=== const_writeback_flat ===
const_writeback_flat, metal layers overlaid:
Scale: 3 px per µm. Only two layers are drawn.
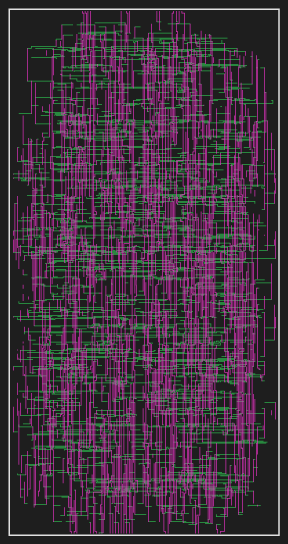

**config.mk**
```make
export PLATFORM = sky130hd
export DESIGN_NAME = const_writeback_flat
export DESIGN_NICKNAME = d
export VERILOG_FILES = /design/src/rtl/const_writeback_if.sv /design/src/rtl/const_writeback.sv /design/src/flat_wrapper.sv
export SDC_FILE = /design/constraint.sdc
export NUM_CORES = 1
export LEC_CHECK = 0
export CAP_MARGIN = 20
export CORE_ASPECT_RATIO = 2
export CORE_MARGIN = 2
export CORE_UTILIZATION = 62
export DETAILED_ROUTE_END_ITERATION = 16
export GPL_TIMING_DRIVEN = 0
export MAX_ROUTING_LAYER = met4
export PLACE_DENSITY_LB_ADDON = 0.2
export SYNTH_ARGS = -nofsm -noshare
export SYNTH_HDL_FRONTEND = slang
export SYNTH_SLANG_ARGS = --single-unit
```
**constraint.sdc**
```tcl
create_clock -name clk -period 4.14 [get_ports clk]
set_input_delay 0.828 -clock clk [delete_from_list [all_inputs] [get_ports clk]]
set_output_delay 0.828 -clock clk [all_outputs]
set_load 0.01 [all_outputs]
```
**src/rtl/const_writeback_if.sv**
```systemverilog
// Constant-result push channel between the constant ALU and const_writeback.
//   master : producer side (constant ALU) drives c_valid/c_data/c_rd, sees c_ready
//   slave  : const_writeback side, accepts the result and drives c_ready
// Signals:
//   c_valid  result valid
//   c_ready  write-back buffer can accept
//   c_data   result value (WORD bits)
//   c_rd     destination register (AW bits)
interface const_writeback_if #(
    parameter int unsigned WORD = 16,
    parameter int unsigned AW   = 3
);
    logic            c_valid;
    logic            c_ready;
    logic [WORD-1:0] c_data;
    logic [AW-1:0]   c_rd;

    modport master (output c_valid, output c_data, output c_rd, input c_ready);
    modport slave  (input c_valid, input c_data, input c_rd, output c_ready);
endinterface

```
**src/rtl/const_writeback.sv**
```systemverilog
// const_writeback: write-back stage behind the constant ALU.
// Buffers constant results in a DEPTH-entry FIFO and retires one per cycle into an
// NREG x WORD register file. The main ALU write port has priority and stalls the FIFO
// head. Holds the Z/S flags of the last retired value and supplies two combinational
// read ports (port A feeds the constant ALU merge operand).
// Ports:
//   clk, rst_n        clock (rising edge), asynchronous active-low reset
//   cw (slave)        constant push channel: c_valid, c_ready, c_data, c_rd
//   alu_we/rd/data    main ALU write port (priority)
//   rs_a/rd_a         read port A
//   rs_b/rd_b         read port B
//   pend_hit          rs_a or rs_b matches a buffered, unretired entry
//   busy              buffer non-empty
//   flag_z, flag_s    zero / sign of the last retired value
// Build option: define CONST_FWD_EN to forward the youngest matching buffered entry
// onto rd_a/rd_b; otherwise reads return register file contents only.
module const_writeback #(
    parameter int unsigned WORD  = 16,
    parameter int unsigned NREG  = 8,
    parameter int unsigned DEPTH = 2,
    localparam int unsigned AW   = (NREG > 1) ? $clog2(NREG) : 1
) (
    input  logic            clk,
    input  logic            rst_n,
    const_writeback_if.slave cw,
    input  logic            alu_we,
    input  logic [AW-1:0]   alu_rd,
    input  logic [WORD-1:0] alu_data,
    input  logic [AW-1:0]   rs_a,
    output logic [WORD-1:0] rd_a,
    input  logic [AW-1:0]   rs_b,
    output logic [WORD-1:0] rd_b,
    output logic            pend_hit,
    output logic            busy,
    output logic            flag_z,
    output logic            flag_s
);
    localparam int unsigned PW = (DEPTH > 1) ? $clog2(DEPTH) : 1;
    localparam int unsigned CW = $clog2(DEPTH + 1);

    typedef struct packed {
        logic [AW-1:0]   rd;
        logic [WORD-1:0] data;
    } entry_t;

    entry_t          fifo_q [DEPTH];
    logic [PW-1:0]   head_q, tail_q;
    logic [CW-1:0]   count_q, count_d;
    logic [WORD-1:0] regs_q [NREG];
    logic            flag_z_q, flag_s_q;

    logic            push, pop;
    logic            wr_en;
    logic [AW-1:0]   wr_addr;
    logic [WORD-1:0] wr_data;

    function automatic logic [PW-1:0] ptr_inc(input logic [PW-1:0] p);
        return (p == PW'(DEPTH - 1)) ? '0 : p + 1'b1;
    endfunction

    // Ready depends on occupancy only; a full buffer never accepts, even on a pop cycle.
    assign cw.c_ready = (count_q < CW'(DEPTH));
    assign push       = cw.c_valid && cw.c_ready;
    assign pop        = !alu_we && (count_q != '0);
    assign busy       = (count_q != '0);

    always_comb begin
        count_d = count_q;
        unique case ({push, pop})
            2'b10:   count_d = count_q + 1'b1;
            2'b01:   count_d = count_q - 1'b1;
            default: count_d = count_q;
        endcase
    end

    // Single register-file write port: ALU first, otherwise the FIFO head.
    always_comb begin
        wr_en   = 1'b0;
        wr_addr = fifo_q[head_q].rd;
        wr_data = fifo_q[head_q].data;
        if (alu_we) begin
            wr_en   = 1'b1;
            wr_addr = alu_rd;
            wr_data = alu_data;
        end else if (count_q != '0) begin
            wr_en   = 1'b1;
        end
    end

    always_ff @(posedge clk or negedge rst_n) begin
        if (!rst_n) begin
            head_q  <= '0;
            tail_q  <= '0;
            count_q <= '0;
            for (int i = 0; i < DEPTH; i++) begin
                fifo_q[i] <= '0;
            end
        end else begin
            if (push) begin
                fifo_q[tail_q] <= '{rd: cw.c_rd, data: cw.c_data};
                tail_q         <= ptr_inc(tail_q);
            end
            if (pop) begin
                head_q <= ptr_inc(head_q);
            end
            count_q <= count_d;
        end
    end

    always_ff @(posedge clk or negedge rst_n) begin
        if (!rst_n) begin
            for (int i = 0; i < NREG; i++) begin
                regs_q[i] <= '0;
            end
            flag_z_q <= 1'b0;
            flag_s_q <= 1'b0;
        end else if (wr_en) begin
            regs_q[wr_addr] <= wr_data;
            flag_z_q        <= (wr_data == '0);
            flag_s_q        <= wr_data[WORD-1];
        end
    end

    assign flag_z = flag_z_q;
    assign flag_s = flag_s_q;

    // Scan live entries oldest to youngest so a later match overrides an earlier one.
    logic            hit_a, hit_b;
    logic [PW-1:0]   idx;
`ifdef CONST_FWD_EN
    logic [WORD-1:0] fwd_a, fwd_b;
`endif

    always_comb begin
        hit_a = 1'b0;
        hit_b = 1'b0;
        idx   = '0;
`ifdef CONST_FWD_EN
        fwd_a = '0;
        fwd_b = '0;
`endif
        for (int k = 0; k < DEPTH; k++) begin
            idx = PW'((int'(head_q) + k) % DEPTH);
            if (k < int'(count_q)) begin
                if (fifo_q[idx].rd == rs_a) begin
                    hit_a = 1'b1;
`ifdef CONST_FWD_EN
                    fwd_a = fifo_q[idx].data;
`endif
                end
                if (fifo_q[idx].rd == rs_b) begin
                    hit_b = 1'b1;
`ifdef CONST_FWD_EN
                    fwd_b = fifo_q[idx].data;
`endif
                end
            end
        end
    end

    assign pend_hit = hit_a || hit_b;

`ifdef CONST_FWD_EN
    assign rd_a = hit_a ? fwd_a : regs_q[rs_a];
    assign rd_b = hit_b ? fwd_b : regs_q[rs_b];
`else
    assign rd_a = regs_q[rs_a];
    assign rd_b = regs_q[rs_b];
`endif

endmodule

```
**src/flat_wrapper.sv**
```systemverilog
// flat-port wrapper written by rule: the top's interface ports become plain ports
module const_writeback_flat 
#(
    parameter int unsigned WORD  = 16,
    parameter int unsigned NREG  = 8,
    parameter int unsigned DEPTH = 2,
    localparam int unsigned AW   = (NREG > 1) ? $clog2(NREG) : 1
)
  (clk, rst_n, alu_we, alu_rd, alu_data, rs_a, rd_a, rs_b, rd_b, pend_hit, busy, flag_z, flag_s, cw_c_valid, cw_c_data, cw_c_rd, cw_c_ready);
  const_writeback_if #(.WORD(WORD), .AW(3)) cw_i ();
  input  logic clk;
  input  logic rst_n;
  input  logic alu_we;
  input  logic [AW-1:0] alu_rd;
  input  logic [WORD-1:0] alu_data;
  input  logic [AW-1:0] rs_a;
  output logic [WORD-1:0] rd_a;
  input  logic [AW-1:0] rs_b;
  output logic [WORD-1:0] rd_b;
  output logic pend_hit;
  output logic busy;
  output logic flag_z;
  output logic flag_s;
  input wire logic [$bits(cw_i.c_valid)-1:0] cw_c_valid;
  input wire logic [$bits(cw_i.c_data)-1:0] cw_c_data;
  input wire logic [$bits(cw_i.c_rd)-1:0] cw_c_rd;
  output wire logic [$bits(cw_i.c_ready)-1:0] cw_c_ready;
  assign cw_i.c_valid = cw_c_valid;
  assign cw_i.c_data = cw_c_data;
  assign cw_i.c_rd = cw_c_rd;
  assign cw_c_ready = cw_i.c_ready;
  const_writeback #(.WORD(WORD), .NREG(NREG), .DEPTH(DEPTH)) u_core (.clk(clk), .rst_n(rst_n), .cw(cw_i), .alu_we(alu_we), .alu_rd(alu_rd), .alu_data(alu_data), .rs_a(rs_a), .rd_a(rd_a), .rs_b(rs_b), .rd_b(rd_b), .pend_hit(pend_hit), .busy(busy), .flag_z(flag_z), .flag_s(flag_s));
endmodule
```
=== div_sched ===
<file path="src/rtl/div_sched_pkg.sv">
// Shared types and constants for the div_sched scheduler and its divider core.
package div_sched_pkg;

   // Default operand width (also the number of divider iterations).
   localparam int DEF_W = 4;

   typedef enum logic [1:0] {
      IDLE = 2'd0,
      LOAD = 2'd1,
      RUN  = 2'd2,
      DONE = 2'd3
   } state_e;

   // Width of the iteration counter, which must be able to hold W-1.
   function automatic int cnt_width(input int w);
      return (w > 1) ? $clog2(w) : 1;
   endfunction

endpackage

</file>
<file path="src/rtl/div_sched_core.sv">
// Restoring shift-subtract divider datapath: one quotient bit per step, no control FSM.
// The quo/rem outputs show the values the registers take at the next edge, so the
// scheduler can capture the result of the final step on the same edge that performs it.
module div_core
   import div_sched_pkg::*;
#(
   parameter int W = DEF_W
) (
   input  logic         clk,
   input  logic         rst,
   input  logic         ld,
   input  logic         step,
   input  logic [W-1:0] a,
   input  logic [W-1:0] b,
   output logic [W-1:0] quo,
   output logic [W-1:0] rem
);

   // 2W-1 bits hold the divisor shifted up by W-1 without overflow.
   localparam int RW = 2 * W - 1;

   logic [RW-1:0] rem_q, rem_d;
   logic [RW-1:0] div_q, div_d;
   logic [W-1:0]  quo_q, quo_d;

   // Load operands, or perform one compare/subtract/shift iteration.
   always_comb begin
      // NOTE: every variable gets a default first so no path leaves it unassigned and a latch is never inferred.
      rem_d = rem_q;
      div_d = div_q;
      quo_d = quo_q;
      if (ld) begin
         rem_d = RW'(a);
         div_d = RW'(b) << (W - 1);
         quo_d = '0;
      end else if (step) begin
         if (rem_q >= div_q) begin
            rem_d = rem_q - div_q;
            quo_d = {quo_q[W-2:0], 1'b1};
         end else begin
            quo_d = {quo_q[W-2:0], 1'b0};
         end
         div_d = div_q >> 1;
      end
   end

   // Datapath registers with synchronous reset.
   always_ff @(posedge clk) begin
      // NOTE: sequential state uses non-blocking assignments so every register samples pre-edge values.
      if (rst) begin
         rem_q <= '0;
         div_q <= '0;
         quo_q <= '0;
      end else begin
         rem_q <= rem_d;
         div_q <= div_d;
         quo_q <= quo_d;
      end
   end

   assign quo = quo_d;
   assign rem = rem_d[W-1:0];

endmodule

</file>
<file path="src/rtl/div_sched.sv">
// Two-requester round-robin scheduler driving one shared iterative divider.
// Accept at cycle T -> LOAD at T+1 -> RUN for W cycles -> DONE at T+W+2 (T+2 on divide-by-zero).
module div_sched
   import div_sched_pkg::*;
#(
   parameter int W = DEF_W
) (
   input  logic         clk,
   input  logic         rst,
   input  logic         req0_valid,
   input  logic [W-1:0] req0_a,
   input  logic [W-1:0] req0_b,
   output logic         req0_ready,
   input  logic         req1_valid,
   input  logic [W-1:0] req1_a,
   input  logic [W-1:0] req1_b,
   output logic         req1_ready,
   output logic         busy,
   output logic         done,
   output logic         done_id,
   output logic [W-1:0] quot,
   output logic [W-1:0] rem,
   output logic         err
);

   localparam int CW = cnt_width(W);

   state_e        state_q, state_d;
   logic [CW-1:0] cnt_q, cnt_d;
   logic [W-1:0]  a_q, a_d, b_q, b_d;
   logic          id_q, id_d;
   logic          last_gnt_q, last_gnt_d;
   logic [W-1:0]  quot_q, quot_d, rem_q, rem_d;
   logic          err_q, err_d, done_id_q, done_id_d;

   logic          gnt0, gnt1, acc0, acc1;
   logic          core_ld, core_step;
   logic [W-1:0]  core_quo, core_rem;

   div_core #(.W(W)) u_core (
      .clk  (clk),
      .rst  (rst),
      .ld   (core_ld),
      .step (core_step),
      .a    (a_q),
      .b    (b_q),
      .quo  (core_quo),
      .rem  (core_rem)
   );

   // Round-robin arbiter: a lone requester wins; on a tie the one not granted last wins.
   always_comb begin
      gnt0 = req0_valid & (~req1_valid | last_gnt_q);
      gnt1 = req1_valid & (~req0_valid | ~last_gnt_q);
   end

   assign req0_ready = (state_q == IDLE) & gnt0;
   assign req1_ready = (state_q == IDLE) & gnt1;
   assign acc0       = req0_valid & req0_ready;
   assign acc1       = req1_valid & req1_ready;

   // Next-state logic: operand latching, core control, iteration count, result capture.
   always_comb begin
      state_d    = state_q;
      cnt_d      = cnt_q;
      a_d        = a_q;
      b_d        = b_q;
      id_d       = id_q;
      last_gnt_d = last_gnt_q;
      quot_d     = quot_q;
      rem_d      = rem_q;
      err_d      = err_q;
      done_id_d  = done_id_q;
      core_ld    = 1'b0;
      core_step  = 1'b0;
      unique case (state_q)
         IDLE: begin
            if (acc0 | acc1) begin
               a_d        = acc1 ? req1_a : req0_a;
               b_d        = acc1 ? req1_b : req0_b;
               id_d       = acc1;
               last_gnt_d = acc1;
               state_d    = LOAD;
            end
         end
         LOAD: begin
            core_ld = 1'b1;
            cnt_d   = CW'(W - 1);
            if (b_q == '0) begin
               quot_d    = '1;
               rem_d     = a_q;
               err_d     = 1'b1;
               done_id_d = id_q;
               state_d   = DONE;
            end else begin
               state_d = RUN;
            end
         end
         RUN: begin
            core_step = 1'b1;
            cnt_d     = cnt_q - 1'b1;
            if (cnt_q == '0) begin
               quot_d    = core_quo;
               rem_d     = core_rem;
               err_d     = 1'b0;
               done_id_d = id_q;
               state_d   = DONE;
            end
         end
         DONE: begin
            state_d = IDLE;
         end
         default: begin
            state_d = IDLE;
         end
      endcase
   end

   // State and output registers; reset aborts any job in flight.
   always_ff @(posedge clk) begin
      if (rst) begin
         state_q    <= IDLE;
         cnt_q      <= '0;
         a_q        <= '0;
         b_q        <= '0;
         id_q       <= 1'b0;
         last_gnt_q <= 1'b1;
         quot_q     <= '0;
         rem_q      <= '0;
         err_q      <= 1'b0;
         done_id_q  <= 1'b0;
      end else begin
         state_q    <= state_d;
         cnt_q      <= cnt_d;
         a_q        <= a_d;
         b_q        <= b_d;
         id_q       <= id_d;
         last_gnt_q <= last_gnt_d;
         quot_q     <= quot_d;
         rem_q      <= rem_d;
         err_q      <= err_d;
         done_id_q  <= done_id_d;
      end
   end

   assign busy    = (state_q != IDLE);
   assign done    = (state_q == DONE);
   assign done_id = done_id_q;
   assign quot    = quot_q;
   assign rem     = rem_q;
   assign err     = err_q;

endmodule
</file>
<file path="config.mk">
export PLATFORM = sky130hd
export DESIGN_NAME = div_sched
export DESIGN_NICKNAME = d
export VERILOG_FILES = /design/src/rtl/div_sched_pkg.sv /design/src/rtl/div_sched_core.sv /design/src/rtl/div_sched.sv
export SDC_FILE = /design/constraint.sdc
export NUM_CORES = 1
export LEC_CHECK = 0
export ABC_CLOCK_PERIOD_IN_PS = 2000
export CAP_MARGIN = 20
export CORE_MARGIN = 2
export CORE_UTILIZATION = 49
export CTS_CLUSTER_DIAMETER = 60
export DETAILED_ROUTE_END_ITERATION = 16
export HOLD_SLACK_MARGIN = 0.02
export PLACE_DENSITY = 0.8
export SLEW_MARGIN = 20
export SYNTH_ARGS = -nofsm -noshare
export SYNTH_HDL_FRONTEND = slang
export SYNTH_HIERARCHICAL = 1
export SYNTH_SLANG_ARGS = --single-unit
</file>
<file path="constraint.sdc">
create_clock -name clk -period 2 [get_ports clk]
set_input_delay 0.2 -clock clk [delete_from_list [all_inputs] [get_ports clk]]
set_output_delay 0.2 -clock clk [all_outputs]
set_load 0.01 [all_outputs]
</file>
=== jericalla_seq ===
### src/rtl/jericalla_pkg.sv
// jericalla_pkg: shared state enum, instruction field layout and instruction struct
package jericalla_pkg;

    typedef enum logic [1:0] {IDLE, LOAD, EXEC, WRITE} state_t;

    localparam int INSTR_W  = 18;
    localparam int DP_W     = 17;
    localparam int FIELD_W  = 4;
    localparam int COND_BIT = 17;
    localparam int EN_BIT   = 16;
    localparam int DIR1_LSB = 12;
    localparam int DIR2_LSB = 8;
    localparam int OP_LSB   = 4;
    localparam int DIRR_LSB = 0;

    typedef struct packed {
        logic               cond;
        logic               en;
        logic [FIELD_W-1:0] dir1;
        logic [FIELD_W-1:0] dir2;
        logic [FIELD_W-1:0] op;
        logic [FIELD_W-1:0] dir_r;
    } instr_t;

endpackage

### src/rtl/jericalla_seq_fifo.sv
// jericalla_seq_fifo: instruction FIFO with wrap-around pointers and occupancy counter
module jericalla_seq_fifo
    import jericalla_pkg::*;
#(
    parameter int DEPTH = 4
) (
    input  logic   clk,
    input  logic   rst,
    input  logic   push,
    input  logic   pop,
    input  instr_t wdata,
    output instr_t rdata,
    output logic   full,
    output logic   empty
);
    localparam int AW = (DEPTH > 1) ? $clog2(DEPTH) : 1;
    localparam int CW = $clog2(DEPTH + 1);

    instr_t         mem [DEPTH];
    logic [AW-1:0]  wr_ptr;
    logic [AW-1:0]  rd_ptr;
    logic [CW-1:0]  count;

    assign rdata = mem[rd_ptr];
    assign full  = count == CW'(DEPTH);
    assign empty = count == '0;

    // storage array, written on every accepted push
    always_ff @(posedge clk) begin
        if (push) mem[wr_ptr] <= wdata;
    end

    // pointers wrap naturally because DEPTH is a power of two
    always_ff @(posedge clk or posedge rst) begin
        if (rst) begin
            wr_ptr <= '0;
            rd_ptr <= '0;
            count  <= '0;
        end else begin
            wr_ptr <= push ? wr_ptr + 1'b1 : wr_ptr;
            rd_ptr <= pop ? rd_ptr + 1'b1 : rd_ptr;
            count  <= count + CW'(push) - CW'(pop);
        end
    end

endmodule

### src/rtl/jericalla_seq.sv
// jericalla_seq: instruction sequencer driving a ROM/ALU/RAM datapath; define JERICALLA_SEQ_COND_EN for conditional execution
module jericalla_seq
    import jericalla_pkg::*;
#(
    parameter int DEPTH  = 4,
    parameter int SETTLE = 1
) (
    input  logic               clk,
    input  logic               rst,
    input  logic               s_valid,
    output logic               s_ready,
    input  logic [INSTR_W-1:0] s_data,
    output logic [DP_W-1:0]    dp_in,
    input  logic [31:0]        dp_out,
    input  logic               dp_zf,
    output logic               res_valid,
    output logic [31:0]        res_data,
    output logic               res_zf,
    output logic               busy,
    output logic [15:0]        retired
);
`ifdef JERICALLA_SEQ_COND_EN
    localparam bit COND_EN = 1'b1;
`else
    localparam bit COND_EN = 1'b0;
`endif

    state_t     state;
    instr_t     head;
    logic       full;
    logic       empty;
    logic       pop;
    logic       en_q;
    logic       cond_q;
    logic       skip_q;
    logic       zf_q;
    logic [3:0] cnt;

    assign s_ready = ~full & ~rst;
    assign pop     = ~empty & (state == IDLE || state == WRITE);
    assign busy    = state != IDLE;

    jericalla_seq_fifo #(.DEPTH(DEPTH)) u_fifo (
        .clk   (clk),
        .rst   (rst),
        .push  (s_valid & s_ready),
        .pop   (pop),
        .wdata (instr_t'(s_data)),
        .rdata (head),
        .full  (full),
        .empty (empty)
    );

    // sequencer FSM with registered datapath drive, flag capture and retire counter
    always_ff @(posedge clk or posedge rst) begin
        if (rst) begin
            state     <= IDLE;
            dp_in     <= '0;
            res_valid <= 1'b0;
            res_data  <= '0;
            res_zf    <= 1'b0;
            zf_q      <= 1'b0;
            retired   <= '0;
            cnt       <= '0;
            en_q      <= 1'b0;
            cond_q    <= 1'b0;
            skip_q    <= 1'b0;
        end else begin
            res_valid <= 1'b0;
            case (state)
                IDLE: begin
                    if (!empty) begin
                        state       <= LOAD;
                        dp_in       <= {1'b0, head.dir1, head.dir2, head.op, head.dir_r};
                        en_q        <= head.en;
                        cond_q      <= head.cond;
                    end
                end
                LOAD: begin
                    state  <= EXEC;
                    cnt    <= '0;
                    skip_q <= COND_EN & cond_q & ~zf_q;
                end
                EXEC: begin
                    if (cnt == 4'(SETTLE - 1)) begin
                        state         <= WRITE;
                        zf_q          <= dp_zf;
                        res_zf        <= dp_zf;
                        dp_in[EN_BIT] <= en_q & ~skip_q;
                    end else begin
                        cnt <= cnt + 4'd1;
                    end
                end
                WRITE: begin
                    res_valid     <= 1'b1;
                    res_data      <= dp_out;
                    retired       <= retired + 16'd1;
                    dp_in[EN_BIT] <= 1'b0;
                    if (!empty) begin
                        state       <= LOAD;
                        dp_in[15:0] <= {head.dir1, head.dir2, head.op, head.dir_r};
                        en_q        <= head.en;
                        cond_q      <= head.cond;
                    end else begin
                        state <= IDLE;
                    end
                end
                default: state <= IDLE;
            endcase
        end
    end

endmodule

### config.mk
export PLATFORM = sky130hd
export DESIGN_NAME = jericalla_seq
export DESIGN_NICKNAME = d
export VERILOG_FILES = /design/src/rtl/jericalla_pkg.sv /design/src/rtl/jericalla_seq_fifo.sv /design/src/rtl/jericalla_seq.sv
export SDC_FILE = /design/constraint.sdc
export NUM_CORES = 1
export LEC_CHECK = 0
export CAP_MARGIN = 30
export CORE_ASPECT_RATIO = 1.2
export CORE_UTILIZATION = 45
export DETAILED_ROUTE_END_ITERATION = 7
export DONT_BUFFER_PORTS = 1
export SETUP_SLACK_MARGIN = 0.2
export SLEW_MARGIN = 40
export SYNTH_ARGS = -nofsm -noshare
export SYNTH_HDL_FRONTEND = slang
export SYNTH_SLANG_ARGS = --single-unit
export TNS_END_PERCENT = 30
### constraint.sdc
create_clock -name clk -period 2.14 [get_ports clk]
set_clock_uncertainty 0.05 [all_clocks]
set_input_delay 0.214 -clock clk [delete_from_list [all_inputs] [get_ports clk]]
set_output_delay 0.214 -clock clk [all_outputs]
set_load 0.01 [all_outputs]

## Gallery

Pin map.
panel A
Scale: 6 px per µm. Pins as bars across the die edge, other pins in grey.
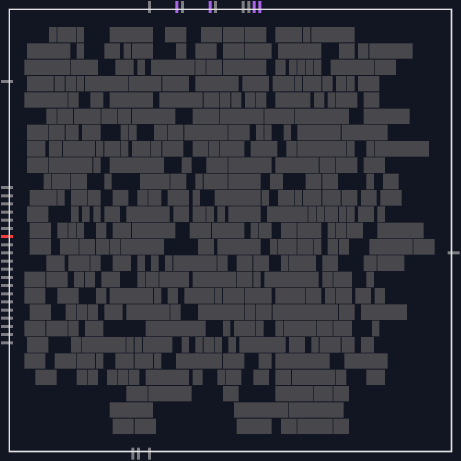
panel B
Scale: 4 px per µm. Pins as bars across the die edge, other pins in grey.
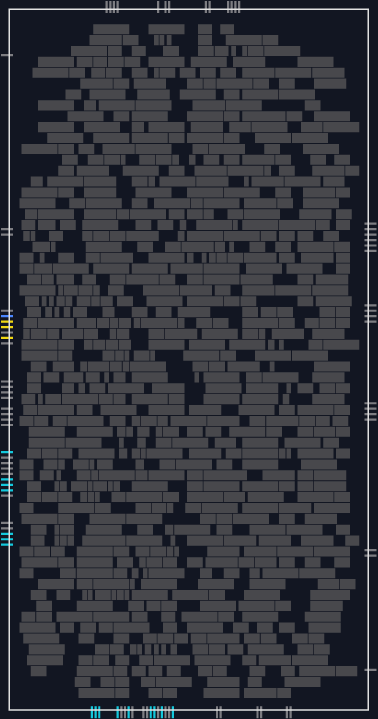
panel C
Scale: 4 px per µm. Pins as bars across the die edge, other pins in grey.
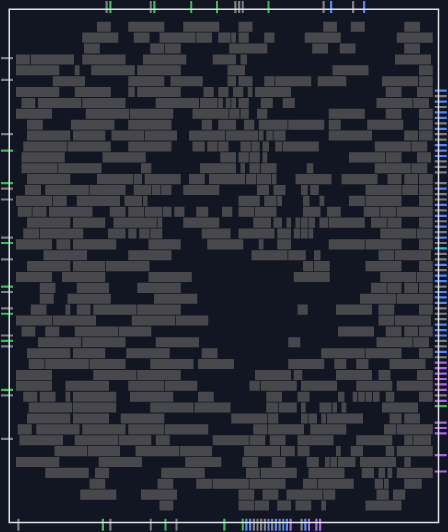
The one with the most pins is panel C.
The one with the fewest pins is panel A.
| picture | from |
|---|---|
| panel B | const_writeback_flat |
| panel C | jericalla_seq |
| panel A | div_sched |

Key to panel B:
- cw_c_data: cyan (pins 16; direction input; edge 9 south, 7 west)
- alu_we: blue (pins 1; direction input; edge west)
- alu_rd: yellow (pins 3; direction input; edge west)
- all pins by edge: 32 west, 23 south, 17 east, 13 north

const_writeback_flat, placed standard cells:
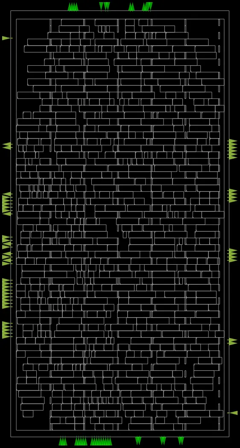
Finished Layout Cells: 894
Flop Count: 172
Core Util, Final: 0.746

## Picture notes: 'metal layers overlaid' of const_writeback_flat
- met2: magenta (wire length 12800 µm)
- met1: green (wire length 8220 µm)
Total GRT Usage: 0.323
Vias: 5777

==> run_results.csv, const_writeback_flat <==
group,metric,value,unit
floorplanning,core_area,14400,µm²
synth,syn_inst,592,
cts,post-cts-setup-buffer-count,0,
synth,ys_sh_adder,0.00415,
cts,root_buffer,"clkbuf_16",
final_layout,num-multi-input-gates,376,
timing,worst_hold_slack,0.319,ns
synth,yosys.area_share.aoi,0.0183,
worst_setup_path,crit_start,"rs_a[0]",
worst_setup_path,endpoint,"rd_a[2]",
synth,async_flop_share,1.00,
synth,top_cell_area_share,0.476,
power,p_per_area,778,nW/µm²
power,comb-power,3550,µW
final_layout,comb_area,4520,µm²
power,seqPwrFrac,0.373,
grt,busiest_layer,"met2",
grt,antenna_found_initial,0,
floorplanning,die_h,175,µm
place,dpl_cell_area,10100,µm²
worst_setup_path,cp-end-kind,"primary output",
synth,synth.cells.most_frequent,"mux2_2, dfrtp_1, mux4_2, nand2_1",
synth,logic_family,"multiplexers",
power,p_switching,2740,µW
final_layout,drive_gt1_frac,0.459,
place,gp_congestion,0.814,
drt,met2_length,12.8,mm
power,total_power,8320,µW
cts,clockBufferDepth,2,
synth,synth_warnings,0,
worst_setup_path,critical-path-slowest-cell,"mux4_2",
grt,gr-total-overflow,0,
timing,fin_skew,0.0174,ns
worst_setup_path,crit_arrival,3.13,ns
cts,clkTransAtPathRegs,0.07,ns
drt,vias_per_cell,6.46,
timing,setup_viol,0,
final_layout,n_antenna_cell,0,
drt,wl_met3,865,µm
timing,final-hold-violation-count,0,
power,leakagePower,0.00447,µW
drt,drt_iter0_drc,445,
final_layout,mostFrequentLayoutCells,"mux2_2, dfrtp_1, clkdlybuf4s50_1",
worst_setup_path,required,3.31,ns
final_layout,reg_top3,"u_core.regs_q (128), u_core.fifo_q (38), u_core.count_q (2)",
grt,grt_pass1_wl,35.6,mm
worst_setup_path,startpoint_type,"input pin",
cts,clk_latency,0.44,ns
timing,worst_pin_slew,0.916,ns
timing,slew_headroom,0.385,
job,warnings,29,
job,maxCapViolCount,0,
place,pre_cts_ws,0.161,ns
worst_setup_path,regToRegStartpoint,"u_core.count_q[1]",
final_layout,nNonClkInverters,4,
status,status,"completed",
final_layout,buffer_area_frac,0.0940,
drt,routed_wl,22.8,mm
timing,layout_setup_ws,0.183,ns
synth,simple_gate_area_frac,0.0252,
synth,topCellsByArea,"dfrtp_1, mux2_2, mux4_2",
worst_setup_path,timing.rr.end,"u_core.regs_q[90]",
synth,synth-seq-cells,172,
floorplanning,io_pins,85,
worst_setup_path,critPathTopFamily,"buffers and inverters",
timing,final_max_slew_viol_count,0,
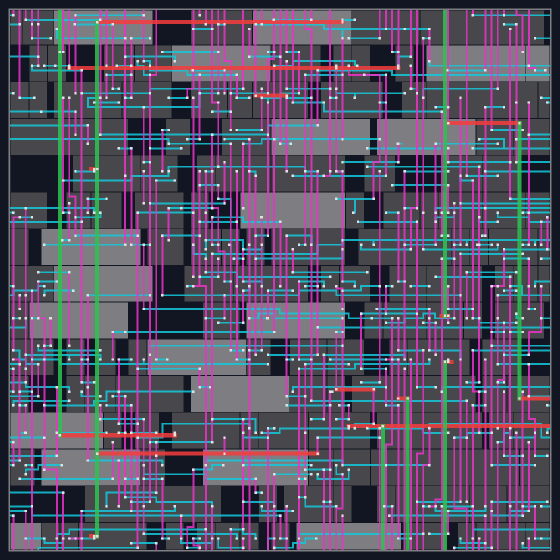
div_sched: layout detail
Region (17, 17) to (57, 57) µm. Cells in grey, sequential cells in the stronger grey; small squares are vias.
- met3: red
- met4: green
- met1: cyan
- met2: magenta
- most frequent: nor2_1 (24), buf_4 (20), dfxtp_1 (14)
- sequential cells in the window: 17
- cells with their middle in the window: 148
- netlist names of flops here include: u_core/rem_q (4), b_q (3), u_core/div_q (3)

==> run_results.csv, div_sched <==
group,metric,value,unit
synth,synth-seq-cells,42,
timing,setup_viol,3,
synth,top_cell_area_share,0.356,
worst_setup_path,crit_start,"u_core/div_q[4]",
cts,cts.sinks,42,
status,violations,"negative setup slack",
final_layout,signal_buffers,72,
timing,fin_tns_setup,-0.139,ns
final_layout,fin_area,3300,µm²
drt,firstDrtPassIters,4,
worst_setup_path,regToRegStartpoint,"u_core/div_q[4]",
worst_setup_path,crit_buf_inv,2,
place,dpl_cell_area,2930,µm²
final_layout,nNonClkInverters,19,
grt,grt_max_degree,38,
power,top_power_group,"combinational logic",
timing,final_max_slew_viol_count,0,
status,status,"finished, violations left",
cts,clk_latency,0.29,ns
floorplanning,io_pins,34,
final_layout,fillers,353,
drt,ant_nets,0,
place,dp_cells,380,
drt,met2_length,3.27,mm
power,p_switching,2160,µW
power,leakagePower,0.00128,µW
worst_setup_path,cp.depth,10,
power,ir_worst_vdd,1.02,mV
power,clkPwrFrac,0.131,
power,p_int,3100,µW
worst_setup_path,required,2.21,ns
worst_hold_path,min_to,"cnt_q[1]",
timing,slew_headroom,0.420,
worst_setup_path,reg2reg_depth,10,
synth,syn_inst,278,
drt,via_count,2252,
timing,layout_setup_ws,-0.0827,ns
floorplanning,rows,25,
drt,vias_per_cell,5.70,
synth,synth-area-yosys,2360,µm²
jericalla_seq, signal wires on met2:
Scale: 3 px per µm.
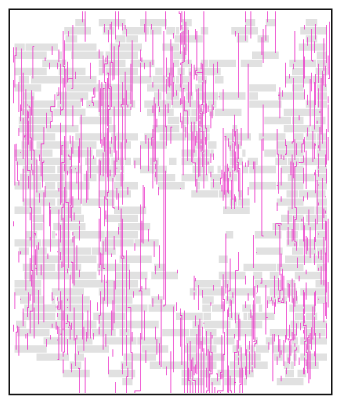
- wire length on this layer: 5670 µm
- share of all routed wire: 52%
- main direction: vertical
- nets with wire on the layer: 440
- longest straight run: 89.4 µm
met2 usage: 0.287
Vias: 3168
WL final: 11.0 mm

jericalla_seq, placed standard cells:
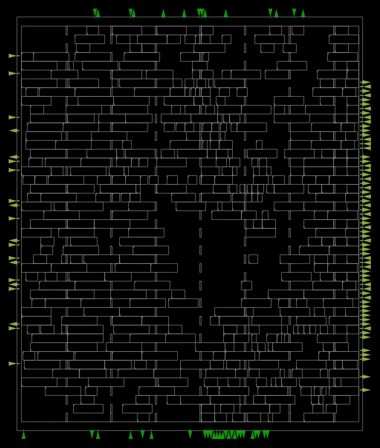
Finished Layout Cells: 608
row count: 45

==> run_results.csv, jericalla_seq <==
group,metric,value,unit
drt,wl_per_cell,18.0,µm
grt,grt_max_degree,31,
power,switching_share,0.298,
floorplanning,fp.dieW,107,µm
synth,yosys.area_share.aoi,0.0187,
cts,clk_latency,0.41,ns
timing,setup_viol,0,
synth,synth-area-yosys,5950,µm²
grt,antenna_found_initial,0,
status,status,"completed",
worst_setup_path,crit_arrival,2.34,ns
power,seqPwrFrac,0.421,
final_layout,clk_share,0.0848,
worst_setup_path,reg2reg_depth,10,
synth,top_cell_area_share,0.343,
timing,max_freq,479,MHz
cts,numCtsBuffers,17,
synth,ys_sh_adder,0.0307,
worst_hold_path,min_path_cells,5,
timing,slew_headroom,0.592,
synth,syn_inst,345,
final_layout,n_antenna_cell,0,
synth,syn_avg_cell_area,17.2,µm²
power,clkPwrFrac,0.291,
final_layout,reg_top3,"u_fifo.mem (68), res_data (32), dp_in (17)",
place,gp_congestion,0.732,
power,total_power,11000,µW
worst_setup_path,crit_chain,"nor2_2 > a211oi_2 > inv_1 > ha_1 > inv_1 > ha_1 > inv_1 > fa_2 > xnor2_2 > xnor2_1",
worst_hold_path,min-delay-start,"rst",
synth,fp_nets,413,
synth,ys_sh_mux,0.170,
cts,cts_tree,"yes",
final_layout,comb_area,1790,µm²

=== seq_det_sched ===
seq_det_sched, placed standard cells:
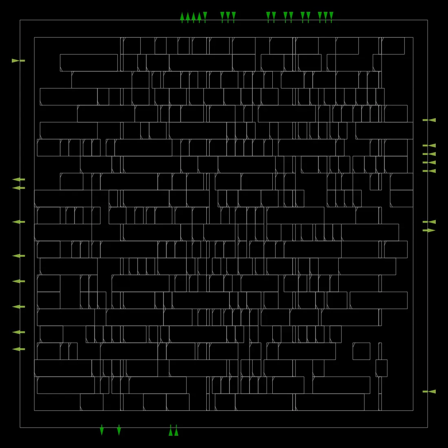

**config.mk**
```make
export PLATFORM = sky130hd
export DESIGN_NAME = seq_det_sched
export DESIGN_NICKNAME = d
export VERILOG_FILES = /design/src/rtl/seq_det_sched_pkg.sv /design/src/rtl/seq_det_sched_arb.sv /design/src/rtl/seq_det_sched.sv
export SDC_FILE = /design/constraint.sdc
export NUM_CORES = 1
export LEC_CHECK = 0
export ABC_AREA = 1
export CORE_MARGIN = 2
export CORE_UTILIZATION = 51
export DETAILED_ROUTE_END_ITERATION = 10
export PLACE_DENSITY = 0.79
export SYNTH_ARGS = -nofsm -noshare
export SYNTH_HDL_FRONTEND = slang
export SYNTH_SLANG_ARGS = --single-unit
export TNS_END_PERCENT = 30
```
**constraint.sdc**
```tcl
create_clock -name clk -period 1.71 [get_ports clk]
set_input_delay 0.4275 -clock clk [delete_from_list [all_inputs] [get_ports clk]]
set_output_delay 0.4275 -clock clk [all_outputs]
set_load 0.01 [all_outputs]
```
**src/rtl/seq_det_sched_pkg.sv**
```systemverilog
// -----------------------------------------------------------------------------
// seq_det_sched_pkg
// Shared types and helpers for the two-requester serial pattern scheduler.
//   state_e    : scheduler FSM state encoding
//   cnt_width  : width needed to hold a hit count for a word of 'width' bits
// -----------------------------------------------------------------------------
package seq_det_sched_pkg;

  typedef enum logic [2:0] {
    ST_IDLE  = 3'd0,
    ST_CLEAR = 3'd1,
    ST_SHIFT = 3'd2,
    ST_DRAIN = 3'd3,
    ST_DONE  = 3'd4
  } state_e;

  // A word of 'width' bits can hold at most width-3 hits, so width+1 values
  // is a comfortable, simple bound for the count field.
  function automatic int cnt_width(input int width);
    return $clog2(width + 1);
  endfunction

endpackage

```
**src/rtl/seq_det_sched_arb.sv**
```systemverilog
// -----------------------------------------------------------------------------
// rr_arb2
// Two-way round-robin arbiter.
// Ports:
//   clk     in   clock, rising edge
//   reset   in   asynchronous, active-low reset
//   req     in   [1:0] request vector
//   advance in   the current grant is consumed; remember who was served
//   gnt     out  [1:0] one-hot grant (combinational)
//   last_q  out  index of the requester granted last (reset: 1, so req0 wins)
// -----------------------------------------------------------------------------
module rr_arb2 (
  input  logic       clk,
  input  logic       reset,
  input  logic [1:0] req,
  input  logic       advance,
  output logic [1:0] gnt,
  output logic       last_q
);

  logic last_d;

  // Grant selection: a lone requester wins; on contention the one not served last wins.
  always_comb begin
    gnt = 2'b00;
    case (req)
      2'b01:   gnt = 2'b01;
      2'b10:   gnt = 2'b10;
      2'b11:   gnt = last_q ? 2'b01 : 2'b10;
      default: gnt = 2'b00;
    endcase
  end

  // Pointer update: record the served requester only when a grant is consumed.
  always_comb begin
    if (advance && (gnt != 2'b00)) begin
      last_d = gnt[1];
    end else begin
      last_d = last_q;
    end
  end

  // Pointer register.
  always_ff @(posedge clk or negedge reset) begin
    if (!reset) begin
      last_q <= 1'b1;
    end else begin
      last_q <= last_d;
    end
  end

endmodule

```
**src/rtl/seq_det_sched.sv**
```systemverilog
// -----------------------------------------------------------------------------
// seq_det_sched
// Shares one external two-pattern serial detector (0110 / 0111) between two
// requesters. A granted word is cleared into the detector, shifted MSB-first,
// and the hits seen for that word are returned on a valid/ready result port.
// Ports:
//   clk, reset                 clock / async active-low reset
//   reqN_valid/data/ready      requester N word handshake (ready pulses on accept)
//   det_rst, det_din           clear and serial bit to the detector
//   det_0110, det_0111         detector flags (DET_LAT cycles after det_din)
//   res_valid/ready            result handshake
//   res_id, res_cnt_0110/0111  owner and hit counts of the finished word
//   busy                       high whenever the scheduler is not idle
// -----------------------------------------------------------------------------
module seq_det_sched
  import seq_det_sched_pkg::*;
#(
  parameter  int WIDTH   = 8,
  parameter  int DET_LAT = 1,
  localparam int CW      = cnt_width(WIDTH)
) (
  input  logic             clk,
  input  logic             reset,
  input  logic             req0_valid,
  input  logic [WIDTH-1:0] req0_data,
  output logic             req0_ready,
  input  logic             req1_valid,
  input  logic [WIDTH-1:0] req1_data,
  output logic             req1_ready,
  output logic             det_rst,
  output logic             det_din,
  input  logic             det_0110,
  input  logic             det_0111,
  output logic             res_valid,
  input  logic             res_ready,
  output logic             res_id,
  output logic [CW-1:0]    res_cnt_0110,
  output logic [CW-1:0]    res_cnt_0111,
  output logic             busy
);

  // One counter indexes SHIFT cycles 0..WIDTH-1 and then DRAIN cycles
  // WIDTH..WIDTH+DET_LAT-1, which makes the sampling window a single compare.
  localparam int BCW = $clog2(WIDTH + DET_LAT + 1);

  state_e           state_q, state_d;
  logic [WIDTH-1:0] sh_q, sh_d;
  logic [BCW-1:0]   bit_cnt_q, bit_cnt_d;
  logic [CW-1:0]    cnt_0110_q, cnt_0110_d;
  logic [CW-1:0]    cnt_0111_q, cnt_0111_d;
  logic             det_rst_q, det_rst_d;
  logic             det_din_q, det_din_d;
  logic             res_valid_q, res_valid_d;
  logic             res_id_q, res_id_d;
  logic [CW-1:0]    res_cnt_0110_q, res_cnt_0110_d;
  logic [CW-1:0]    res_cnt_0111_q, res_cnt_0111_d;
  logic             busy_q, busy_d;

  logic [1:0]       gnt;
  logic             arb_last;
  logic             accept;
  logic             sample_en;
  logic             last_bit;
  logic             last_drain;

  assign accept     = (state_q == ST_IDLE) && (gnt != 2'b00);
  // Flags lag det_din by DET_LAT cycles, so the first DET_LAT shift cycles
  // still show the response to the cleared state and are skipped.
  assign sample_en  = (bit_cnt_q >= BCW'(DET_LAT));
  assign last_bit   = (bit_cnt_q == BCW'(WIDTH - 1));
  assign last_drain = (bit_cnt_q == BCW'(WIDTH + DET_LAT - 1));

  // Gating with reset keeps the ready pulses low while reset is asserted.
  assign req0_ready = reset && accept && gnt[0];
  assign req1_ready = reset && accept && gnt[1];

  rr_arb2 u_arb (
    .clk     (clk),
    .reset   (reset),
    .req     ({req1_valid, req0_valid}),
    .advance (accept),
    .gnt     (gnt),
    .last_q  (arb_last)
  );

  // Next-state, datapath and registered-output computation.
  always_comb begin
    state_d        = state_q;
    sh_d           = sh_q;
    bit_cnt_d      = bit_cnt_q;
    cnt_0110_d     = cnt_0110_q;
    cnt_0111_d     = cnt_0111_q;
    det_din_d      = 1'b0;
    res_id_d       = res_id_q;
    res_cnt_0110_d = res_cnt_0110_q;
    res_cnt_0111_d = res_cnt_0111_q;

    case (state_q)
      ST_IDLE: begin
        if (accept) begin
          state_d = ST_CLEAR;
          sh_d    = gnt[1] ? req1_data : req0_data;
        end else begin
          state_d = ST_IDLE;
        end
      end
      ST_CLEAR: begin
        state_d    = ST_SHIFT;
        bit_cnt_d  = {BCW{1'b0}};
        cnt_0110_d = {CW{1'b0}};
        cnt_0111_d = {CW{1'b0}};
        // Present the MSB in the first SHIFT cycle.
        det_din_d  = sh_q[WIDTH-1];
        sh_d       = {sh_q[WIDTH-2:0], 1'b0};
      end
      ST_SHIFT: begin
        bit_cnt_d = bit_cnt_q + BCW'(1);
        if (sample_en) begin
          cnt_0110_d = cnt_0110_q + CW'(det_0110);
          cnt_0111_d = cnt_0111_q + CW'(det_0111);
        end else begin
          cnt_0110_d = cnt_0110_q;
          cnt_0111_d = cnt_0111_q;
        end
        if (last_bit) begin
          state_d = (DET_LAT > 0) ? ST_DRAIN : ST_DONE;
        end else begin
          state_d   = ST_SHIFT;
          det_din_d = sh_q[WIDTH-1];
          sh_d      = {sh_q[WIDTH-2:0], 1'b0};
        end
      end
      ST_DRAIN: begin
        bit_cnt_d  = bit_cnt_q + BCW'(1);
        cnt_0110_d = cnt_0110_q + CW'(det_0110);
        cnt_0111_d = cnt_0111_q + CW'(det_0111);
        if (last_drain) begin
          state_d = ST_DONE;
        end else begin
          state_d = ST_DRAIN;
        end
      end
      ST_DONE: begin
        if (res_ready) begin
          state_d = ST_IDLE;
        end else begin
          state_d = ST_DONE;
        end
      end
      default: begin
        state_d = ST_IDLE;
      end
    endcase

    det_rst_d   = (state_d == ST_CLEAR);
    res_valid_d = (state_d == ST_DONE);
    busy_d      = (state_d != ST_IDLE);

    // Capture the result once on DONE entry; it then holds under back-pressure.
    // The arbiter pointer still names the owner, as no new grant can occur yet.
    if ((state_d == ST_DONE) && (state_q != ST_DONE)) begin
      res_id_d       = arb_last;
      res_cnt_0110_d = cnt_0110_d;
      res_cnt_0111_d = cnt_0111_d;
    end else begin
      res_id_d       = res_id_q;
      res_cnt_0110_d = res_cnt_0110_q;
      res_cnt_0111_d = res_cnt_0111_q;
    end
  end

  // FSM, datapath and output registers.
  always_ff @(posedge clk or negedge reset) begin
    if (!reset) begin
      state_q        <= ST_IDLE;
      sh_q           <= {WIDTH{1'b0}};
      bit_cnt_q      <= {BCW{1'b0}};
      cnt_0110_q     <= {CW{1'b0}};
      cnt_0111_q     <= {CW{1'b0}};
      det_rst_q      <= 1'b0;
      det_din_q      <= 1'b0;
      res_valid_q    <= 1'b0;
      res_id_q       <= 1'b0;
      res_cnt_0110_q <= {CW{1'b0}};
      res_cnt_0111_q <= {CW{1'b0}};
      busy_q         <= 1'b0;
    end else begin
      state_q        <= state_d;
      sh_q           <= sh_d;
      bit_cnt_q      <= bit_cnt_d;
      cnt_0110_q     <= cnt_0110_d;
      cnt_0111_q     <= cnt_0111_d;
      det_rst_q      <= det_rst_d;
      det_din_q      <= det_din_d;
      res_valid_q    <= res_valid_d;
      res_id_q       <= res_id_d;
      res_cnt_0110_q <= res_cnt_0110_d;
      res_cnt_0111_q <= res_cnt_0111_d;
      busy_q         <= busy_d;
    end
  end

  assign det_rst      = det_rst_q;
  assign det_din      = det_din_q;
  assign res_valid    = res_valid_q;
  assign res_id       = res_id_q;
  assign res_cnt_0110 = res_cnt_0110_q;
  assign res_cnt_0111 = res_cnt_0111_q;
  assign busy         = busy_q;

endmodule
```
=== hex_keypad_scanner_flat ===
$ cat src/rtl/hex_keypad_scanner_pkg.sv
// Shared types for the hex keypad scanner: FSM states, frame classes, key codes
// and the frame classification helpers.
package kpd_pkg;

  localparam int NUM_ROWS = 4;
  localparam int NUM_COLS = 4;

  typedef logic [3:0] key_code_t;

  typedef enum logic [1:0] {
    IDLE      = 2'd0,
    PRESS_DEB = 2'd1,
    HELD      = 2'd2,
    REL_DEB   = 2'd3
  } kpd_state_t;

  typedef enum logic [1:0] {
    NONE   = 2'd0,
    SINGLE = 2'd1,
    MULTI  = 2'd2
  } frame_class_t;

  // A frame is one bit per key, indexed row*4 + col.
  function automatic frame_class_t classify(input logic [NUM_ROWS*NUM_COLS-1:0] bits);
    logic [4:0]   n;
    frame_class_t cls;
    n = 5'd0;
    for (int i = 0; i < NUM_ROWS*NUM_COLS; i++) begin
      n = n + {4'd0, bits[i]};
    end
    case (n)
      5'd0:    cls = NONE;
      5'd1:    cls = SINGLE;
      default: cls = MULTI;
    endcase
    return cls;
  endfunction

  function automatic key_code_t first_key(input logic [NUM_ROWS*NUM_COLS-1:0] bits);
    key_code_t k;
    k = 4'd0;
    for (int i = 0; i < NUM_ROWS*NUM_COLS; i++) begin
      if (bits[i]) begin
        k = key_code_t'(i);
      end
    end
    return k;
  endfunction

endpackage

$ cat src/rtl/hex_keypad_scanner_if.sv
// Keypad matrix lines plus the key delivery handshake; master is the scanner,
// slave is the keypad/consumer side.
interface hex_keypad_scanner_if;
  import kpd_pkg::*;

  logic [3:0]  rows;
  logic [3:0]  cols;
  key_code_t   keyCode;
  logic        keyValid;
  logic        keyAck;
  logic        keyDown;
  logic        overflow;
  logic [31:0] entry;
  logic        clearEntry;

  modport master (
    input  rows, keyAck, clearEntry,
    output cols, keyCode, keyValid, keyDown, overflow, entry
  );

  modport slave (
    output rows, keyAck, clearEntry,
    input  cols, keyCode, keyValid, keyDown, overflow, entry
  );

endinterface

$ cat src/rtl/hex_keypad_scanner_row_sync.sv
// Two-flop synchronizer for the asynchronous keypad row lines.
module kpd_row_sync (
  input  logic       clk,
  input  logic       rst_n,
  input  logic [3:0] din,
  output logic [3:0] dout
);

  logic [3:0] meta_r;
  logic [3:0] sync_r;

  // metastability stage followed by the stable stage
  always_ff @(posedge clk or negedge rst_n) begin
    if (!rst_n) begin
      meta_r <= 4'd0;
      sync_r <= 4'd0;
    end else begin
      meta_r <= din;
      sync_r <= meta_r;
    end
  end

  assign dout = sync_r;

endmodule

$ cat src/rtl/hex_keypad_scanner.sv
// 4x4 hex keypad scanner: column strobing, frame-based debounce, valid/ack key
// delivery and an eight-digit entry shift register.
module hex_keypad_scanner
  import kpd_pkg::*;
#(
  parameter int COL_CYCLES      = 4,
  parameter int DEBOUNCE_FRAMES = 3
) (
  input  logic                 scanClk,
  input  logic                 rstN,
  hex_keypad_scanner_if.master kpd
);

  localparam logic [3:0] PHASE_LAST = 4'(COL_CYCLES - 1);
  localparam logic [3:0] DEB_LAST   = 4'(DEBOUNCE_FRAMES);

  logic [3:0]   rows_sync_s;
  logic [3:0]   phase_r;
  logic [1:0]   col_idx_r;
  logic [3:0]   cols_r;
  logic [15:0]  frame_bits_r;
  logic [15:0]  frame_next_s;
  logic         phase_last_s;
  logic         frame_end_s;
  frame_class_t cls_s;
  key_code_t    key_s;

  kpd_state_t   state_r;
  logic [3:0]   cnt_r;
  key_code_t    cand_r;
  logic         accept_r;
  logic         key_down_r;

  key_code_t    key_code_r;
  logic         key_valid_r;
  logic         overflow_r;
  logic [31:0]  entry_r;

  kpd_row_sync u_row_sync (
    .clk   (scanClk),
    .rst_n (rstN),
    .din   (kpd.rows),
    .dout  (rows_sync_s)
  );

  assign phase_last_s = (phase_r == PHASE_LAST);
  assign frame_end_s  = phase_last_s && (col_idx_r == 2'd3);

  // Current frame with the active column's rows merged in; at frame end this
  // is the complete 16-key snapshot.
  always_comb begin
    frame_next_s = frame_bits_r;
    for (int r = 0; r < NUM_ROWS; r++) begin
      frame_next_s[{2'(r), col_idx_r}] = rows_sync_s[r];
    end
  end

  assign cls_s = classify(frame_next_s);
  assign key_s = first_key(frame_next_s);

  // column strobe rotation and per-column row capture
  always_ff @(posedge scanClk or negedge rstN) begin
    if (!rstN) begin
      phase_r      <= 4'd0;
      col_idx_r    <= 2'd0;
      cols_r       <= 4'b0001;
      frame_bits_r <= 16'd0;
    end else if (phase_last_s) begin
      phase_r      <= 4'd0;
      col_idx_r    <= col_idx_r + 2'd1;
      cols_r       <= {cols_r[2:0], cols_r[3]};
      frame_bits_r <= frame_next_s;
    end else begin
      phase_r      <= phase_r + 4'd1;
    end
  end

  // press/release debounce FSM, stepped once per frame
  always_ff @(posedge scanClk or negedge rstN) begin
    if (!rstN) begin
      state_r    <= IDLE;
      cnt_r      <= 4'd0;
      cand_r     <= 4'd0;
      accept_r   <= 1'b0;
      key_down_r <= 1'b0;
    end else begin
      accept_r <= 1'b0;
      if (frame_end_s) begin
        case (state_r)
          IDLE: begin
            if (cls_s == SINGLE) begin
              state_r <= PRESS_DEB;
              cand_r  <= key_s;
              cnt_r   <= 4'd1;
            end else begin
              state_r <= IDLE;
            end
          end
          PRESS_DEB: begin
            if ((cls_s == SINGLE) && (key_s == cand_r)) begin
              if ((cnt_r + 4'd1) == DEB_LAST) begin
                state_r    <= HELD;
                key_down_r <= 1'b1;
                accept_r   <= 1'b1;
              end else begin
                cnt_r <= cnt_r + 4'd1;
              end
            end else begin
              state_r <= IDLE;
            end
          end
          HELD: begin
            // no rollover: a second key is ignored until everything is released
            if (cls_s == NONE) begin
              state_r <= REL_DEB;
              cnt_r   <= 4'd1;
            end else begin
              state_r <= HELD;
            end
          end
          REL_DEB: begin
            if (cls_s == NONE) begin
              if ((cnt_r + 4'd1) == DEB_LAST) begin
                state_r    <= IDLE;
                key_down_r <= 1'b0;
              end else begin
                cnt_r <= cnt_r + 4'd1;
              end
            end else begin
              state_r <= HELD;
            end
          end
          default: begin
            state_r    <= IDLE;
            key_down_r <= 1'b0;
          end
        endcase
      end else begin
        state_r <= state_r;
      end
    end
  end

  // key delivery handshake, overflow flag and entry shift register
  always_ff @(posedge scanClk or negedge rstN) begin
    if (!rstN) begin
      key_code_r  <= 4'd0;
      key_valid_r <= 1'b0;
      overflow_r  <= 1'b0;
      entry_r     <= 32'd0;
    end else begin
      if (accept_r) begin
        if (!key_valid_r || kpd.keyAck) begin
          key_code_r  <= cand_r;
          key_valid_r <= 1'b1;
        end else begin
          overflow_r  <= 1'b1;
        end
      end else if (kpd.keyAck) begin
        key_valid_r <= 1'b0;
      end else begin
        key_valid_r <= key_valid_r;
      end

      if (kpd.clearEntry) begin
        entry_r    <= accept_r ? {28'd0, cand_r} : 32'd0;
        overflow_r <= 1'b0;
      end else if (accept_r) begin
        entry_r    <= {entry_r[27:0], cand_r};
      end else begin
        entry_r    <= entry_r;
      end
    end
  end

  assign kpd.cols     = cols_r;
  assign kpd.keyCode  = key_code_r;
  assign kpd.keyValid = key_valid_r;
  assign kpd.keyDown  = key_down_r;
  assign kpd.overflow = overflow_r;
  assign kpd.entry    = entry_r;

endmodule

$ cat src/flat_wrapper.sv
// flat-port wrapper written by rule: the top's interface ports become plain ports
module hex_keypad_scanner_flat import kpd_pkg::*;
#(
  parameter int COL_CYCLES      = 4,
  parameter int DEBOUNCE_FRAMES = 3
)
  (scanClk, rstN, kpd_rows, kpd_keyAck, kpd_clearEntry, kpd_cols, kpd_keyCode, kpd_keyValid, kpd_keyDown, kpd_overflow, kpd_entry);
  hex_keypad_scanner_if kpd_i ();
  input  logic scanClk;
  input  logic rstN;
  input wire logic [$bits(kpd_i.rows)-1:0] kpd_rows;
  input wire logic [$bits(kpd_i.keyAck)-1:0] kpd_keyAck;
  input wire logic [$bits(kpd_i.clearEntry)-1:0] kpd_clearEntry;
  output wire logic [$bits(kpd_i.cols)-1:0] kpd_cols;
  output wire logic [$bits(kpd_i.keyCode)-1:0] kpd_keyCode;
  output wire logic [$bits(kpd_i.keyValid)-1:0] kpd_keyValid;
  output wire logic [$bits(kpd_i.keyDown)-1:0] kpd_keyDown;
  output wire logic [$bits(kpd_i.overflow)-1:0] kpd_overflow;
  output wire logic [$bits(kpd_i.entry)-1:0] kpd_entry;
  assign kpd_i.rows = kpd_rows;
  assign kpd_i.keyAck = kpd_keyAck;
  assign kpd_i.clearEntry = kpd_clearEntry;
  assign kpd_cols = kpd_i.cols;
  assign kpd_keyCode = kpd_i.keyCode;
  assign kpd_keyValid = kpd_i.keyValid;
  assign kpd_keyDown = kpd_i.keyDown;
  assign kpd_overflow = kpd_i.overflow;
  assign kpd_entry = kpd_i.entry;
  hex_keypad_scanner #(.COL_CYCLES(COL_CYCLES), .DEBOUNCE_FRAMES(DEBOUNCE_FRAMES)) u_core (.scanClk(scanClk), .rstN(rstN), .kpd(kpd_i));
endmodule
$ cat config.mk
export PLATFORM = sky130hd
export DESIGN_NAME = hex_keypad_scanner_flat
export DESIGN_NICKNAME = d
export VERILOG_FILES = /design/src/rtl/hex_keypad_scanner_pkg.sv /design/src/rtl/hex_keypad_scanner_if.sv /design/src/rtl/hex_keypad_scanner_row_sync.sv /design/src/rtl/hex_keypad_scanner.sv /design/src/flat_wrapper.sv
export SDC_FILE = /design/constraint.sdc
export NUM_CORES = 1
export LEC_CHECK = 0
export CORE_MARGIN = 10
export CORE_UTILIZATION = 35
export CTS_CLUSTER_DIAMETER = 80
export DETAILED_ROUTE_END_ITERATION = 10
export MAX_ROUTING_LAYER = met4
export PLACE_DENSITY = 0.52
export SYNTH_ARGS = -nofsm -noshare
export SYNTH_HDL_FRONTEND = slang
export SYNTH_SLANG_ARGS = --single-unit
$ cat constraint.sdc
create_clock -name scanClk -period 14.5 [get_ports scanClk]
set_input_delay 2.9 -clock scanClk [delete_from_list [all_inputs] [get_ports scanClk]]
set_output_delay 2.9 -clock scanClk [all_outputs]
set_load 0.05 [all_outputs]

==> notes/layouts.md <==
Pictures saved along the way, in no particular order.

Pin map.
picture 1
Scale: 8 px per µm. Pins as bars across the die edge, other pins in grey.
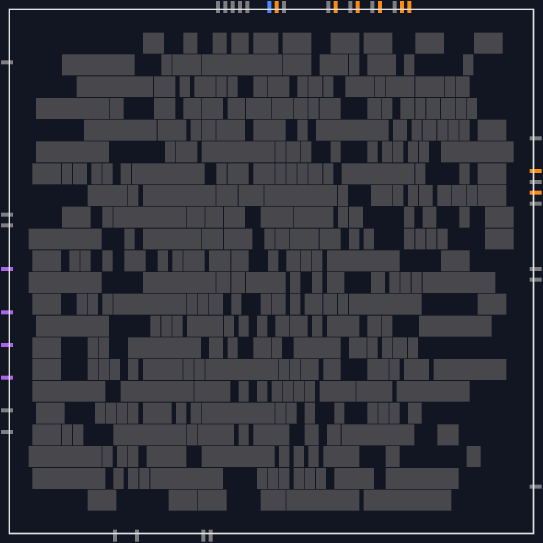
picture 2
Scale: 4 px per µm. Pins as bars across the die edge, other pins in grey.
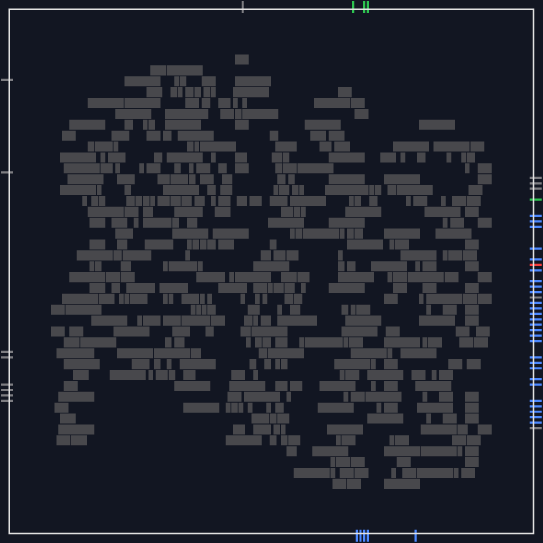
Of these, most pins: picture 2
- seq_det_sched = picture 1
- hex_keypad_scanner_flat = picture 2

Key to picture 2:
- kpd_entry: blue (pins 32; direction output; edge 27 east, 5 south)
- kpd_keyCode: green (pins 4; direction output; edge 3 north, 1 east)
- kpd_clearEntry: red (pins 1; direction input; edge east)

seq_det_sched, layout detail:
Region (13, 13) to (53, 53) µm. Cells in grey, sequential cells in the stronger grey; small squares are vias.
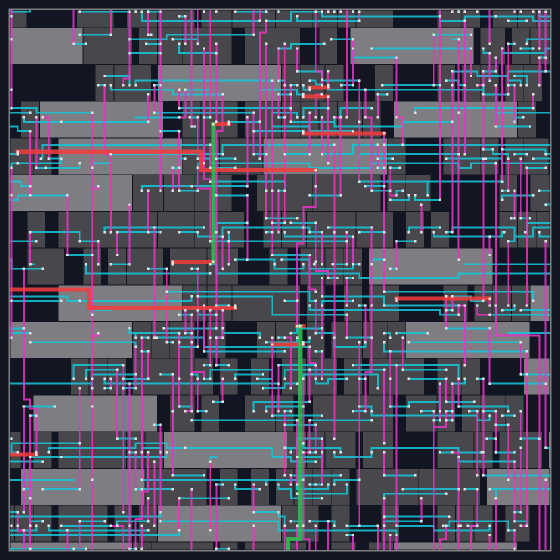
- met2: magenta
- met3: red
- met4: green
- met1: cyan
- most frequent: nand2_1 (51), inv_1 (19), dfrtp_1 (17)
- sequential cells in the window: 17
- cells with their middle in the window: 164
- netlist names of flops here include: sh_q (5), cnt_0110_q (4), state_q (3)

seq_det_sched, signal wires on met2:
Scale: 6 px per µm.
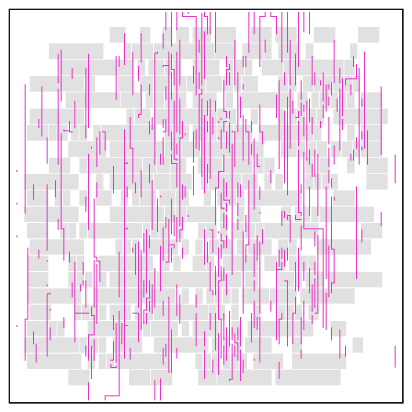
- share of all routed wire: 45%
- wire length on this layer: 1840 µm
- main direction: vertical
- nets with wire on the layer: 268
WL final: 4.08 mm
Vias: 1725

## Picture notes: 'placed standard cells' of seq_det_sched
core region area: 3630 µm²
Finished Layout Cells: 361
Fill cells: 298
row count: 22
Seq/total area: 0.350

==> run_results.csv, seq_det_sched <==
group,metric,value,unit
status,status,"finished, violations left",
status,violations,"negative setup slack",
final_layout,signal_buffers,56,
timing,setup_viol,2,
place,pre_cts_ws,-0.632,ns
grt,use_met3,0.0616,
final_layout,comb_area,933,µm²
power,p_int,2600,µW
worst_setup_path,reg2reg_depth,11,
place,port_buffers,37,
worst_setup_path,startpoint_type,"flop",
final_layout,buffer_area_frac,0.187,
job,warnings,30,
power,p_clk,792,µW
place,gp_congestion,0.831,
power,p_per_area,1630,nW/µm²
grt,busiest_layer,"met2",
final_layout,clk_share,0.0453,
power,total_power,4330,µW
synth,ys_sh_mux,0,
timing,fin_skew,0.00646,ns
floorplanning,io_pins,38,
power,pwr-share-comb,0.487,
drt,ant_nets,0,
final_layout,mostFrequentLayoutCells,"nand2_1, dfrtp_1, clkdlybuf4s50_1",
worst_setup_path,regToRegStartpoint,"bit_cnt_q[0]",
floorplanning,tap_cells,48,
cts,hold_buffers,0,
power,top_power_group,"combinational logic",
job,maxCapViolCount,0,
timing,layout_setup_ws,-0.0759,ns
worst_setup_path,endpoint,"req0_ready",
final_layout,final_nets,342,
worst_setup_path,rrSetupSlack,0.17,ns
final_layout,clockBufferCount,6,
synth,synth-area-yosys,1920,µm²
floorplanning,chip_area,4270,µm²
place,dpl_cell_area,2450,µm²
final_layout,final_util,0.729,
floorplanning,fp.dieW,65.3,µm
grt,gr-total-overflow,0,
final_layout,regMostFlops,"sh_q",
synth,synth_warnings,0,
worst_setup_path,required,1.28,ns
worst_setup_path,critPathMaxFanout,2,
floorplanning,initCoreUtil,0.528,
worst_setup_path,cp.depth,3,
grt,use_met1,0.298,
cts,cts.repair.resized,17,
synth,yosysMostFrequentCell,"nand2_1",
place,dp_hpwl,3.00,mm
synth,synth_area,1920,µm²
synth,syn_avg_cell_area,7.68,µm²
drt,highest_layer,"met4",
drt,wl_met3,165,µm
cts,cts.sinks,37,
worst_setup_path,crit_start,"u_arb.last_q",
synth,synth-edff-count,0,
power,switching_share,0.400,
drt,firstDrtPassIters,4,
floorplanning,die_h,65.3,µm
grt,grt_pass1_wl,7.11,mm
cts,post-cts-setup-buffer-count,1,
worst_setup_path,critPathMaxStageDelay,0.54,ns
grt,grt_pass1_vias,1607,
power,p_seq,1430,µW
timing,min_period,1.79,ns
grt,antenna_found_initial,0,
worst_setup_path,cp-end-kind,"primary output",
synth,synth-seq-cells,37,
hex_keypad_scanner_flat, metal layers overlaid:
Scale: 3 px per µm. Only two layers are drawn.
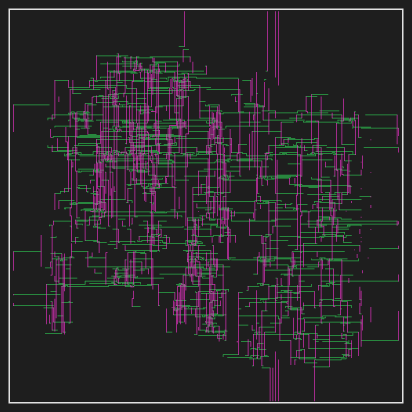
- met1: green (wire length 4150 µm)
- met2: magenta (wire length 4220 µm)
Vias: 2996
WL final: 9.09 mm

==> run_results.csv, hex_keypad_scanner_flat <==
group,metric,value,unit
status,status,"completed",
grt,grt_pass1_wl,14.9,mm
final_layout,n_antenna_cell,0,
worst_setup_path,rrSetupSlack,7.73,ns
worst_setup_path,required,14.72,ns
final_layout,mostFrequentLayoutCells,"dfrtp_1, nor2_1, clkdlybuf4s50_1",
power,p_int,431,µW
final_layout,fillers,1155,
floorplanning,rows,40,
power,p_seq,253,µW
final_layout,area_delta_synth_final,22.0,%
cts,h-tree-depth,3,
worst_setup_path,cp-end-kind,"flop",
final_layout,lay_top_count,"dfrtp_1",
job,maxCapViolCount,0,
synth,synth.yosys.seq_area_share,0.490,
power,p_switching,156,µW
synth,ys_sh_mux,0.136,
worst_setup_path,regToRegStartpoint,"u_core.col_idx_r[0]",
cts,clockBufferDepth,2,
worst_setup_path,crit_arrival,6.99,ns
final_layout,num-multi-input-gates,264,
synth,syn_avg_cell_area,10.9,µm²
power,p_per_area,112,nW/µm²
worst_hold_path,hold_class,"flop to flop",
synth,logic_family,"multiplexers",
worst_hold_path,min_to,"u_core.u_row_sync.dout[0]",
drt,wl_met3,531,µm
worst_setup_path,crit_start,"u_core.col_idx_r[0]",
synth,synth_top_flop_cell,"dfrtp_1",
floorplanning,core_area,12000,µm²
synth,simple_gate_area_frac,0.132,
final_layout,final_nets,465,
timing,rsz0062_at_grt,"false",
synth,top_area_cell,"dfrtp_1",
worst_setup_path,endpoint,"u_core.cnt_r[3]",
power,ir_worst_vdd,0.0502,mV
drt,met2_length,4.22,mm
worst_setup_path,timing.rr.end,"u_core.cnt_r[3]",
timing,final-hold-violation-count,0,
drt,firstDrtPassIters,5,
timing,final.period_utilization,0.467,
synth,xor_area_frac,0.0102,
timing,min_period,6.77,ns
worst_setup_path,critPathTopFamily,"adder cells",
worst_hold_path,min_path_cells,0,
synth,synth_warnings,0,
drt,wl_per_cell,15.5,µm
synth,synth-edff-count,0,
grt,grt_max_degree,85,
cts,numCtsBuffers,9,
power,pwr-share-comb,0.143,
final_layout,nNonClkInverters,25,
synth,yosysMostFrequentCell,"dfrtp_1",
drt,ant_nets,0,
timing,layout_setup_ws,7.73,ns
worst_setup_path,cp.depth,23,
floorplanning,fp.dieW,131,µm
grt,busiest_layer,"met2",
place,pre_cts_ws,7.73,ns
worst_setup_path,critPathMaxFanout,10,

=== regfile_mp ===
regfile_mp, pin map:
Scale: 1 px per µm. Pins as bars across the die edge, other pins in grey.
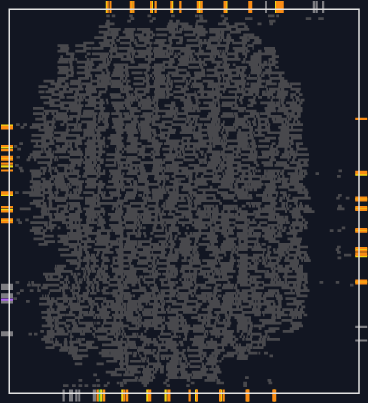

$ cat src/rtl/regfile_mp.sv
// regfile_mp
//   Multi-port register file with a per-entry pending scoreboard and a
//   sequential bulk-clear engine. After reset (or clr_req) the array is swept
//   to zero one entry per clock; ready rises once the sweep has finished.
//
// Ports
//   clk, rst           clock (rising edge), asynchronous active-high reset
//   clr_req            request bulk clear of all entries and pending bits
//   ready              1 = RUN, writes and allocations accepted
//   we/waddr/wdata     writeback port
//   raddr/rdata/rpend  NUM_RD packed read ports (combinational data + pending)
//   alloc_valid/addr   mark a register as having an in-flight producer
module regfile_mp #(
  parameter int unsigned DATA_W   = 32,
  parameter int unsigned ADDR_W   = 5,
  parameter int unsigned NUM_RD   = 2,
  parameter int unsigned ZERO_REG = 1,
  parameter int unsigned BYPASS   = 1
) (
  input  logic                     clk,
  input  logic                     rst,
  input  logic                     clr_req,
  output logic                     ready,
  input  logic                     we,
  input  logic [ADDR_W-1:0]        waddr,
  input  logic [DATA_W-1:0]        wdata,
  input  logic [NUM_RD*ADDR_W-1:0] raddr,
  output logic [NUM_RD*DATA_W-1:0] rdata,
  output logic [NUM_RD-1:0]        rpend,
  input  logic                     alloc_valid,
  input  logic [ADDR_W-1:0]        alloc_addr
);

  localparam int unsigned DEPTH = 1 << ADDR_W;

  typedef enum logic {ST_INIT, ST_RUN} state_t;

  state_t              state_q, state_d;
  logic [ADDR_W-1:0]   clr_cnt_q, clr_cnt_d;
  logic                ready_q, ready_d;
  logic [DEPTH-1:0]    pend_q, pend_d;

  logic                mem_we;
  logic [ADDR_W-1:0]   mem_waddr;
  logic [DATA_W-1:0]   mem_wdata;
  logic [DATA_W-1:0]   mem_q [DEPTH];

  // Control, scoreboard and the single array write port. The sweep and the
  // writeback share the write port; the state decides who owns it.
  always_comb begin
    state_d   = state_q;
    clr_cnt_d = clr_cnt_q;
    ready_d   = ready_q;
    pend_d    = pend_q;
    mem_we    = 1'b0;
    mem_waddr = waddr;
    mem_wdata = wdata;
    unique case (state_q)
      ST_INIT: begin
        mem_we    = 1'b1;
        mem_waddr = clr_cnt_q;
        mem_wdata = '0;
        clr_cnt_d = clr_cnt_q + ADDR_W'(1);
        // All-ones counter is the last entry (DEPTH-1); counter wraps to 0.
        if (&clr_cnt_q) begin
          state_d = ST_RUN;
          ready_d = 1'b1;
        end
      end
      ST_RUN: begin
        if (clr_req) begin
          state_d   = ST_INIT;
          clr_cnt_d = '0;
          ready_d   = 1'b0;
          pend_d    = '0;
        end else begin
          if (we) pend_d[waddr] = 1'b0;
          // Set after clear: a same-edge allocation of the written register
          // is a newer producer and must stay outstanding.
          if (alloc_valid) pend_d[alloc_addr] = 1'b1;
          if (ZERO_REG != 0) pend_d[0] = 1'b0;
          mem_we = we && !((ZERO_REG != 0) && (waddr == '0));
        end
      end
      default: begin
        state_d = ST_INIT;
      end
    endcase
  end

  always_ff @(posedge clk or posedge rst) begin
    if (rst) begin
      state_q   <= ST_INIT;
      clr_cnt_q <= '0;
      ready_q   <= 1'b0;
      pend_q    <= '0;
    end else begin
      state_q   <= state_d;
      clr_cnt_q <= clr_cnt_d;
      ready_q   <= ready_d;
      pend_q    <= pend_d;
    end
  end

  // Array has no reset; the INIT sweep zeroes it.
  always_ff @(posedge clk) begin
    if (mem_we) mem_q[mem_waddr] <= mem_wdata;
  end

  // Read ports: zero register first, then same-cycle forwarding, then array.
  always_comb begin
    logic [ADDR_W-1:0] ra;
    ra    = '0;
    rdata = '0;
    rpend = '0;
    if (state_q == ST_RUN) begin
      for (int unsigned k = 0; k < NUM_RD; k++) begin
        ra = raddr[k*ADDR_W +: ADDR_W];
        if ((ZERO_REG != 0) && (ra == '0)) begin
          rdata[k*DATA_W +: DATA_W] = '0;
          rpend[k]                  = 1'b0;
        end else if ((BYPASS != 0) && we && (waddr == ra)) begin
          rdata[k*DATA_W +: DATA_W] = wdata;
          rpend[k]                  = 1'b0;
        end else begin
          rdata[k*DATA_W +: DATA_W] = mem_q[ra];
          rpend[k]                  = pend_q[ra];
        end
      end
    end
  end

  assign ready = ready_q;

endmodule

$ cat config.mk
export PLATFORM = sky130hd
export DESIGN_NAME = regfile_mp
export DESIGN_NICKNAME = d
export VERILOG_FILES = /design/src/rtl/regfile_mp.sv
export SDC_FILE = /design/constraint.sdc
export NUM_CORES = 1
export LEC_CHECK = 0
export CAP_MARGIN = 15
export CORE_ASPECT_RATIO = 1.1
export CORE_MARGIN = 3
export CORE_UTILIZATION = 40
export CTS_CLUSTER_DIAMETER = 50
export DETAILED_ROUTE_END_ITERATION = 8
export PLACE_DENSITY = 0.65
export REMOVE_ABC_BUFFERS = 1
export SKIP_CTS_REPAIR_TIMING = 1
export SYNTH_ARGS = -nofsm -noshare
export SYNTH_HDL_FRONTEND = slang
export SYNTH_SLANG_ARGS = --single-unit
$ cat constraint.sdc
create_clock -name clk -period 6.4 [get_ports clk]
set_input_delay 1.6 -clock clk [delete_from_list [all_inputs] [get_ports clk]]
set_output_delay 1.6 -clock clk [all_outputs]
set_load 0.02 [all_outputs]
=== adder_share_arbiter ===
[src/rtl/adder_share_pkg.sv]
`default_nettype none
// ============================================================================
// Module      : adder_share_pkg
// Description : Shared defaults, ID width helper and tag type for the
//               adder-sharing arbiter.
// Revision    : 1.0 - initial release
// ============================================================================
package adder_share_pkg;

    localparam int N_DEF       = 4;
    localparam int W_DEF       = 16;
    localparam int ADD_LAT_DEF = 1;
    // Widest requester index ever needed (N <= 16)
    localparam int ID_W_MAX    = 4;

    function automatic int id_width(input int n);
        if (n <= 2) return 1;
        return $clog2(n);
    endfunction

    typedef struct packed {
        logic                valid;
        logic [ID_W_MAX-1:0] id;
    } tag_t;

endpackage
`default_nettype wire

[src/rtl/adder_share_arbiter_rr_arbiter.sv]
`default_nettype none
// ============================================================================
// Module      : rr_arbiter
// Description : Combinational round-robin grant starting the search at ptr.
// Revision    : 1.0 - initial release
// ============================================================================
module rr_arbiter
    import adder_share_pkg::*;
#(
    parameter int N    = N_DEF,
    parameter int ID_W = id_width(N)
) (
    input  logic [N-1:0]    req,
    input  logic [ID_W-1:0] ptr,
    input  logic            en,
    output logic [N-1:0]    grant,
    output logic [ID_W-1:0] grant_id,
    output logic            any_grant
);

    logic [N-1:0] w_mask;
    logic [N-1:0] w_hi;
    logic [N-1:0] w_pick;

    // Requests at or above ptr win first; otherwise wrap to the lowest index.
    assign w_mask    = ~((N'(1) << ptr) - N'(1));
    assign w_hi      = req & w_mask;
    assign w_pick    = (|w_hi) ? w_hi : req;
    assign grant     = en ? (w_pick & (~w_pick + N'(1))) : '0;
    assign any_grant = |grant;

    always_comb begin
        grant_id = '0;
        for (int i = 0; i < N; i++) begin
            if (grant[i]) grant_id = ID_W'(i);
        end
    end

endmodule
`default_nettype wire

[src/rtl/adder_share_arbiter.sv]
`default_nettype none
// ============================================================================
// Module      : adder_share_arbiter
// Description : Round-robin time-sharing of one registered adder among N
//               requesters, with tagged in-order response return.
// Revision    : 1.0 - initial release
// ============================================================================
module adder_share_arbiter
    import adder_share_pkg::*;
#(
    parameter  int N       = N_DEF,
    parameter  int W       = W_DEF,
    parameter  int ADD_LAT = ADD_LAT_DEF,
    localparam int ID_W    = id_width(N)
) (
    input  logic              clk,
    input  logic              reset,
    input  logic [N-1:0]      req_valid,
    output logic [N-1:0]      req_ready,
    input  logic [N*W-1:0]    req_a,
    input  logic [N*W-1:0]    req_b,
    input  logic [N-1:0]      req_cin,
    output logic [W-1:0]      add_a,
    output logic [W-1:0]      add_b,
    output logic              add_cin,
    input  logic [W:0]        add_sum,
    output logic [N-1:0]      rsp_valid,
    output logic [ID_W-1:0]   rsp_id,
    output logic [W:0]        rsp_sum,
    output logic [ID_W+1:0]   in_flight
);

    logic [N-1:0]    w_grant;
    logic [ID_W-1:0] w_grant_id;
    logic            w_any_grant;
    logic [ID_W-1:0] r_ptr;
    logic [W-1:0]    w_sel_a;
    logic [W-1:0]    w_sel_b;
    logic            w_sel_cin;
    logic [W-1:0]    r_add_a;
    logic [W-1:0]    r_add_b;
    logic            r_add_cin;
    tag_t            r_tag [ADD_LAT+1];
    tag_t            w_last;
    logic [ID_W+1:0] r_in_flight;

    rr_arbiter #(
        .N    (N),
        .ID_W (ID_W)
    ) u_rr_arbiter (
        .req       (req_valid),
        .ptr       (r_ptr),
        .en        (~reset),
        .grant     (w_grant),
        .grant_id  (w_grant_id),
        .any_grant (w_any_grant)
    );

    assign req_ready = w_grant;

    if (N == 1) begin : g_ptr_fixed
        assign r_ptr = '0;
    end else begin : g_ptr_rr
        always_ff @(posedge clk) begin
            if (reset) begin
                r_ptr <= '0;
            end else if (w_any_grant) begin
                r_ptr <= (w_grant_id == ID_W'(N - 1)) ? '0 : w_grant_id + ID_W'(1);
            end
        end
    end

    // One-hot grant lets the operand select be a plain OR; no grant yields zeros.
    always_comb begin
        w_sel_a   = '0;
        w_sel_b   = '0;
        w_sel_cin = 1'b0;
        for (int i = 0; i < N; i++) begin
            if (w_grant[i]) begin
                w_sel_a   = w_sel_a | req_a[i*W +: W];
                w_sel_b   = w_sel_b | req_b[i*W +: W];
                w_sel_cin = w_sel_cin | req_cin[i];
            end
        end
    end

    always_ff @(posedge clk) begin
        if (reset) begin
            r_add_a   <= '0;
            r_add_b   <= '0;
            r_add_cin <= 1'b0;
        end else begin
            r_add_a   <= w_sel_a;
            r_add_b   <= w_sel_b;
            r_add_cin <= w_sel_cin;
        end
    end

    assign add_a   = r_add_a;
    assign add_b   = r_add_b;
    assign add_cin = r_add_cin;

    // Stage 0 pairs with the issue registers; stage ADD_LAT pairs with add_sum.
    always_ff @(posedge clk) begin
        if (reset) begin
            for (int s = 0; s <= ADD_LAT; s++) r_tag[s] <= '0;
        end else begin
            r_tag[0] <= tag_t'{valid: w_any_grant, id: ID_W_MAX'(w_grant_id)};
            for (int s = 1; s <= ADD_LAT; s++) r_tag[s] <= r_tag[s-1];
        end
    end

    assign w_last    = r_tag[ADD_LAT];
    assign rsp_valid = w_last.valid ? (N'(1) << w_last.id) : '0;
    assign rsp_id    = w_last.valid ? w_last.id[ID_W-1:0] : '0;
    assign rsp_sum   = w_last.valid ? add_sum : '0;

    always_ff @(posedge clk) begin
        if (reset) begin
            r_in_flight <= '0;
        end else begin
            case ({w_any_grant, w_last.valid})
                2'b10:   r_in_flight <= r_in_flight + 1'b1;
                2'b01:   r_in_flight <= r_in_flight - 1'b1;
                default: r_in_flight <= r_in_flight;
            endcase
        end
    end

    assign in_flight = r_in_flight;

endmodule
`default_nettype wire
[config.mk]
export PLATFORM = sky130hd
export DESIGN_NAME = adder_share_arbiter
export DESIGN_NICKNAME = d
export VERILOG_FILES = /design/src/rtl/adder_share_pkg.sv /design/src/rtl/adder_share_arbiter_rr_arbiter.sv /design/src/rtl/adder_share_arbiter.sv
export SDC_FILE = /design/constraint.sdc
export NUM_CORES = 1
export LEC_CHECK = 0
export CORE_AREA = 2 2 91 93
export DETAILED_ROUTE_END_ITERATION = 12
export DIE_AREA = 0 0 93 95
export PLACE_DENSITY = 0.81
export SLEW_MARGIN = 20
export SYNTH_ARGS = -nofsm -noshare
export SYNTH_HDL_FRONTEND = slang
export SYNTH_SLANG_ARGS = --single-unit
[constraint.sdc]
create_clock -name clk -period 3.5 [get_ports clk]
set_clock_uncertainty 0.05 [all_clocks]
set_input_delay 0.35 -clock clk [delete_from_list [all_inputs] [get_ports clk]]
set_output_delay 0.35 -clock clk [all_outputs]
set_load 0.02 [all_outputs]
=== fp_stream_reduce ===
`config.mk`:
```
export PLATFORM = sky130hd
export DESIGN_NAME = fp_stream_reduce
export DESIGN_NICKNAME = d
export VERILOG_FILES = /design/src/rtl/fp_stream_reduce_pkg.sv /design/src/rtl/fp_stream_reduce_cmp_sel.sv /design/src/rtl/fp_stream_reduce.sv
export SDC_FILE = /design/constraint.sdc
export NUM_CORES = 1
export LEC_CHECK = 0
export CAP_MARGIN = 5
export CORE_AREA = 2 2 145 147
export CTS_BUF_LIST = sky130_fd_sc_hd__clkbuf_16
export CTS_CLUSTER_DIAMETER = 80
export DETAILED_ROUTE_END_ITERATION = 16
export DIE_AREA = 0 0 147 149
export PLACE_DENSITY = 0.72
export SYNTH_ARGS = -nofsm -noshare
export SYNTH_HDL_FRONTEND = slang
export SYNTH_SLANG_ARGS = --single-unit
```
`constraint.sdc`:
```
create_clock -name clk_i -period 13.2 [get_ports clk_i]
set_clock_uncertainty 0.05 [all_clocks]
set_input_delay 2.64 -clock clk_i [delete_from_list [all_inputs] [get_ports clk_i]]
set_output_delay 2.64 -clock clk_i [all_outputs]
set_load 0.01 [all_outputs]
```
`src/rtl/fp_stream_reduce_pkg.sv`:
```
// Shared element macro, op encoding and ordered-compare helper for fp_stream_reduce.
`ifndef IEEE754
`define IEEE754(NX, NM) struct packed { logic sign; logic [(NX)-1:0] exp; logic [(NM)-1:0] mant; }
`endif

package fp_stream_reduce_pkg;

  typedef enum logic [1:0] {
    OP_MAX    = 2'd0,
    OP_MIN    = 2'd1,
    OP_ABSMAX = 2'd2
  } op_e;

  // Reserved encoding falls back to MAX.
  function automatic op_e op_decode(input logic [1:0] raw);
    case (raw)
      2'd1:    return OP_MIN;
      2'd2:    return OP_ABSMAX;
      default: return OP_MAX;
    endcase
  endfunction

  // x > y in sign-magnitude order, given the magnitude relation; +0 beats -0.
  function automatic logic fp_gt(input logic sign_x, input logic sign_y,
                                 input logic mag_gt, input logic mag_lt);
    case ({sign_x, sign_y})
      2'b01:   return 1'b1;
      2'b10:   return 1'b0;
      2'b00:   return mag_gt;
      default: return mag_lt;
    endcase
  endfunction

endpackage

```
`src/rtl/fp_stream_reduce_cmp_sel.sv`:
```
// Two-operand compare/select; a wins ties. NaN flag OR only with FP_REDUCE_NAN_EN.
module fp_stream_reduce_cmp_sel
  import fp_stream_reduce_pkg::*;
#(
  parameter int unsigned NX = 8,
  parameter int unsigned NM = 23
) (
  input  op_e              op_i,
  input  logic [NX+NM:0]   a_i,
  input  logic [NX+NM:0]   b_i,
  input  logic             nan_a_i,
  input  logic             nan_b_i,
  output logic [NX+NM:0]   y_c_o,
  output logic             nan_c_o
);

  logic              sign_a, sign_b;
  logic [NX+NM-1:0]  mag_a, mag_b;
  logic              take_b;

  assign {sign_a, mag_a} = a_i;
  assign {sign_b, mag_b} = b_i;

  always_comb begin
    take_b = 1'b0;
    case (op_i)
      OP_MIN:    take_b = fp_gt(sign_a, sign_b, mag_a > mag_b, mag_a < mag_b);
      OP_ABSMAX: take_b = mag_b > mag_a;
      default:   take_b = fp_gt(sign_b, sign_a, mag_b > mag_a, mag_b < mag_a);
    endcase
  end

  assign y_c_o = take_b ? b_i : a_i;

`ifdef FP_REDUCE_NAN_EN
  assign nan_c_o = nan_a_i | nan_b_i;
`else
  logic unused_nan;
  assign unused_nan = nan_a_i ^ nan_b_i;
  assign nan_c_o    = 1'b0;
`endif

endmodule

```
`src/rtl/fp_stream_reduce.sv`:
```
// Per-packet MAX/MIN/ABSMAX reduction over NCH-wide float beats with beat count.
// Optional NaN tracking and canonical-qNaN forcing under FP_REDUCE_NAN_EN.
module fp_stream_reduce
  import fp_stream_reduce_pkg::*;
#(
  parameter  int unsigned NX   = 8,
  parameter  int unsigned NM   = 23,
  parameter  int unsigned NCH  = 4,
  parameter  int unsigned CNTW = 16,
  localparam int unsigned W    = 1 + NX + NM
) (
  input  logic             clk_i,
  input  logic             rst_i,
  input  logic [1:0]       op_i,
  input  logic             in_valid_i,
  output logic             in_ready_o,
  input  logic [NCH*W-1:0] in_data_i,
  input  logic             in_last_i,
  output logic             out_valid_o,
  input  logic             out_ready_i,
  output logic [W-1:0]     out_data_o,
  output logic [CNTW-1:0]  out_count_o,
  output logic             out_nan_o
);

  localparam int unsigned LG   = $clog2(NCH);
  localparam logic [W-1:0] QNAN = {1'b0, {NX{1'b1}}, 1'b1, {(NM-1){1'b0}}};

  localparam logic [1:0] S_IDLE  = 2'd0;
  localparam logic [1:0] S_ACCUM = 2'd1;
  localparam logic [1:0] S_HOLD  = 2'd2;

  typedef `IEEE754(NX, NM) elem_t;

  logic [1:0]      state_q, state_d;
  logic            in_pkt_q, in_pkt_d;
  op_e             op_q, op_d, op_eff;
  logic            s1_valid_q, s1_valid_d, s1_last_q, s1_last_d, s1_nan_q, s1_nan_d;
  logic [W-1:0]    s1_data_q, s1_data_d;
  logic [W-1:0]    acc_q, acc_d;
  logic            acc_nan_q, acc_nan_d;
  logic [CNTW-1:0] count_q, count_d;
  logic            out_valid_q, out_valid_d;
  logic            accept;
  logic [W-1:0]    tree_data, fold_data;
  logic            tree_nan, fold_nan;

  assign in_ready_o = (state_q != S_HOLD) && !(s1_valid_q && s1_last_q);
  assign accept     = in_valid_i && in_ready_o;
  // The first beat of a packet is folded with the live op before it is latched.
  assign op_eff     = in_pkt_q ? op_q : op_decode(op_i);

  for (genvar l = 0; l <= LG; l++) begin : g_lvl
    logic [W-1:0] v [NCH>>l];
    logic         n [NCH>>l];
    if (l == 0) begin : g_leaf
      for (genvar j = 0; j < NCH; j++) begin : g_ch
        elem_t e;
        assign e    = elem_t'(in_data_i[j*W +: W]);
        assign v[j] = e;
`ifdef FP_REDUCE_NAN_EN
        assign n[j] = (e.exp == {NX{1'b1}}) && (e.mant != '0);
`else
        assign n[j] = 1'b0;
`endif
      end
    end else begin : g_fold
      for (genvar j = 0; j < (NCH >> l); j++) begin : g_pair
        fp_stream_reduce_cmp_sel #(.NX(NX), .NM(NM)) u_sel (
          .op_i    (op_eff),
          .a_i     (g_lvl[l-1].v[2*j]),
          .b_i     (g_lvl[l-1].v[2*j+1]),
          .nan_a_i (g_lvl[l-1].n[2*j]),
          .nan_b_i (g_lvl[l-1].n[2*j+1]),
          .y_c_o   (v[j]),
          .nan_c_o (n[j])
        );
      end
    end
  end

  assign tree_data = g_lvl[LG].v[0];
  assign tree_nan  = g_lvl[LG].n[0];

  fp_stream_reduce_cmp_sel #(.NX(NX), .NM(NM)) u_acc_sel (
    .op_i    (op_q),
    .a_i     (acc_q),
    .b_i     (s1_data_q),
    .nan_a_i (acc_nan_q),
    .nan_b_i (s1_nan_q),
    .y_c_o   (fold_data),
    .nan_c_o (fold_nan)
  );

  always_ff @(posedge clk_i) begin
    if (rst_i) begin
      state_q     <= S_IDLE;
      in_pkt_q    <= 1'b0;
      op_q        <= OP_MAX;
      s1_valid_q  <= 1'b0;
      s1_last_q   <= 1'b0;
      s1_nan_q    <= 1'b0;
      s1_data_q   <= '0;
      acc_q       <= '0;
      acc_nan_q   <= 1'b0;
      count_q     <= '0;
      out_valid_q <= 1'b0;
    end else begin
      state_q     <= state_d;
      in_pkt_q    <= in_pkt_d;
      op_q        <= op_d;
      s1_valid_q  <= s1_valid_d;
      s1_last_q   <= s1_last_d;
      s1_nan_q    <= s1_nan_d;
      s1_data_q   <= s1_data_d;
      acc_q       <= acc_d;
      acc_nan_q   <= acc_nan_d;
      count_q     <= count_d;
      out_valid_q <= out_valid_d;
    end
  end

  always_comb begin
    state_d    = state_q;
    in_pkt_d   = in_pkt_q;
    op_d       = op_q;
    s1_valid_d = accept;
    s1_last_d  = s1_last_q;
    s1_nan_d   = s1_nan_q;
    s1_data_d  = s1_data_q;
    acc_d      = acc_q;
    acc_nan_d  = acc_nan_q;
    count_d    = count_q;

    if (accept) begin
      s1_data_d = tree_data;
      s1_nan_d  = tree_nan;
      s1_last_d = in_last_i;
      in_pkt_d  = !in_last_i;
      if (!in_pkt_q) op_d = op_decode(op_i);
    end

    // State tracks the accumulator: IDLE means it holds no beat of the current packet.
    case (state_q)
      S_IDLE: begin
        if (s1_valid_q) begin
          acc_d     = s1_nan_q ? QNAN : s1_data_q;
          acc_nan_d = s1_nan_q;
          count_d   = CNTW'(1);
          state_d   = s1_last_q ? S_HOLD : S_ACCUM;
        end
      end
      S_ACCUM: begin
        if (s1_valid_q) begin
          acc_d     = fold_nan ? QNAN : fold_data;
          acc_nan_d = fold_nan;
          count_d   = (count_q == {CNTW{1'b1}}) ? count_q : count_q + CNTW'(1);
          if (s1_last_q) state_d = S_HOLD;
        end
      end
      S_HOLD: begin
        if (out_ready_i) state_d = S_IDLE;
      end
      default: state_d = S_IDLE;
    endcase

    out_valid_d = (state_d == S_HOLD);
  end

  assign out_valid_o = out_valid_q;
  assign out_data_o  = acc_q;
  assign out_count_o = count_q;
  assign out_nan_o   = acc_nan_q;

endmodule

```
fp_stream_reduce, metal layers overlaid:
Scale: 2 px per µm. Only two layers are drawn.
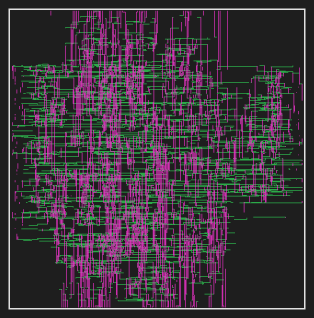
- met1: green (wire length 10400 µm)
- met2: magenta (wire length 10200 µm)
wire length per cell: 15.4 µm
Vias: 7785
Total GRT Usage: 0.200

fp_stream_reduce, layout detail:
Region (54, 54) to (94, 94) µm. Cells in grey, sequential cells in the stronger grey; small squares are vias.
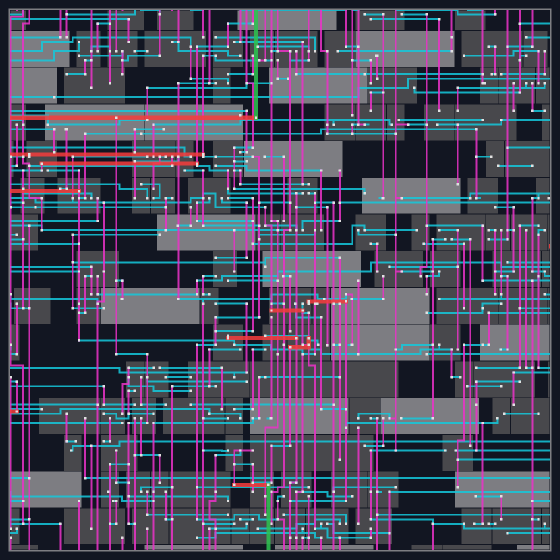
- met3: red
- met2: magenta
- met4: green
- met1: cyan
- cells with their middle in the window: 115
- sequential cells in the window: 18
- netlist names of flops here include: s1_data_q (11), out_data_o (6)
- most frequent: dfxtp_1 (18), a21oi_1 (14), ha_1 (14)

==> run_results.csv, fp_stream_reduce <==
group,metric,value,unit
floorplanning,die_h,149,µm
worst_setup_path,timing.rr.end,"s1_data_q[12]",
place,dpl_cell_area,10100,µm²
synth,top_area_cell,"dfxtp_1",
drt,met2_length,10.2,mm
grt,grt_pass1_vias,7282,
status,status,"completed",
grt,met2_usage,0.337,
synth,synthDistinctLibCells,61,
drt,vias_per_cell,5.35,
drt,drcViolationCount,0,
synth,fp_nets,1282,
worst_setup_path,reg2reg_depth,21,
floorplanning,io_pins,186,
power,p_per_area,99.9,nW/µm²
synth,synth.yosys.seq_area_share,0.221,
synth,synth.cells.most_frequent,"ha_1, inv_1, nand2_1, dfxtp_1, a21oi_1",
final_layout,buffer_area_frac,0.184,
timing,worst_pin_slew,1.24,ns
timing,rsz0062_at_grt,"false",
worst_setup_path,critPathMaxStageDelay,0.99,ns
synth,synth-edff-count,0,
final_layout,fillers,1970,
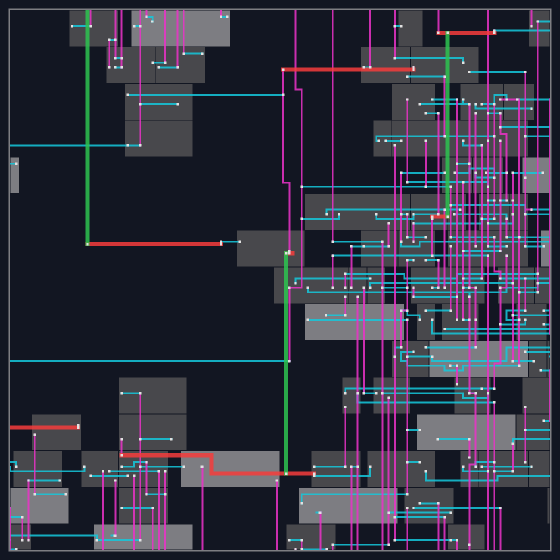
adder_share_arbiter: layout detail
Region (26, 28) to (66, 68) µm. Cells in grey, sequential cells in the stronger grey; small squares are vias.
- met4: green
- met2: magenta
- met3: red
- met1: cyan
- netlist names of flops here include: add_a (3), add_b (2)
- most frequent: dfxtp_1 (8), clkbuf_8 (7), clkdlybuf4s50_1 (7)
- cells with their middle in the window: 61
- sequential cells in the window: 8

==> run_results.csv, adder_share_arbiter <==
group,metric,value,unit
synth,ys_sh_mux,0.128,
final_layout,seq_area,901,µm²
timing,final.period_utilization,0.798,
synth,synth-edff-count,0,
synth,synth_warnings,0,
synth,synthDistinctLibCells,38,
floorplanning,chip_area,8840,µm²
worst_setup_path,startpoint_type,"input pin",
drt,ant_nets,0,
timing,worst_pin_slew,0.553,ns
grt,grt_pass1_vias,3163,
final_layout,fin_area,4980,µm²
place,dpl_cell_area,4880,µm²
power,top_power_group,"combinational logic",
synth,synth-seq-cells,45,
synth,syn_inst,311,
synth,async_flop_share,0,
timing,final_max_slew_viol_count,0,
final_layout,comb_share,0.324,
worst_setup_path,cp-end-kind,"primary output",
grt,use_met1,0.208,
cts,h-tree-depth,2,
worst_hold_path,min_path_cells,1,
timing,max_freq,358,MHz
worst_setup_path,crit_start,"req_valid[2]",
power,switching_share,0.295,
drt,highest_layer,"met4",
grt,antenna_found_initial,0,
cts,cts.repair.resized,0,
place,pre_cts_ws,0.714,ns
timing,final-hold-violation-count,0,
final_layout,clockBufferCount,7,
drt,drcViolationCount,0,
final_layout,clk_share,0.0203,
final_layout,buffer_area_frac,0.446,
power,clkPwrFrac,0.231,
cts,cts.sinks,45,
floorplanning,io_pins,219,
drt,wl_met3,866,µm
floorplanning,core_area,7930,µm²
synth,top_cell_area_share,0.339,
power,comb-power,599,µW
place,dp_hpwl,7.16,mm
status,status,"completed",
floorplanning,tap_cells,105,
grt,gr-total-overflow,0,
worst_setup_path,critical-path-slowest-cell,"clkdlybuf4s50_1",
cts,post-cts-setup-buffer-count,0,
timing,setup_viol,0,
regfile_mp, placed standard cells:
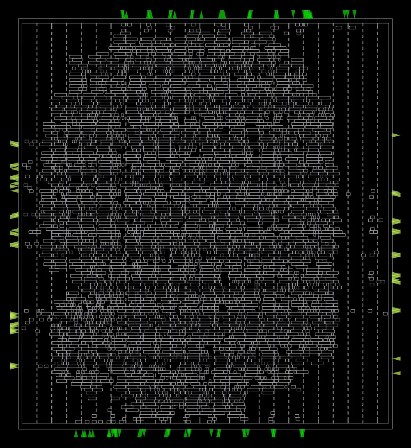
core region area: 127000 µm²
Core Util, Final: 0.468

About 'pin map' of regfile_mp:
- wdata: yellow (pins 32; direction input; edge 10 north, 8 south, 7 east, 7 west)
- rpend: green (pins 2; direction output; edge south)
- alloc_valid: purple (pins 1; direction input; edge west)
- rdata: orange (pins 64; direction output; edge 19 north, 16 south, 15 east, 14 west)
- all pins by edge: 34 west, 33 north, 33 south, 24 east
chip height: 383 µm
die width: 348 µm
port buffer count: 123

==> run_results.csv, regfile_mp <==
group,metric,value,unit
status,status,"completed",
timing,fin_skew,0.0141,ns
worst_setup_path,timing.rr.end,"mem_q[1][16]",
worst_setup_path,path_class,"input pin to primary output",
floorplanning,chip_area,133000,µm²
final_layout,mostFrequentLayoutCells,"edfxtp_1, mux2i_1, o22ai_1",
final_layout,fillers,10800,
worst_hold_path,min-delay-start,"pend_q[25]",
timing,rsz0062_at_grt,"false",
final_layout,n_antenna_cell,0,
cts,root_buffer,"clkbuf_16",
cts,h-tree-depth,3,
synth,ys_sh_mux,0.217,
worst_setup_path,reg2reg_depth,6,
worst_setup_path,crit_arrival,4.63,ns
power,p_per_area,324,nW/µm²
job,maxCapViolCount,0,
grt,grt_pass1_wl,241,mm
grt,busiest_layer,"met2",
synth,synth-area-yosys,51600,µm²
synth,synthDistinctLibCells,62,
worst_setup_path,crit_start,"raddr[2]",
drt,highest_layer,"met4",
grt,gr-total-overflow,0,
cts,numCtsBuffers,113,
final_layout,final_nets,3657,
power,ir_worst_vdd,0.258,mV

=== game_state_ctrl ===
## config.mk

```make
export PLATFORM = sky130hd
export DESIGN_NAME = game_state_ctrl
export DESIGN_NICKNAME = d
export VERILOG_FILES = /design/src/rtl/game_pkg.sv /design/src/rtl/rise_edge.sv /design/src/rtl/game_state_ctrl.sv
export SDC_FILE = /design/constraint.sdc
export NUM_CORES = 1
export LEC_CHECK = 0
export CORE_ASPECT_RATIO = 0.7
export CORE_MARGIN = 2
export CORE_UTILIZATION = 45
export CTS_BUF_LIST = sky130_fd_sc_hd__clkbuf_8
export DETAILED_ROUTE_END_ITERATION = 7
export HOLD_SLACK_MARGIN = 0.08
export PLACE_DENSITY = 0.71
export SYNTH_ARGS = -nofsm -noshare
export SYNTH_HDL_FRONTEND = slang
export SYNTH_SLANG_ARGS = --single-unit
```

## constraint.sdc

```tcl
create_clock -name clk -period 2.3 [get_ports clk]
set_input_delay 0.46 -clock clk [delete_from_list [all_inputs] [get_ports clk]]
set_output_delay 0.46 -clock clk [all_outputs]
set_load 0.02 [all_outputs]
```

## src/rtl/game_pkg.sv

```systemverilog
// Shared definitions for the game sequencer and the object position/time counter.
//   game_state_t     : top-level game states
//   POS_W / TIME_W   : widths shared with the counter stage
//   DEFAULT_WRAP_POS : object position at which an obstacle wave counts as complete
package game_pkg;

    typedef enum logic [2:0] {
        MENU,
        PLAY,
        HIT,
        WON,
        LOST
    } game_state_t;

    localparam int unsigned POS_W            = 10;
    localparam int unsigned TIME_W           = 16;
    localparam int unsigned DEFAULT_WRAP_POS = 680;

endpackage

```

## src/rtl/rise_edge.sv

```systemverilog
// Registered rising-edge detector.
//   clk   : system clock
//   reset : synchronous active-low reset, loads the history register with RESET_VAL
//   d     : level input
//   rise  : high for the cycle where d is 1 and was 0 on the previous clk
// A RESET_VAL of 1 suppresses an edge for a level already high when reset is released.
module rise_edge #(
    parameter logic RESET_VAL = 1'b0
) (
    input  logic clk,
    input  logic reset,
    input  logic d,
    output logic rise
);

    logic d_q;

    always_ff @(posedge clk) begin
        if (!reset) begin
            d_q <= RESET_VAL;
        end else begin
            d_q <= d;
        end
    end

    assign rise = d & ~d_q;

endmodule

```

## src/rtl/game_state_ctrl.sv

```systemverilog
// Top-level game sequencer.
//   clk, reset           : clock and synchronous active-low reset
//   start_btn            : synchronised start/continue button level
//   collision            : player/obstacle overlap from the collision checker
//   obj_position_counter : object position read back from the counter stage
//   menuScreen / playerWon / playerLost : registered state flags for the counter stage
//   reset_obj_count      : single-cycle pulse restarting the object sweep
//   level, lives_left    : 0-based level and remaining lives
//   invulnerable         : high while recovering from a hit
module game_state_ctrl
    import game_pkg::*;
#(
    parameter int unsigned LIVES           = 3,
    parameter int unsigned WAVES_PER_LEVEL = 4,
    parameter int unsigned NUM_LEVELS      = 3,
    parameter int unsigned HIT_CYCLES      = 60,
    parameter int unsigned WRAP_POS        = DEFAULT_WRAP_POS
) (
    input  logic             clk,
    input  logic             reset,
    input  logic             start_btn,
    input  logic             collision,
    input  logic [POS_W-1:0] obj_position_counter,
    output logic             menuScreen,
    output logic             playerWon,
    output logic             playerLost,
    output logic             reset_obj_count,
    output logic [1:0]       level,
    output logic [2:0]       lives_left,
    output logic             invulnerable
);

    localparam int unsigned WAVE_W = (WAVES_PER_LEVEL > 1) ? $clog2(WAVES_PER_LEVEL) : 1;
    localparam int unsigned HIT_W  = $clog2(HIT_CYCLES + 1);

    localparam logic [WAVE_W-1:0] LAST_WAVE  = WAVE_W'(WAVES_PER_LEVEL - 1);
    localparam logic [1:0]        LAST_LEVEL = 2'(NUM_LEVELS - 1);
    localparam logic [2:0]        LIVES_INIT = 3'(LIVES);
    localparam logic [HIT_W-1:0]  HIT_LOAD   = HIT_W'(HIT_CYCLES - 1);
    localparam logic [POS_W-1:0]  WRAP_THR   = POS_W'(WRAP_POS);

    game_state_t       state_q, state_d;
    logic [1:0]        level_q, level_d;
    logic [2:0]        lives_q, lives_d;
    logic [WAVE_W-1:0] wave_q, wave_d;
    logic [HIT_W-1:0]  hit_q, hit_d;
    logic              restart;

    logic menu_q, won_q, lost_q, rst_obj_q, inv_q;

    logic start_rise;
    logic wrap_rise;
    logic wave_last;
    logic level_last;

    // Button history resets high so a button held through reset cannot start a game.
    rise_edge #(
        .RESET_VAL (1'b1)
    ) u_start_edge (
        .clk   (clk),
        .reset (reset),
        .d     (start_btn),
        .rise  (start_rise)
    );

    // One event per contiguous run at or above the wrap position.
    rise_edge #(
        .RESET_VAL (1'b0)
    ) u_wrap_edge (
        .clk   (clk),
        .reset (reset),
        .d     (obj_position_counter >= WRAP_THR),
        .rise  (wrap_rise)
    );

    assign wave_last  = (wave_q == LAST_WAVE);
    assign level_last = (level_q == LAST_LEVEL);

    always_comb begin
        state_d = state_q;
        level_d = level_q;
        lives_d = lives_q;
        wave_d  = wave_q;
        hit_d   = hit_q;
        restart = 1'b0;

        unique case (state_q)
            MENU: begin
                if (start_rise) begin
                    state_d = PLAY;
                    lives_d = LIVES_INIT;
                    level_d = 2'd0;
                    wave_d  = '0;
                end
            end

            PLAY: begin
                if (collision) begin
                    if (lives_q == 3'd1) begin
                        state_d = LOST;
                        lives_d = 3'd0;
                    end else begin
                        state_d = HIT;
                        lives_d = lives_q - 3'd1;
                        hit_d   = HIT_LOAD;
                        restart = 1'b1;
                    end
                end else if (wrap_rise) begin
                    if (!wave_last) begin
                        wave_d = wave_q + WAVE_W'(1);
                    end else if (level_last) begin
                        state_d = WON;
                    end else begin
                        level_d = level_q + 2'd1;
                        wave_d  = '0;
                        restart = 1'b1;
                    end
                end
            end

            HIT: begin
                if (hit_q == '0) begin
                    state_d = PLAY;
                end else begin
                    hit_d = hit_q - HIT_W'(1);
                end
                // Assigned after the countdown so a win overrides hit expiry.
                if (wrap_rise) begin
                    if (!wave_last) begin
                        wave_d = wave_q + WAVE_W'(1);
                    end else if (level_last) begin
                        state_d = WON;
                    end else begin
                        level_d = level_q + 2'd1;
                        wave_d  = '0;
                        restart = 1'b1;
                    end
                end
            end

            WON, LOST: begin
                if (start_rise) begin
                    state_d = MENU;
                end
            end

            default: begin
                state_d = MENU;
            end
        endcase
    end

    always_ff @(posedge clk) begin
        if (!reset) begin
            state_q   <= MENU;
            level_q   <= 2'd0;
            lives_q   <= LIVES_INIT;
            wave_q    <= '0;
            hit_q     <= '0;
            menu_q    <= 1'b1;
            won_q     <= 1'b0;
            lost_q    <= 1'b0;
            rst_obj_q <= 1'b0;
            inv_q     <= 1'b0;
        end else begin
            state_q   <= state_d;
            level_q   <= level_d;
            lives_q   <= lives_d;
            wave_q    <= wave_d;
            hit_q     <= hit_d;
            menu_q    <= (state_d == MENU);
            won_q     <= (state_d == WON);
            lost_q    <= (state_d == LOST);
            // A hit right after a level advance (or vice versa) must not stretch the pulse.
            rst_obj_q <= restart & ~rst_obj_q;
            inv_q     <= (state_d == HIT);
        end
    end

    assign menuScreen      = menu_q;
    assign playerWon       = won_q;
    assign playerLost      = lost_q;
    assign reset_obj_count = rst_obj_q;
    assign level           = level_q;
    assign lives_left      = lives_q;
    assign invulnerable    = inv_q;

endmodule

```

=== s2p_receiver ===
===== src/rtl/s2p_pkg.sv =====
// Shared definitions for the serial/parallel chain: state encoding and default frame width.
package s2p_pkg;

    localparam int unsigned S2P_WIDTH = 8;
    localparam int unsigned ST_W      = 2;

    typedef logic [ST_W-1:0] state_t;

    localparam state_t ST_IDLE   = 2'd0;
    localparam state_t ST_SHIFT  = 2'd1;
    localparam state_t ST_PARITY = 2'd2;

endpackage


===== src/rtl/s2p_shift_in.sv =====
// WIDTH-bit left shift register: serial bit enters at bit 0, so the first bit ends up in the MSB.
module s2p_shift_in #(
    parameter int unsigned WIDTH = 8
) (
    input  logic             clk_i,
    input  logic             clr_i,
    input  logic             en_i,
    input  logic             d_i,
    output logic [WIDTH-1:0] q_o
);

    logic [WIDTH-1:0] sr_q;

    always_ff @(posedge clk_i) begin
        if (clr_i) begin
            sr_q <= '0;
        end else if (en_i) begin
            sr_q <= {sr_q[WIDTH-2:0], d_i};
        end
    end

    assign q_o = sr_q;

endmodule


===== src/rtl/s2p_receiver.sv =====
// Serial-to-parallel receiver with one-entry holding register and sticky error flags.
// Optional odd-parity check enabled by defining S2P_PARITY_CHECK_EN.
module s2p_receiver
    import s2p_pkg::*;
#(
    parameter int unsigned WIDTH = S2P_WIDTH,
    parameter int unsigned CNT_W = 6
) (
    input  logic             clk,
    input  logic             rst,
    input  logic             s_in,
    input  logic             s_valid,
    input  logic             s_start,
    input  logic             p_ready,
    input  logic             err_clr,
    output logic [WIDTH-1:0] p_out,
    output logic             p_valid,
    output logic             busy,
    output logic             frame_err,
    output logic             overrun,
    output logic             parity_err
);

`ifdef S2P_PARITY_CHECK_EN
    localparam state_t ST_DATA_DONE = ST_PARITY;
`else
    localparam state_t ST_DATA_DONE = ST_IDLE;
`endif

    state_t           state_q, state_d;
    logic [CNT_W-1:0] cnt_q, cnt_d;
    logic [WIDTH-1:0] sr_q, word_c, p_out_q, p_out_d;
    logic             p_valid_q, p_valid_d, busy_q;
    logic             frame_err_q, frame_err_d, overrun_q, overrun_d;
    logic             shift_en_c, last_bit_c, done_c, abort_c, ovr_set_c;
`ifdef S2P_PARITY_CHECK_EN
    logic             parity_err_q, parity_err_d, par_fail_c;
`endif

    assign last_bit_c = (cnt_q == CNT_W'(WIDTH - 1));
    assign shift_en_c = s_valid & (s_start | (state_q == ST_SHIFT));

    s2p_shift_in #(
        .WIDTH (WIDTH)
    ) u_shift (
        .clk_i (clk),
        .clr_i (rst),
        .en_i  (shift_en_c),
        .d_i   (s_in),
        .q_o   (sr_q)
    );

    always_ff @(posedge clk) begin
        if (rst) begin
            state_q <= ST_IDLE;
        end else begin
            state_q <= state_d;
        end
    end

    // s_start with a strobe always (re)starts a frame, whatever the state.
    always_comb begin
        state_d = state_q;
        if (s_valid) begin
            if (s_start) begin
                state_d = ST_SHIFT;
            end else begin
                case (state_q)
                    ST_SHIFT:  if (last_bit_c) state_d = ST_DATA_DONE;
                    ST_PARITY: state_d = ST_IDLE;
                    default:   state_d = state_q;
                endcase
            end
        end
    end

    always_comb begin
        cnt_d     = cnt_q;
        abort_c   = 1'b0;
        done_c    = 1'b0;
        word_c    = sr_q;
        ovr_set_c = 1'b0;
        p_out_d   = p_out_q;
        p_valid_d = p_valid_q;
`ifdef S2P_PARITY_CHECK_EN
        par_fail_c = 1'b0;
`endif
        if (s_valid) begin
            if (s_start) begin
                cnt_d   = CNT_W'(1);
                abort_c = (state_q != ST_IDLE);
            end else if (state_q == ST_SHIFT) begin
                if (last_bit_c) begin
                    cnt_d = '0;
`ifndef S2P_PARITY_CHECK_EN
                    done_c = 1'b1;
                    word_c = {sr_q[WIDTH-2:0], s_in};
`endif
                end else begin
                    cnt_d = cnt_q + CNT_W'(1);
                end
`ifdef S2P_PARITY_CHECK_EN
            end else if (state_q == ST_PARITY) begin
                cnt_d = '0;
                if (^{sr_q, s_in}) begin
                    done_c = 1'b1;
                end else begin
                    par_fail_c = 1'b1;
                end
`endif
            end
        end

        // A transfer this cycle frees the slot for a word completing in the same cycle.
        if (p_valid_q && p_ready) begin
            p_valid_d = 1'b0;
        end
        if (done_c) begin
            if (!p_valid_q || p_ready) begin
                p_out_d   = word_c;
                p_valid_d = 1'b1;
            end else begin
                ovr_set_c = 1'b1;
            end
        end

        frame_err_d = abort_c | (frame_err_q & ~err_clr);
        overrun_d   = ovr_set_c | (overrun_q & ~err_clr);
`ifdef S2P_PARITY_CHECK_EN
        parity_err_d = par_fail_c | (parity_err_q & ~err_clr);
`endif
    end

    always_ff @(posedge clk) begin
        if (rst) begin
            cnt_q       <= '0;
            p_out_q     <= '0;
            p_valid_q   <= 1'b0;
            busy_q      <= 1'b0;
            frame_err_q <= 1'b0;
            overrun_q   <= 1'b0;
        end else begin
            cnt_q       <= cnt_d;
            p_out_q     <= p_out_d;
            p_valid_q   <= p_valid_d;
            busy_q      <= (state_d != ST_IDLE);
            frame_err_q <= frame_err_d;
            overrun_q   <= overrun_d;
        end
    end

`ifdef S2P_PARITY_CHECK_EN
    always_ff @(posedge clk) begin
        if (rst) begin
            parity_err_q <= 1'b0;
        end else begin
            parity_err_q <= parity_err_d;
        end
    end
    assign parity_err = parity_err_q;
`else
    assign parity_err = 1'b0;
`endif

    assign p_out     = p_out_q;
    assign p_valid   = p_valid_q;
    assign busy      = busy_q;
    assign frame_err = frame_err_q;
    assign overrun   = overrun_q;

endmodule

===== config.mk =====
export PLATFORM = sky130hd
export DESIGN_NAME = s2p_receiver
export DESIGN_NICKNAME = d
export VERILOG_FILES = /design/src/rtl/s2p_pkg.sv /design/src/rtl/s2p_shift_in.sv /design/src/rtl/s2p_receiver.sv
export SDC_FILE = /design/constraint.sdc
export NUM_CORES = 1
export LEC_CHECK = 0
export CAP_MARGIN = 20
export CORE_ASPECT_RATIO = 1.75
export CORE_MARGIN = 4
export CORE_UTILIZATION = 36
export DETAILED_ROUTE_END_ITERATION = 7
export HOLD_SLACK_MARGIN = 0.1
export SYNTH_ARGS = -nofsm -noshare
export SYNTH_HDL_FRONTEND = slang
export SYNTH_SLANG_ARGS = --single-unit

===== constraint.sdc =====
create_clock -name clk -period 4.78 [get_ports clk]
set_input_delay 1.195 -clock clk [delete_from_list [all_inputs] [get_ports clk]]
set_output_delay 1.195 -clock clk [all_outputs]
set_load 0.02 [all_outputs]

game_state_ctrl, placed standard cells:
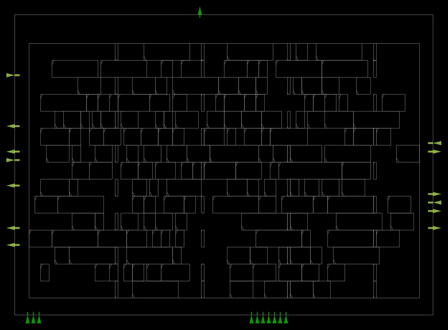
Fill cells: 231
Flop Count: 23
Finished Layout Cells: 204
row count: 15
Core Util, Final: 0.625

==> run_results.csv, game_state_ctrl <==
group,metric,value,unit
status,status,"completed",
job,warnings,31,
worst_setup_path,endpoint,"level[0]",
drt,wl_met3,208,µm
place,dp_cells,200,
final_layout,comb_area,744,µm²
power,seqPwrFrac,0.527,
synth,synth_warnings,0,
worst_setup_path,regToRegStartpoint,"state_q[0]",
synth,ys_sh_adder,0.0600,
worst_setup_path,reg2reg_depth,5,
worst_hold_path,min-delay-start,"reset_obj_count",
grt,gr-total-overflow,0,
synth,topCellsByArea,"dfxtp_1, ha_1, nand2_1",
power,p_clk,252,µW
drt,routedLengthMet1,1.38,mm
drt,drcViolationCount,0,
worst_setup_path,critPathMaxStageDelay,0.56,ns
cts,numCtsBuffers,3,
power,pwr-share-comb,0.156,
timing,worst_hold_slack,0.429,ns
cts,clkTransAtPathRegs,0.08,ns
timing,final.period_utilization,0.928,
power,switching_share,0.254,
grt,grt_max_degree,14,
cts,cts.repair.resized,0,
synth,yosys_cells,140,
synth,fp_nets,160,
timing,rsz0062_at_grt,"false",
power,comb-power,123,µW
synth,synth-seq-cells,23,
cts,post-cts-setup-buffer-count,0,
synth,synth-area-yosys,1250,µm²
final_layout,comb_share,0.467,
drt,drt_iter0_drc,90,
worst_setup_path,crit_chain,"clkdlybuf4s50_1 > or4b_4 > o32ai_4 > nand4b_2 > or3b_1 > o22ai_1",
worst_setup_path,critPathMaxFanout,4,
floorplanning,chip_area,3220,µm²
s2p_receiver, pin map:
Scale: 8 px per µm. Pins as bars across the die edge, other pins in grey.
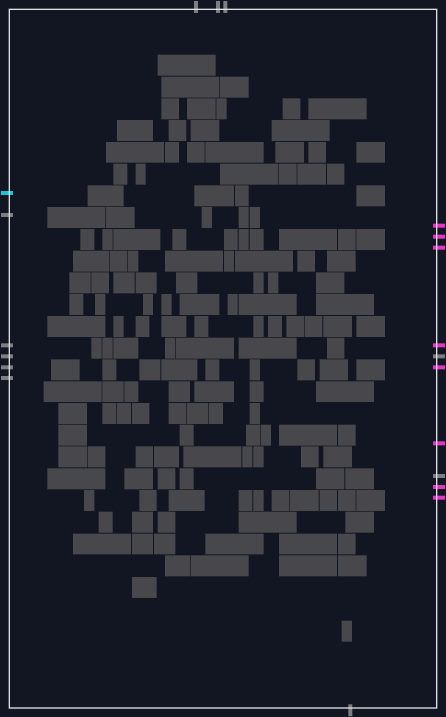
- clk: cyan (pins 1; direction input; edge west)
- p_out: magenta (pins 8; direction output; edge east)
chip height: 87.2 µm
port buffer count: 18

==> run_results.csv, s2p_receiver <==
group,metric,value,unit
synth,topCellsByArea,"dfxtp_1, nand2b_1, a21oi_1",
job,warnings,28,
synth,ys_sh_adder,0.0388,
grt,met2_usage,0.212,
cts,h-tree-depth,1,
final_layout,buffer_area_frac,0.123,
final_layout,clockBufferCount,4,
synth,yosys.area_share.aoi,0.156,
power,p_per_area,260,nW/µm²
grt,antenna_found_initial,0,
synth,syn_inst,146,
place,dp_hpwl,1.90,mm
drt,drt_iter0_drc,13,
place,dpl_cell_area,1460,µm²
final_layout,fin_area,1510,µm²
drt,firstDrtPassIters,5,
cts,post-cts-setup-buffer-count,0,
power,switching_share,0.231,
cts,hold_buffers,0,
power,p_clk,130,µW
grt,grt_pass1_vias,1077,
worst_setup_path,reg2reg_depth,4,
power,p_int,302,µW
synth,yosysMostFrequentCell,"dfxtp_1",
cts,clkTransAtPathRegs,0.09,ns
final_layout,comb_share,0.442,
worst_setup_path,crit_buf_inv,1,
final_layout,largest_class,"logic gates",
timing,worst_pin_slew,1.05,ns
drt,met2_length,1.36,mm
power,p_seq,230,µW
worst_setup_path,crit_chain,"clkdlybuf4s50_1 > and3b_1 > and4b_1 > mux2i_1",
timing,fin_tns_setup,0,ns
final_layout,n_antenna_cell,0,
final_layout,final_nets,170,
final_layout,num-multi-input-gates,104,
drt,vias_per_cell,5.02,
cts,clockBufferDepth,2,
cts,cts.sinks,27,
worst_setup_path,startpoint_type,"input pin",
final_layout,nFlopsAndLatches,27,
place,pre_cts_ws,1.56,ns
worst_setup_path,crit_arrival,3.02,ns
worst_setup_path,cp.depth,4,
floorplanning,tap_cells,45,
drt,wl_per_cell,12.9,µm
final_layout,fillers,363,
timing,worst_hold_slack,0.471,ns
final_layout,fin_cells,203,
worst_hold_path,min_to,"p_out[4]",
drt,highest_layer,"met4",
drt,drcViolationCount,0,
status,status,"completed",
synth,top_cell_area_share,0.419,
grt,grt_pass1_wl,4.54,mm

==> screenshots <==
Metal layers overlaid.
Scale: 6 px per µm. Only two layers are drawn.
Plate I
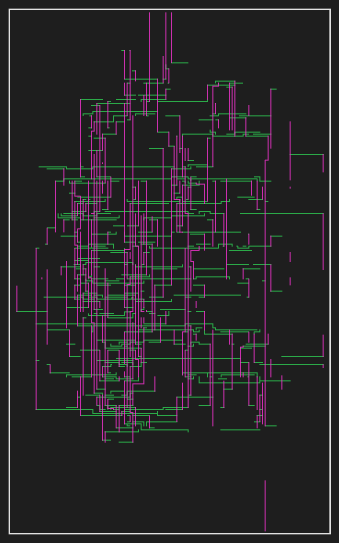
Plate II
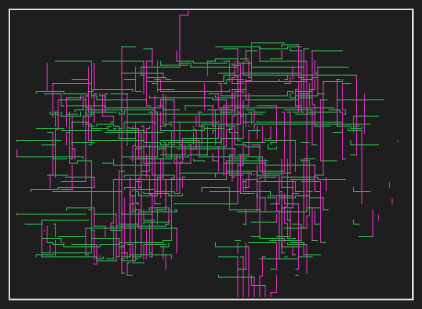
Plate I comes from s2p_receiver.
Plate II comes from game_state_ctrl.
- largest die: Plate I

Key to Plate I:
- met2: magenta (wire length 1360 µm)
- met1: green (wire length 1130 µm)



## Gallery

Signal wires on met2.
(a)
Scale: 6 px per µm.
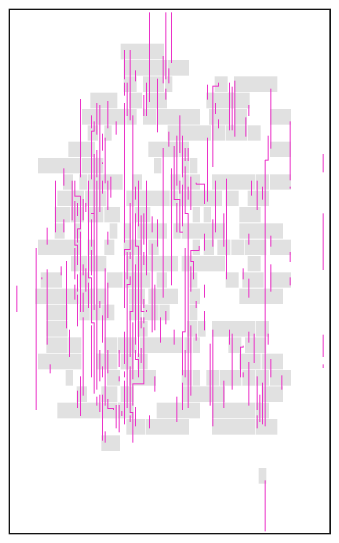
(b)
Scale: 6 px per µm.
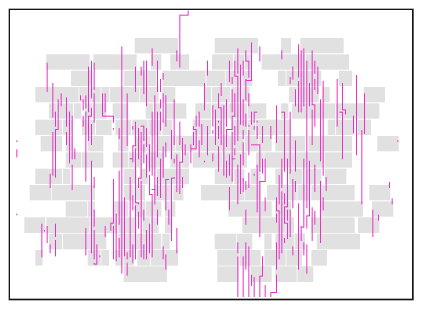
(c)
Scale: 4 px per µm.
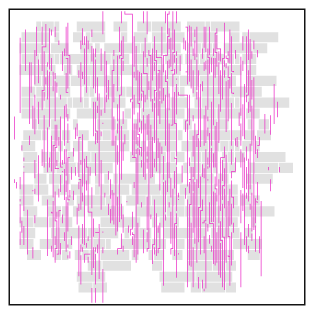
(d)
Scale: 3 px per µm.
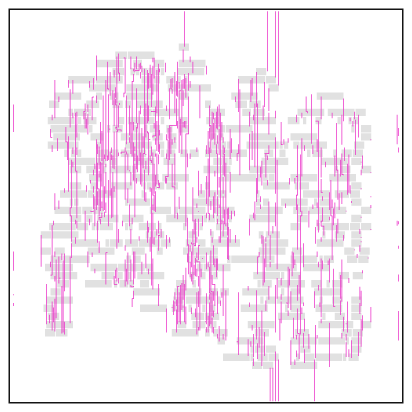
(e)
Scale: 4 px per µm.
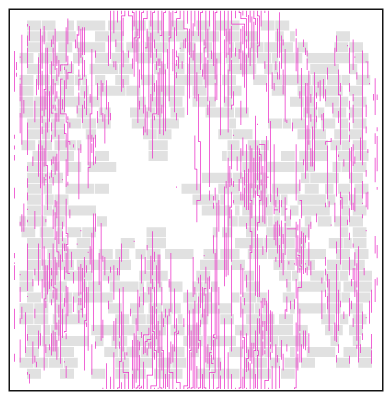
(f)
Scale: 3 px per µm.
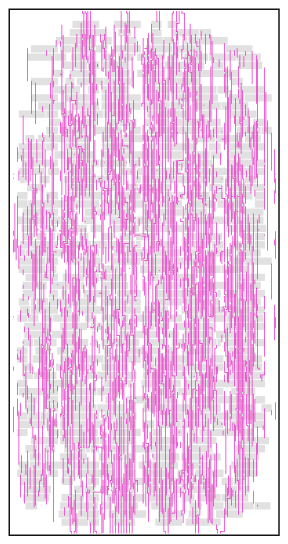
(b) is game_state_ctrl.
(d) is hex_keypad_scanner_flat.
(f) is const_writeback_flat.
(c) is div_sched.
(a) is s2p_receiver.
(e) is adder_share_arbiter.
The one with the smallest die is (b).

Key to (a):
- wire length on this layer: 1360 µm
- share of all routed wire: 52%
- main direction: vertical


==> gallery <==
Layout detail.
image #1
Region (45, 45) to (85, 85) µm. Cells in grey, sequential cells in the stronger grey; small squares are vias.
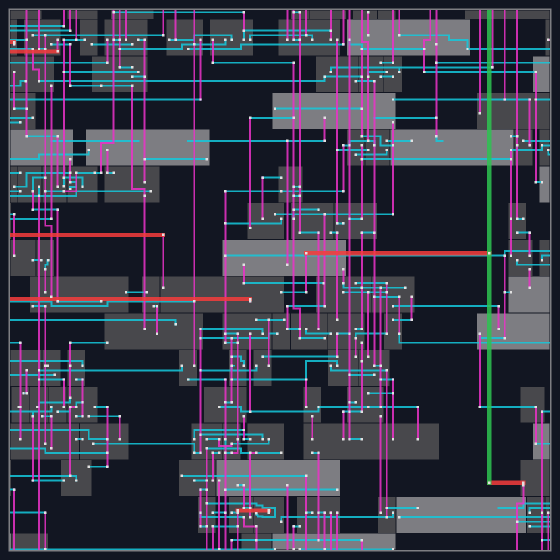
image #2
Region (33, 44) to (73, 84) µm. Cells in grey, sequential cells in the stronger grey; small squares are vias.
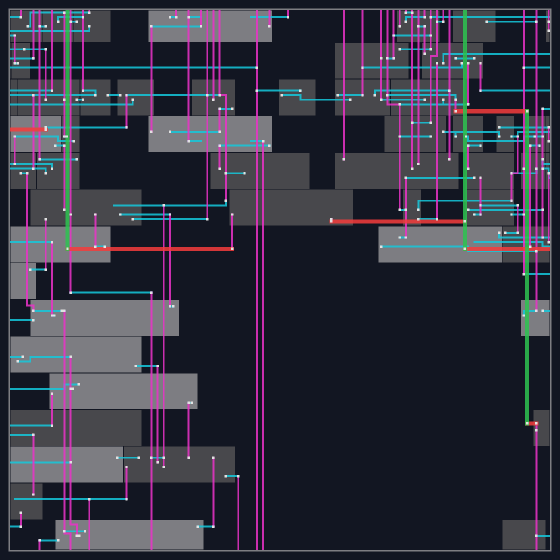
image #3
Region (154, 171) to (194, 211) µm. Cells in grey, sequential cells in the stronger grey; small squares are vias.
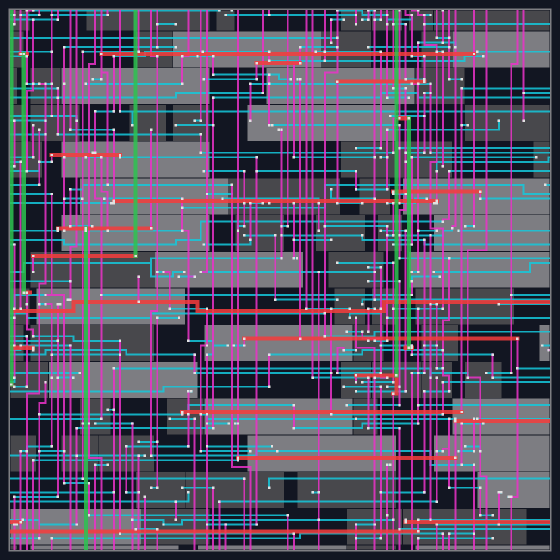
image #4
Region (25, 67) to (65, 107) µm. Cells in grey, sequential cells in the stronger grey; small squares are vias.
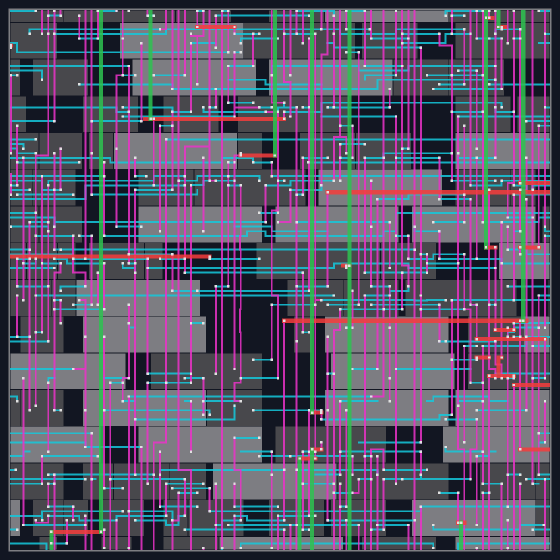
| picture | from |
|---|---|
| image #1 | hex_keypad_scanner_flat |
| image #3 | regfile_mp |
| image #4 | const_writeback_flat |
| image #2 | jericalla_seq |

Power and IR drop assume default switching activity.
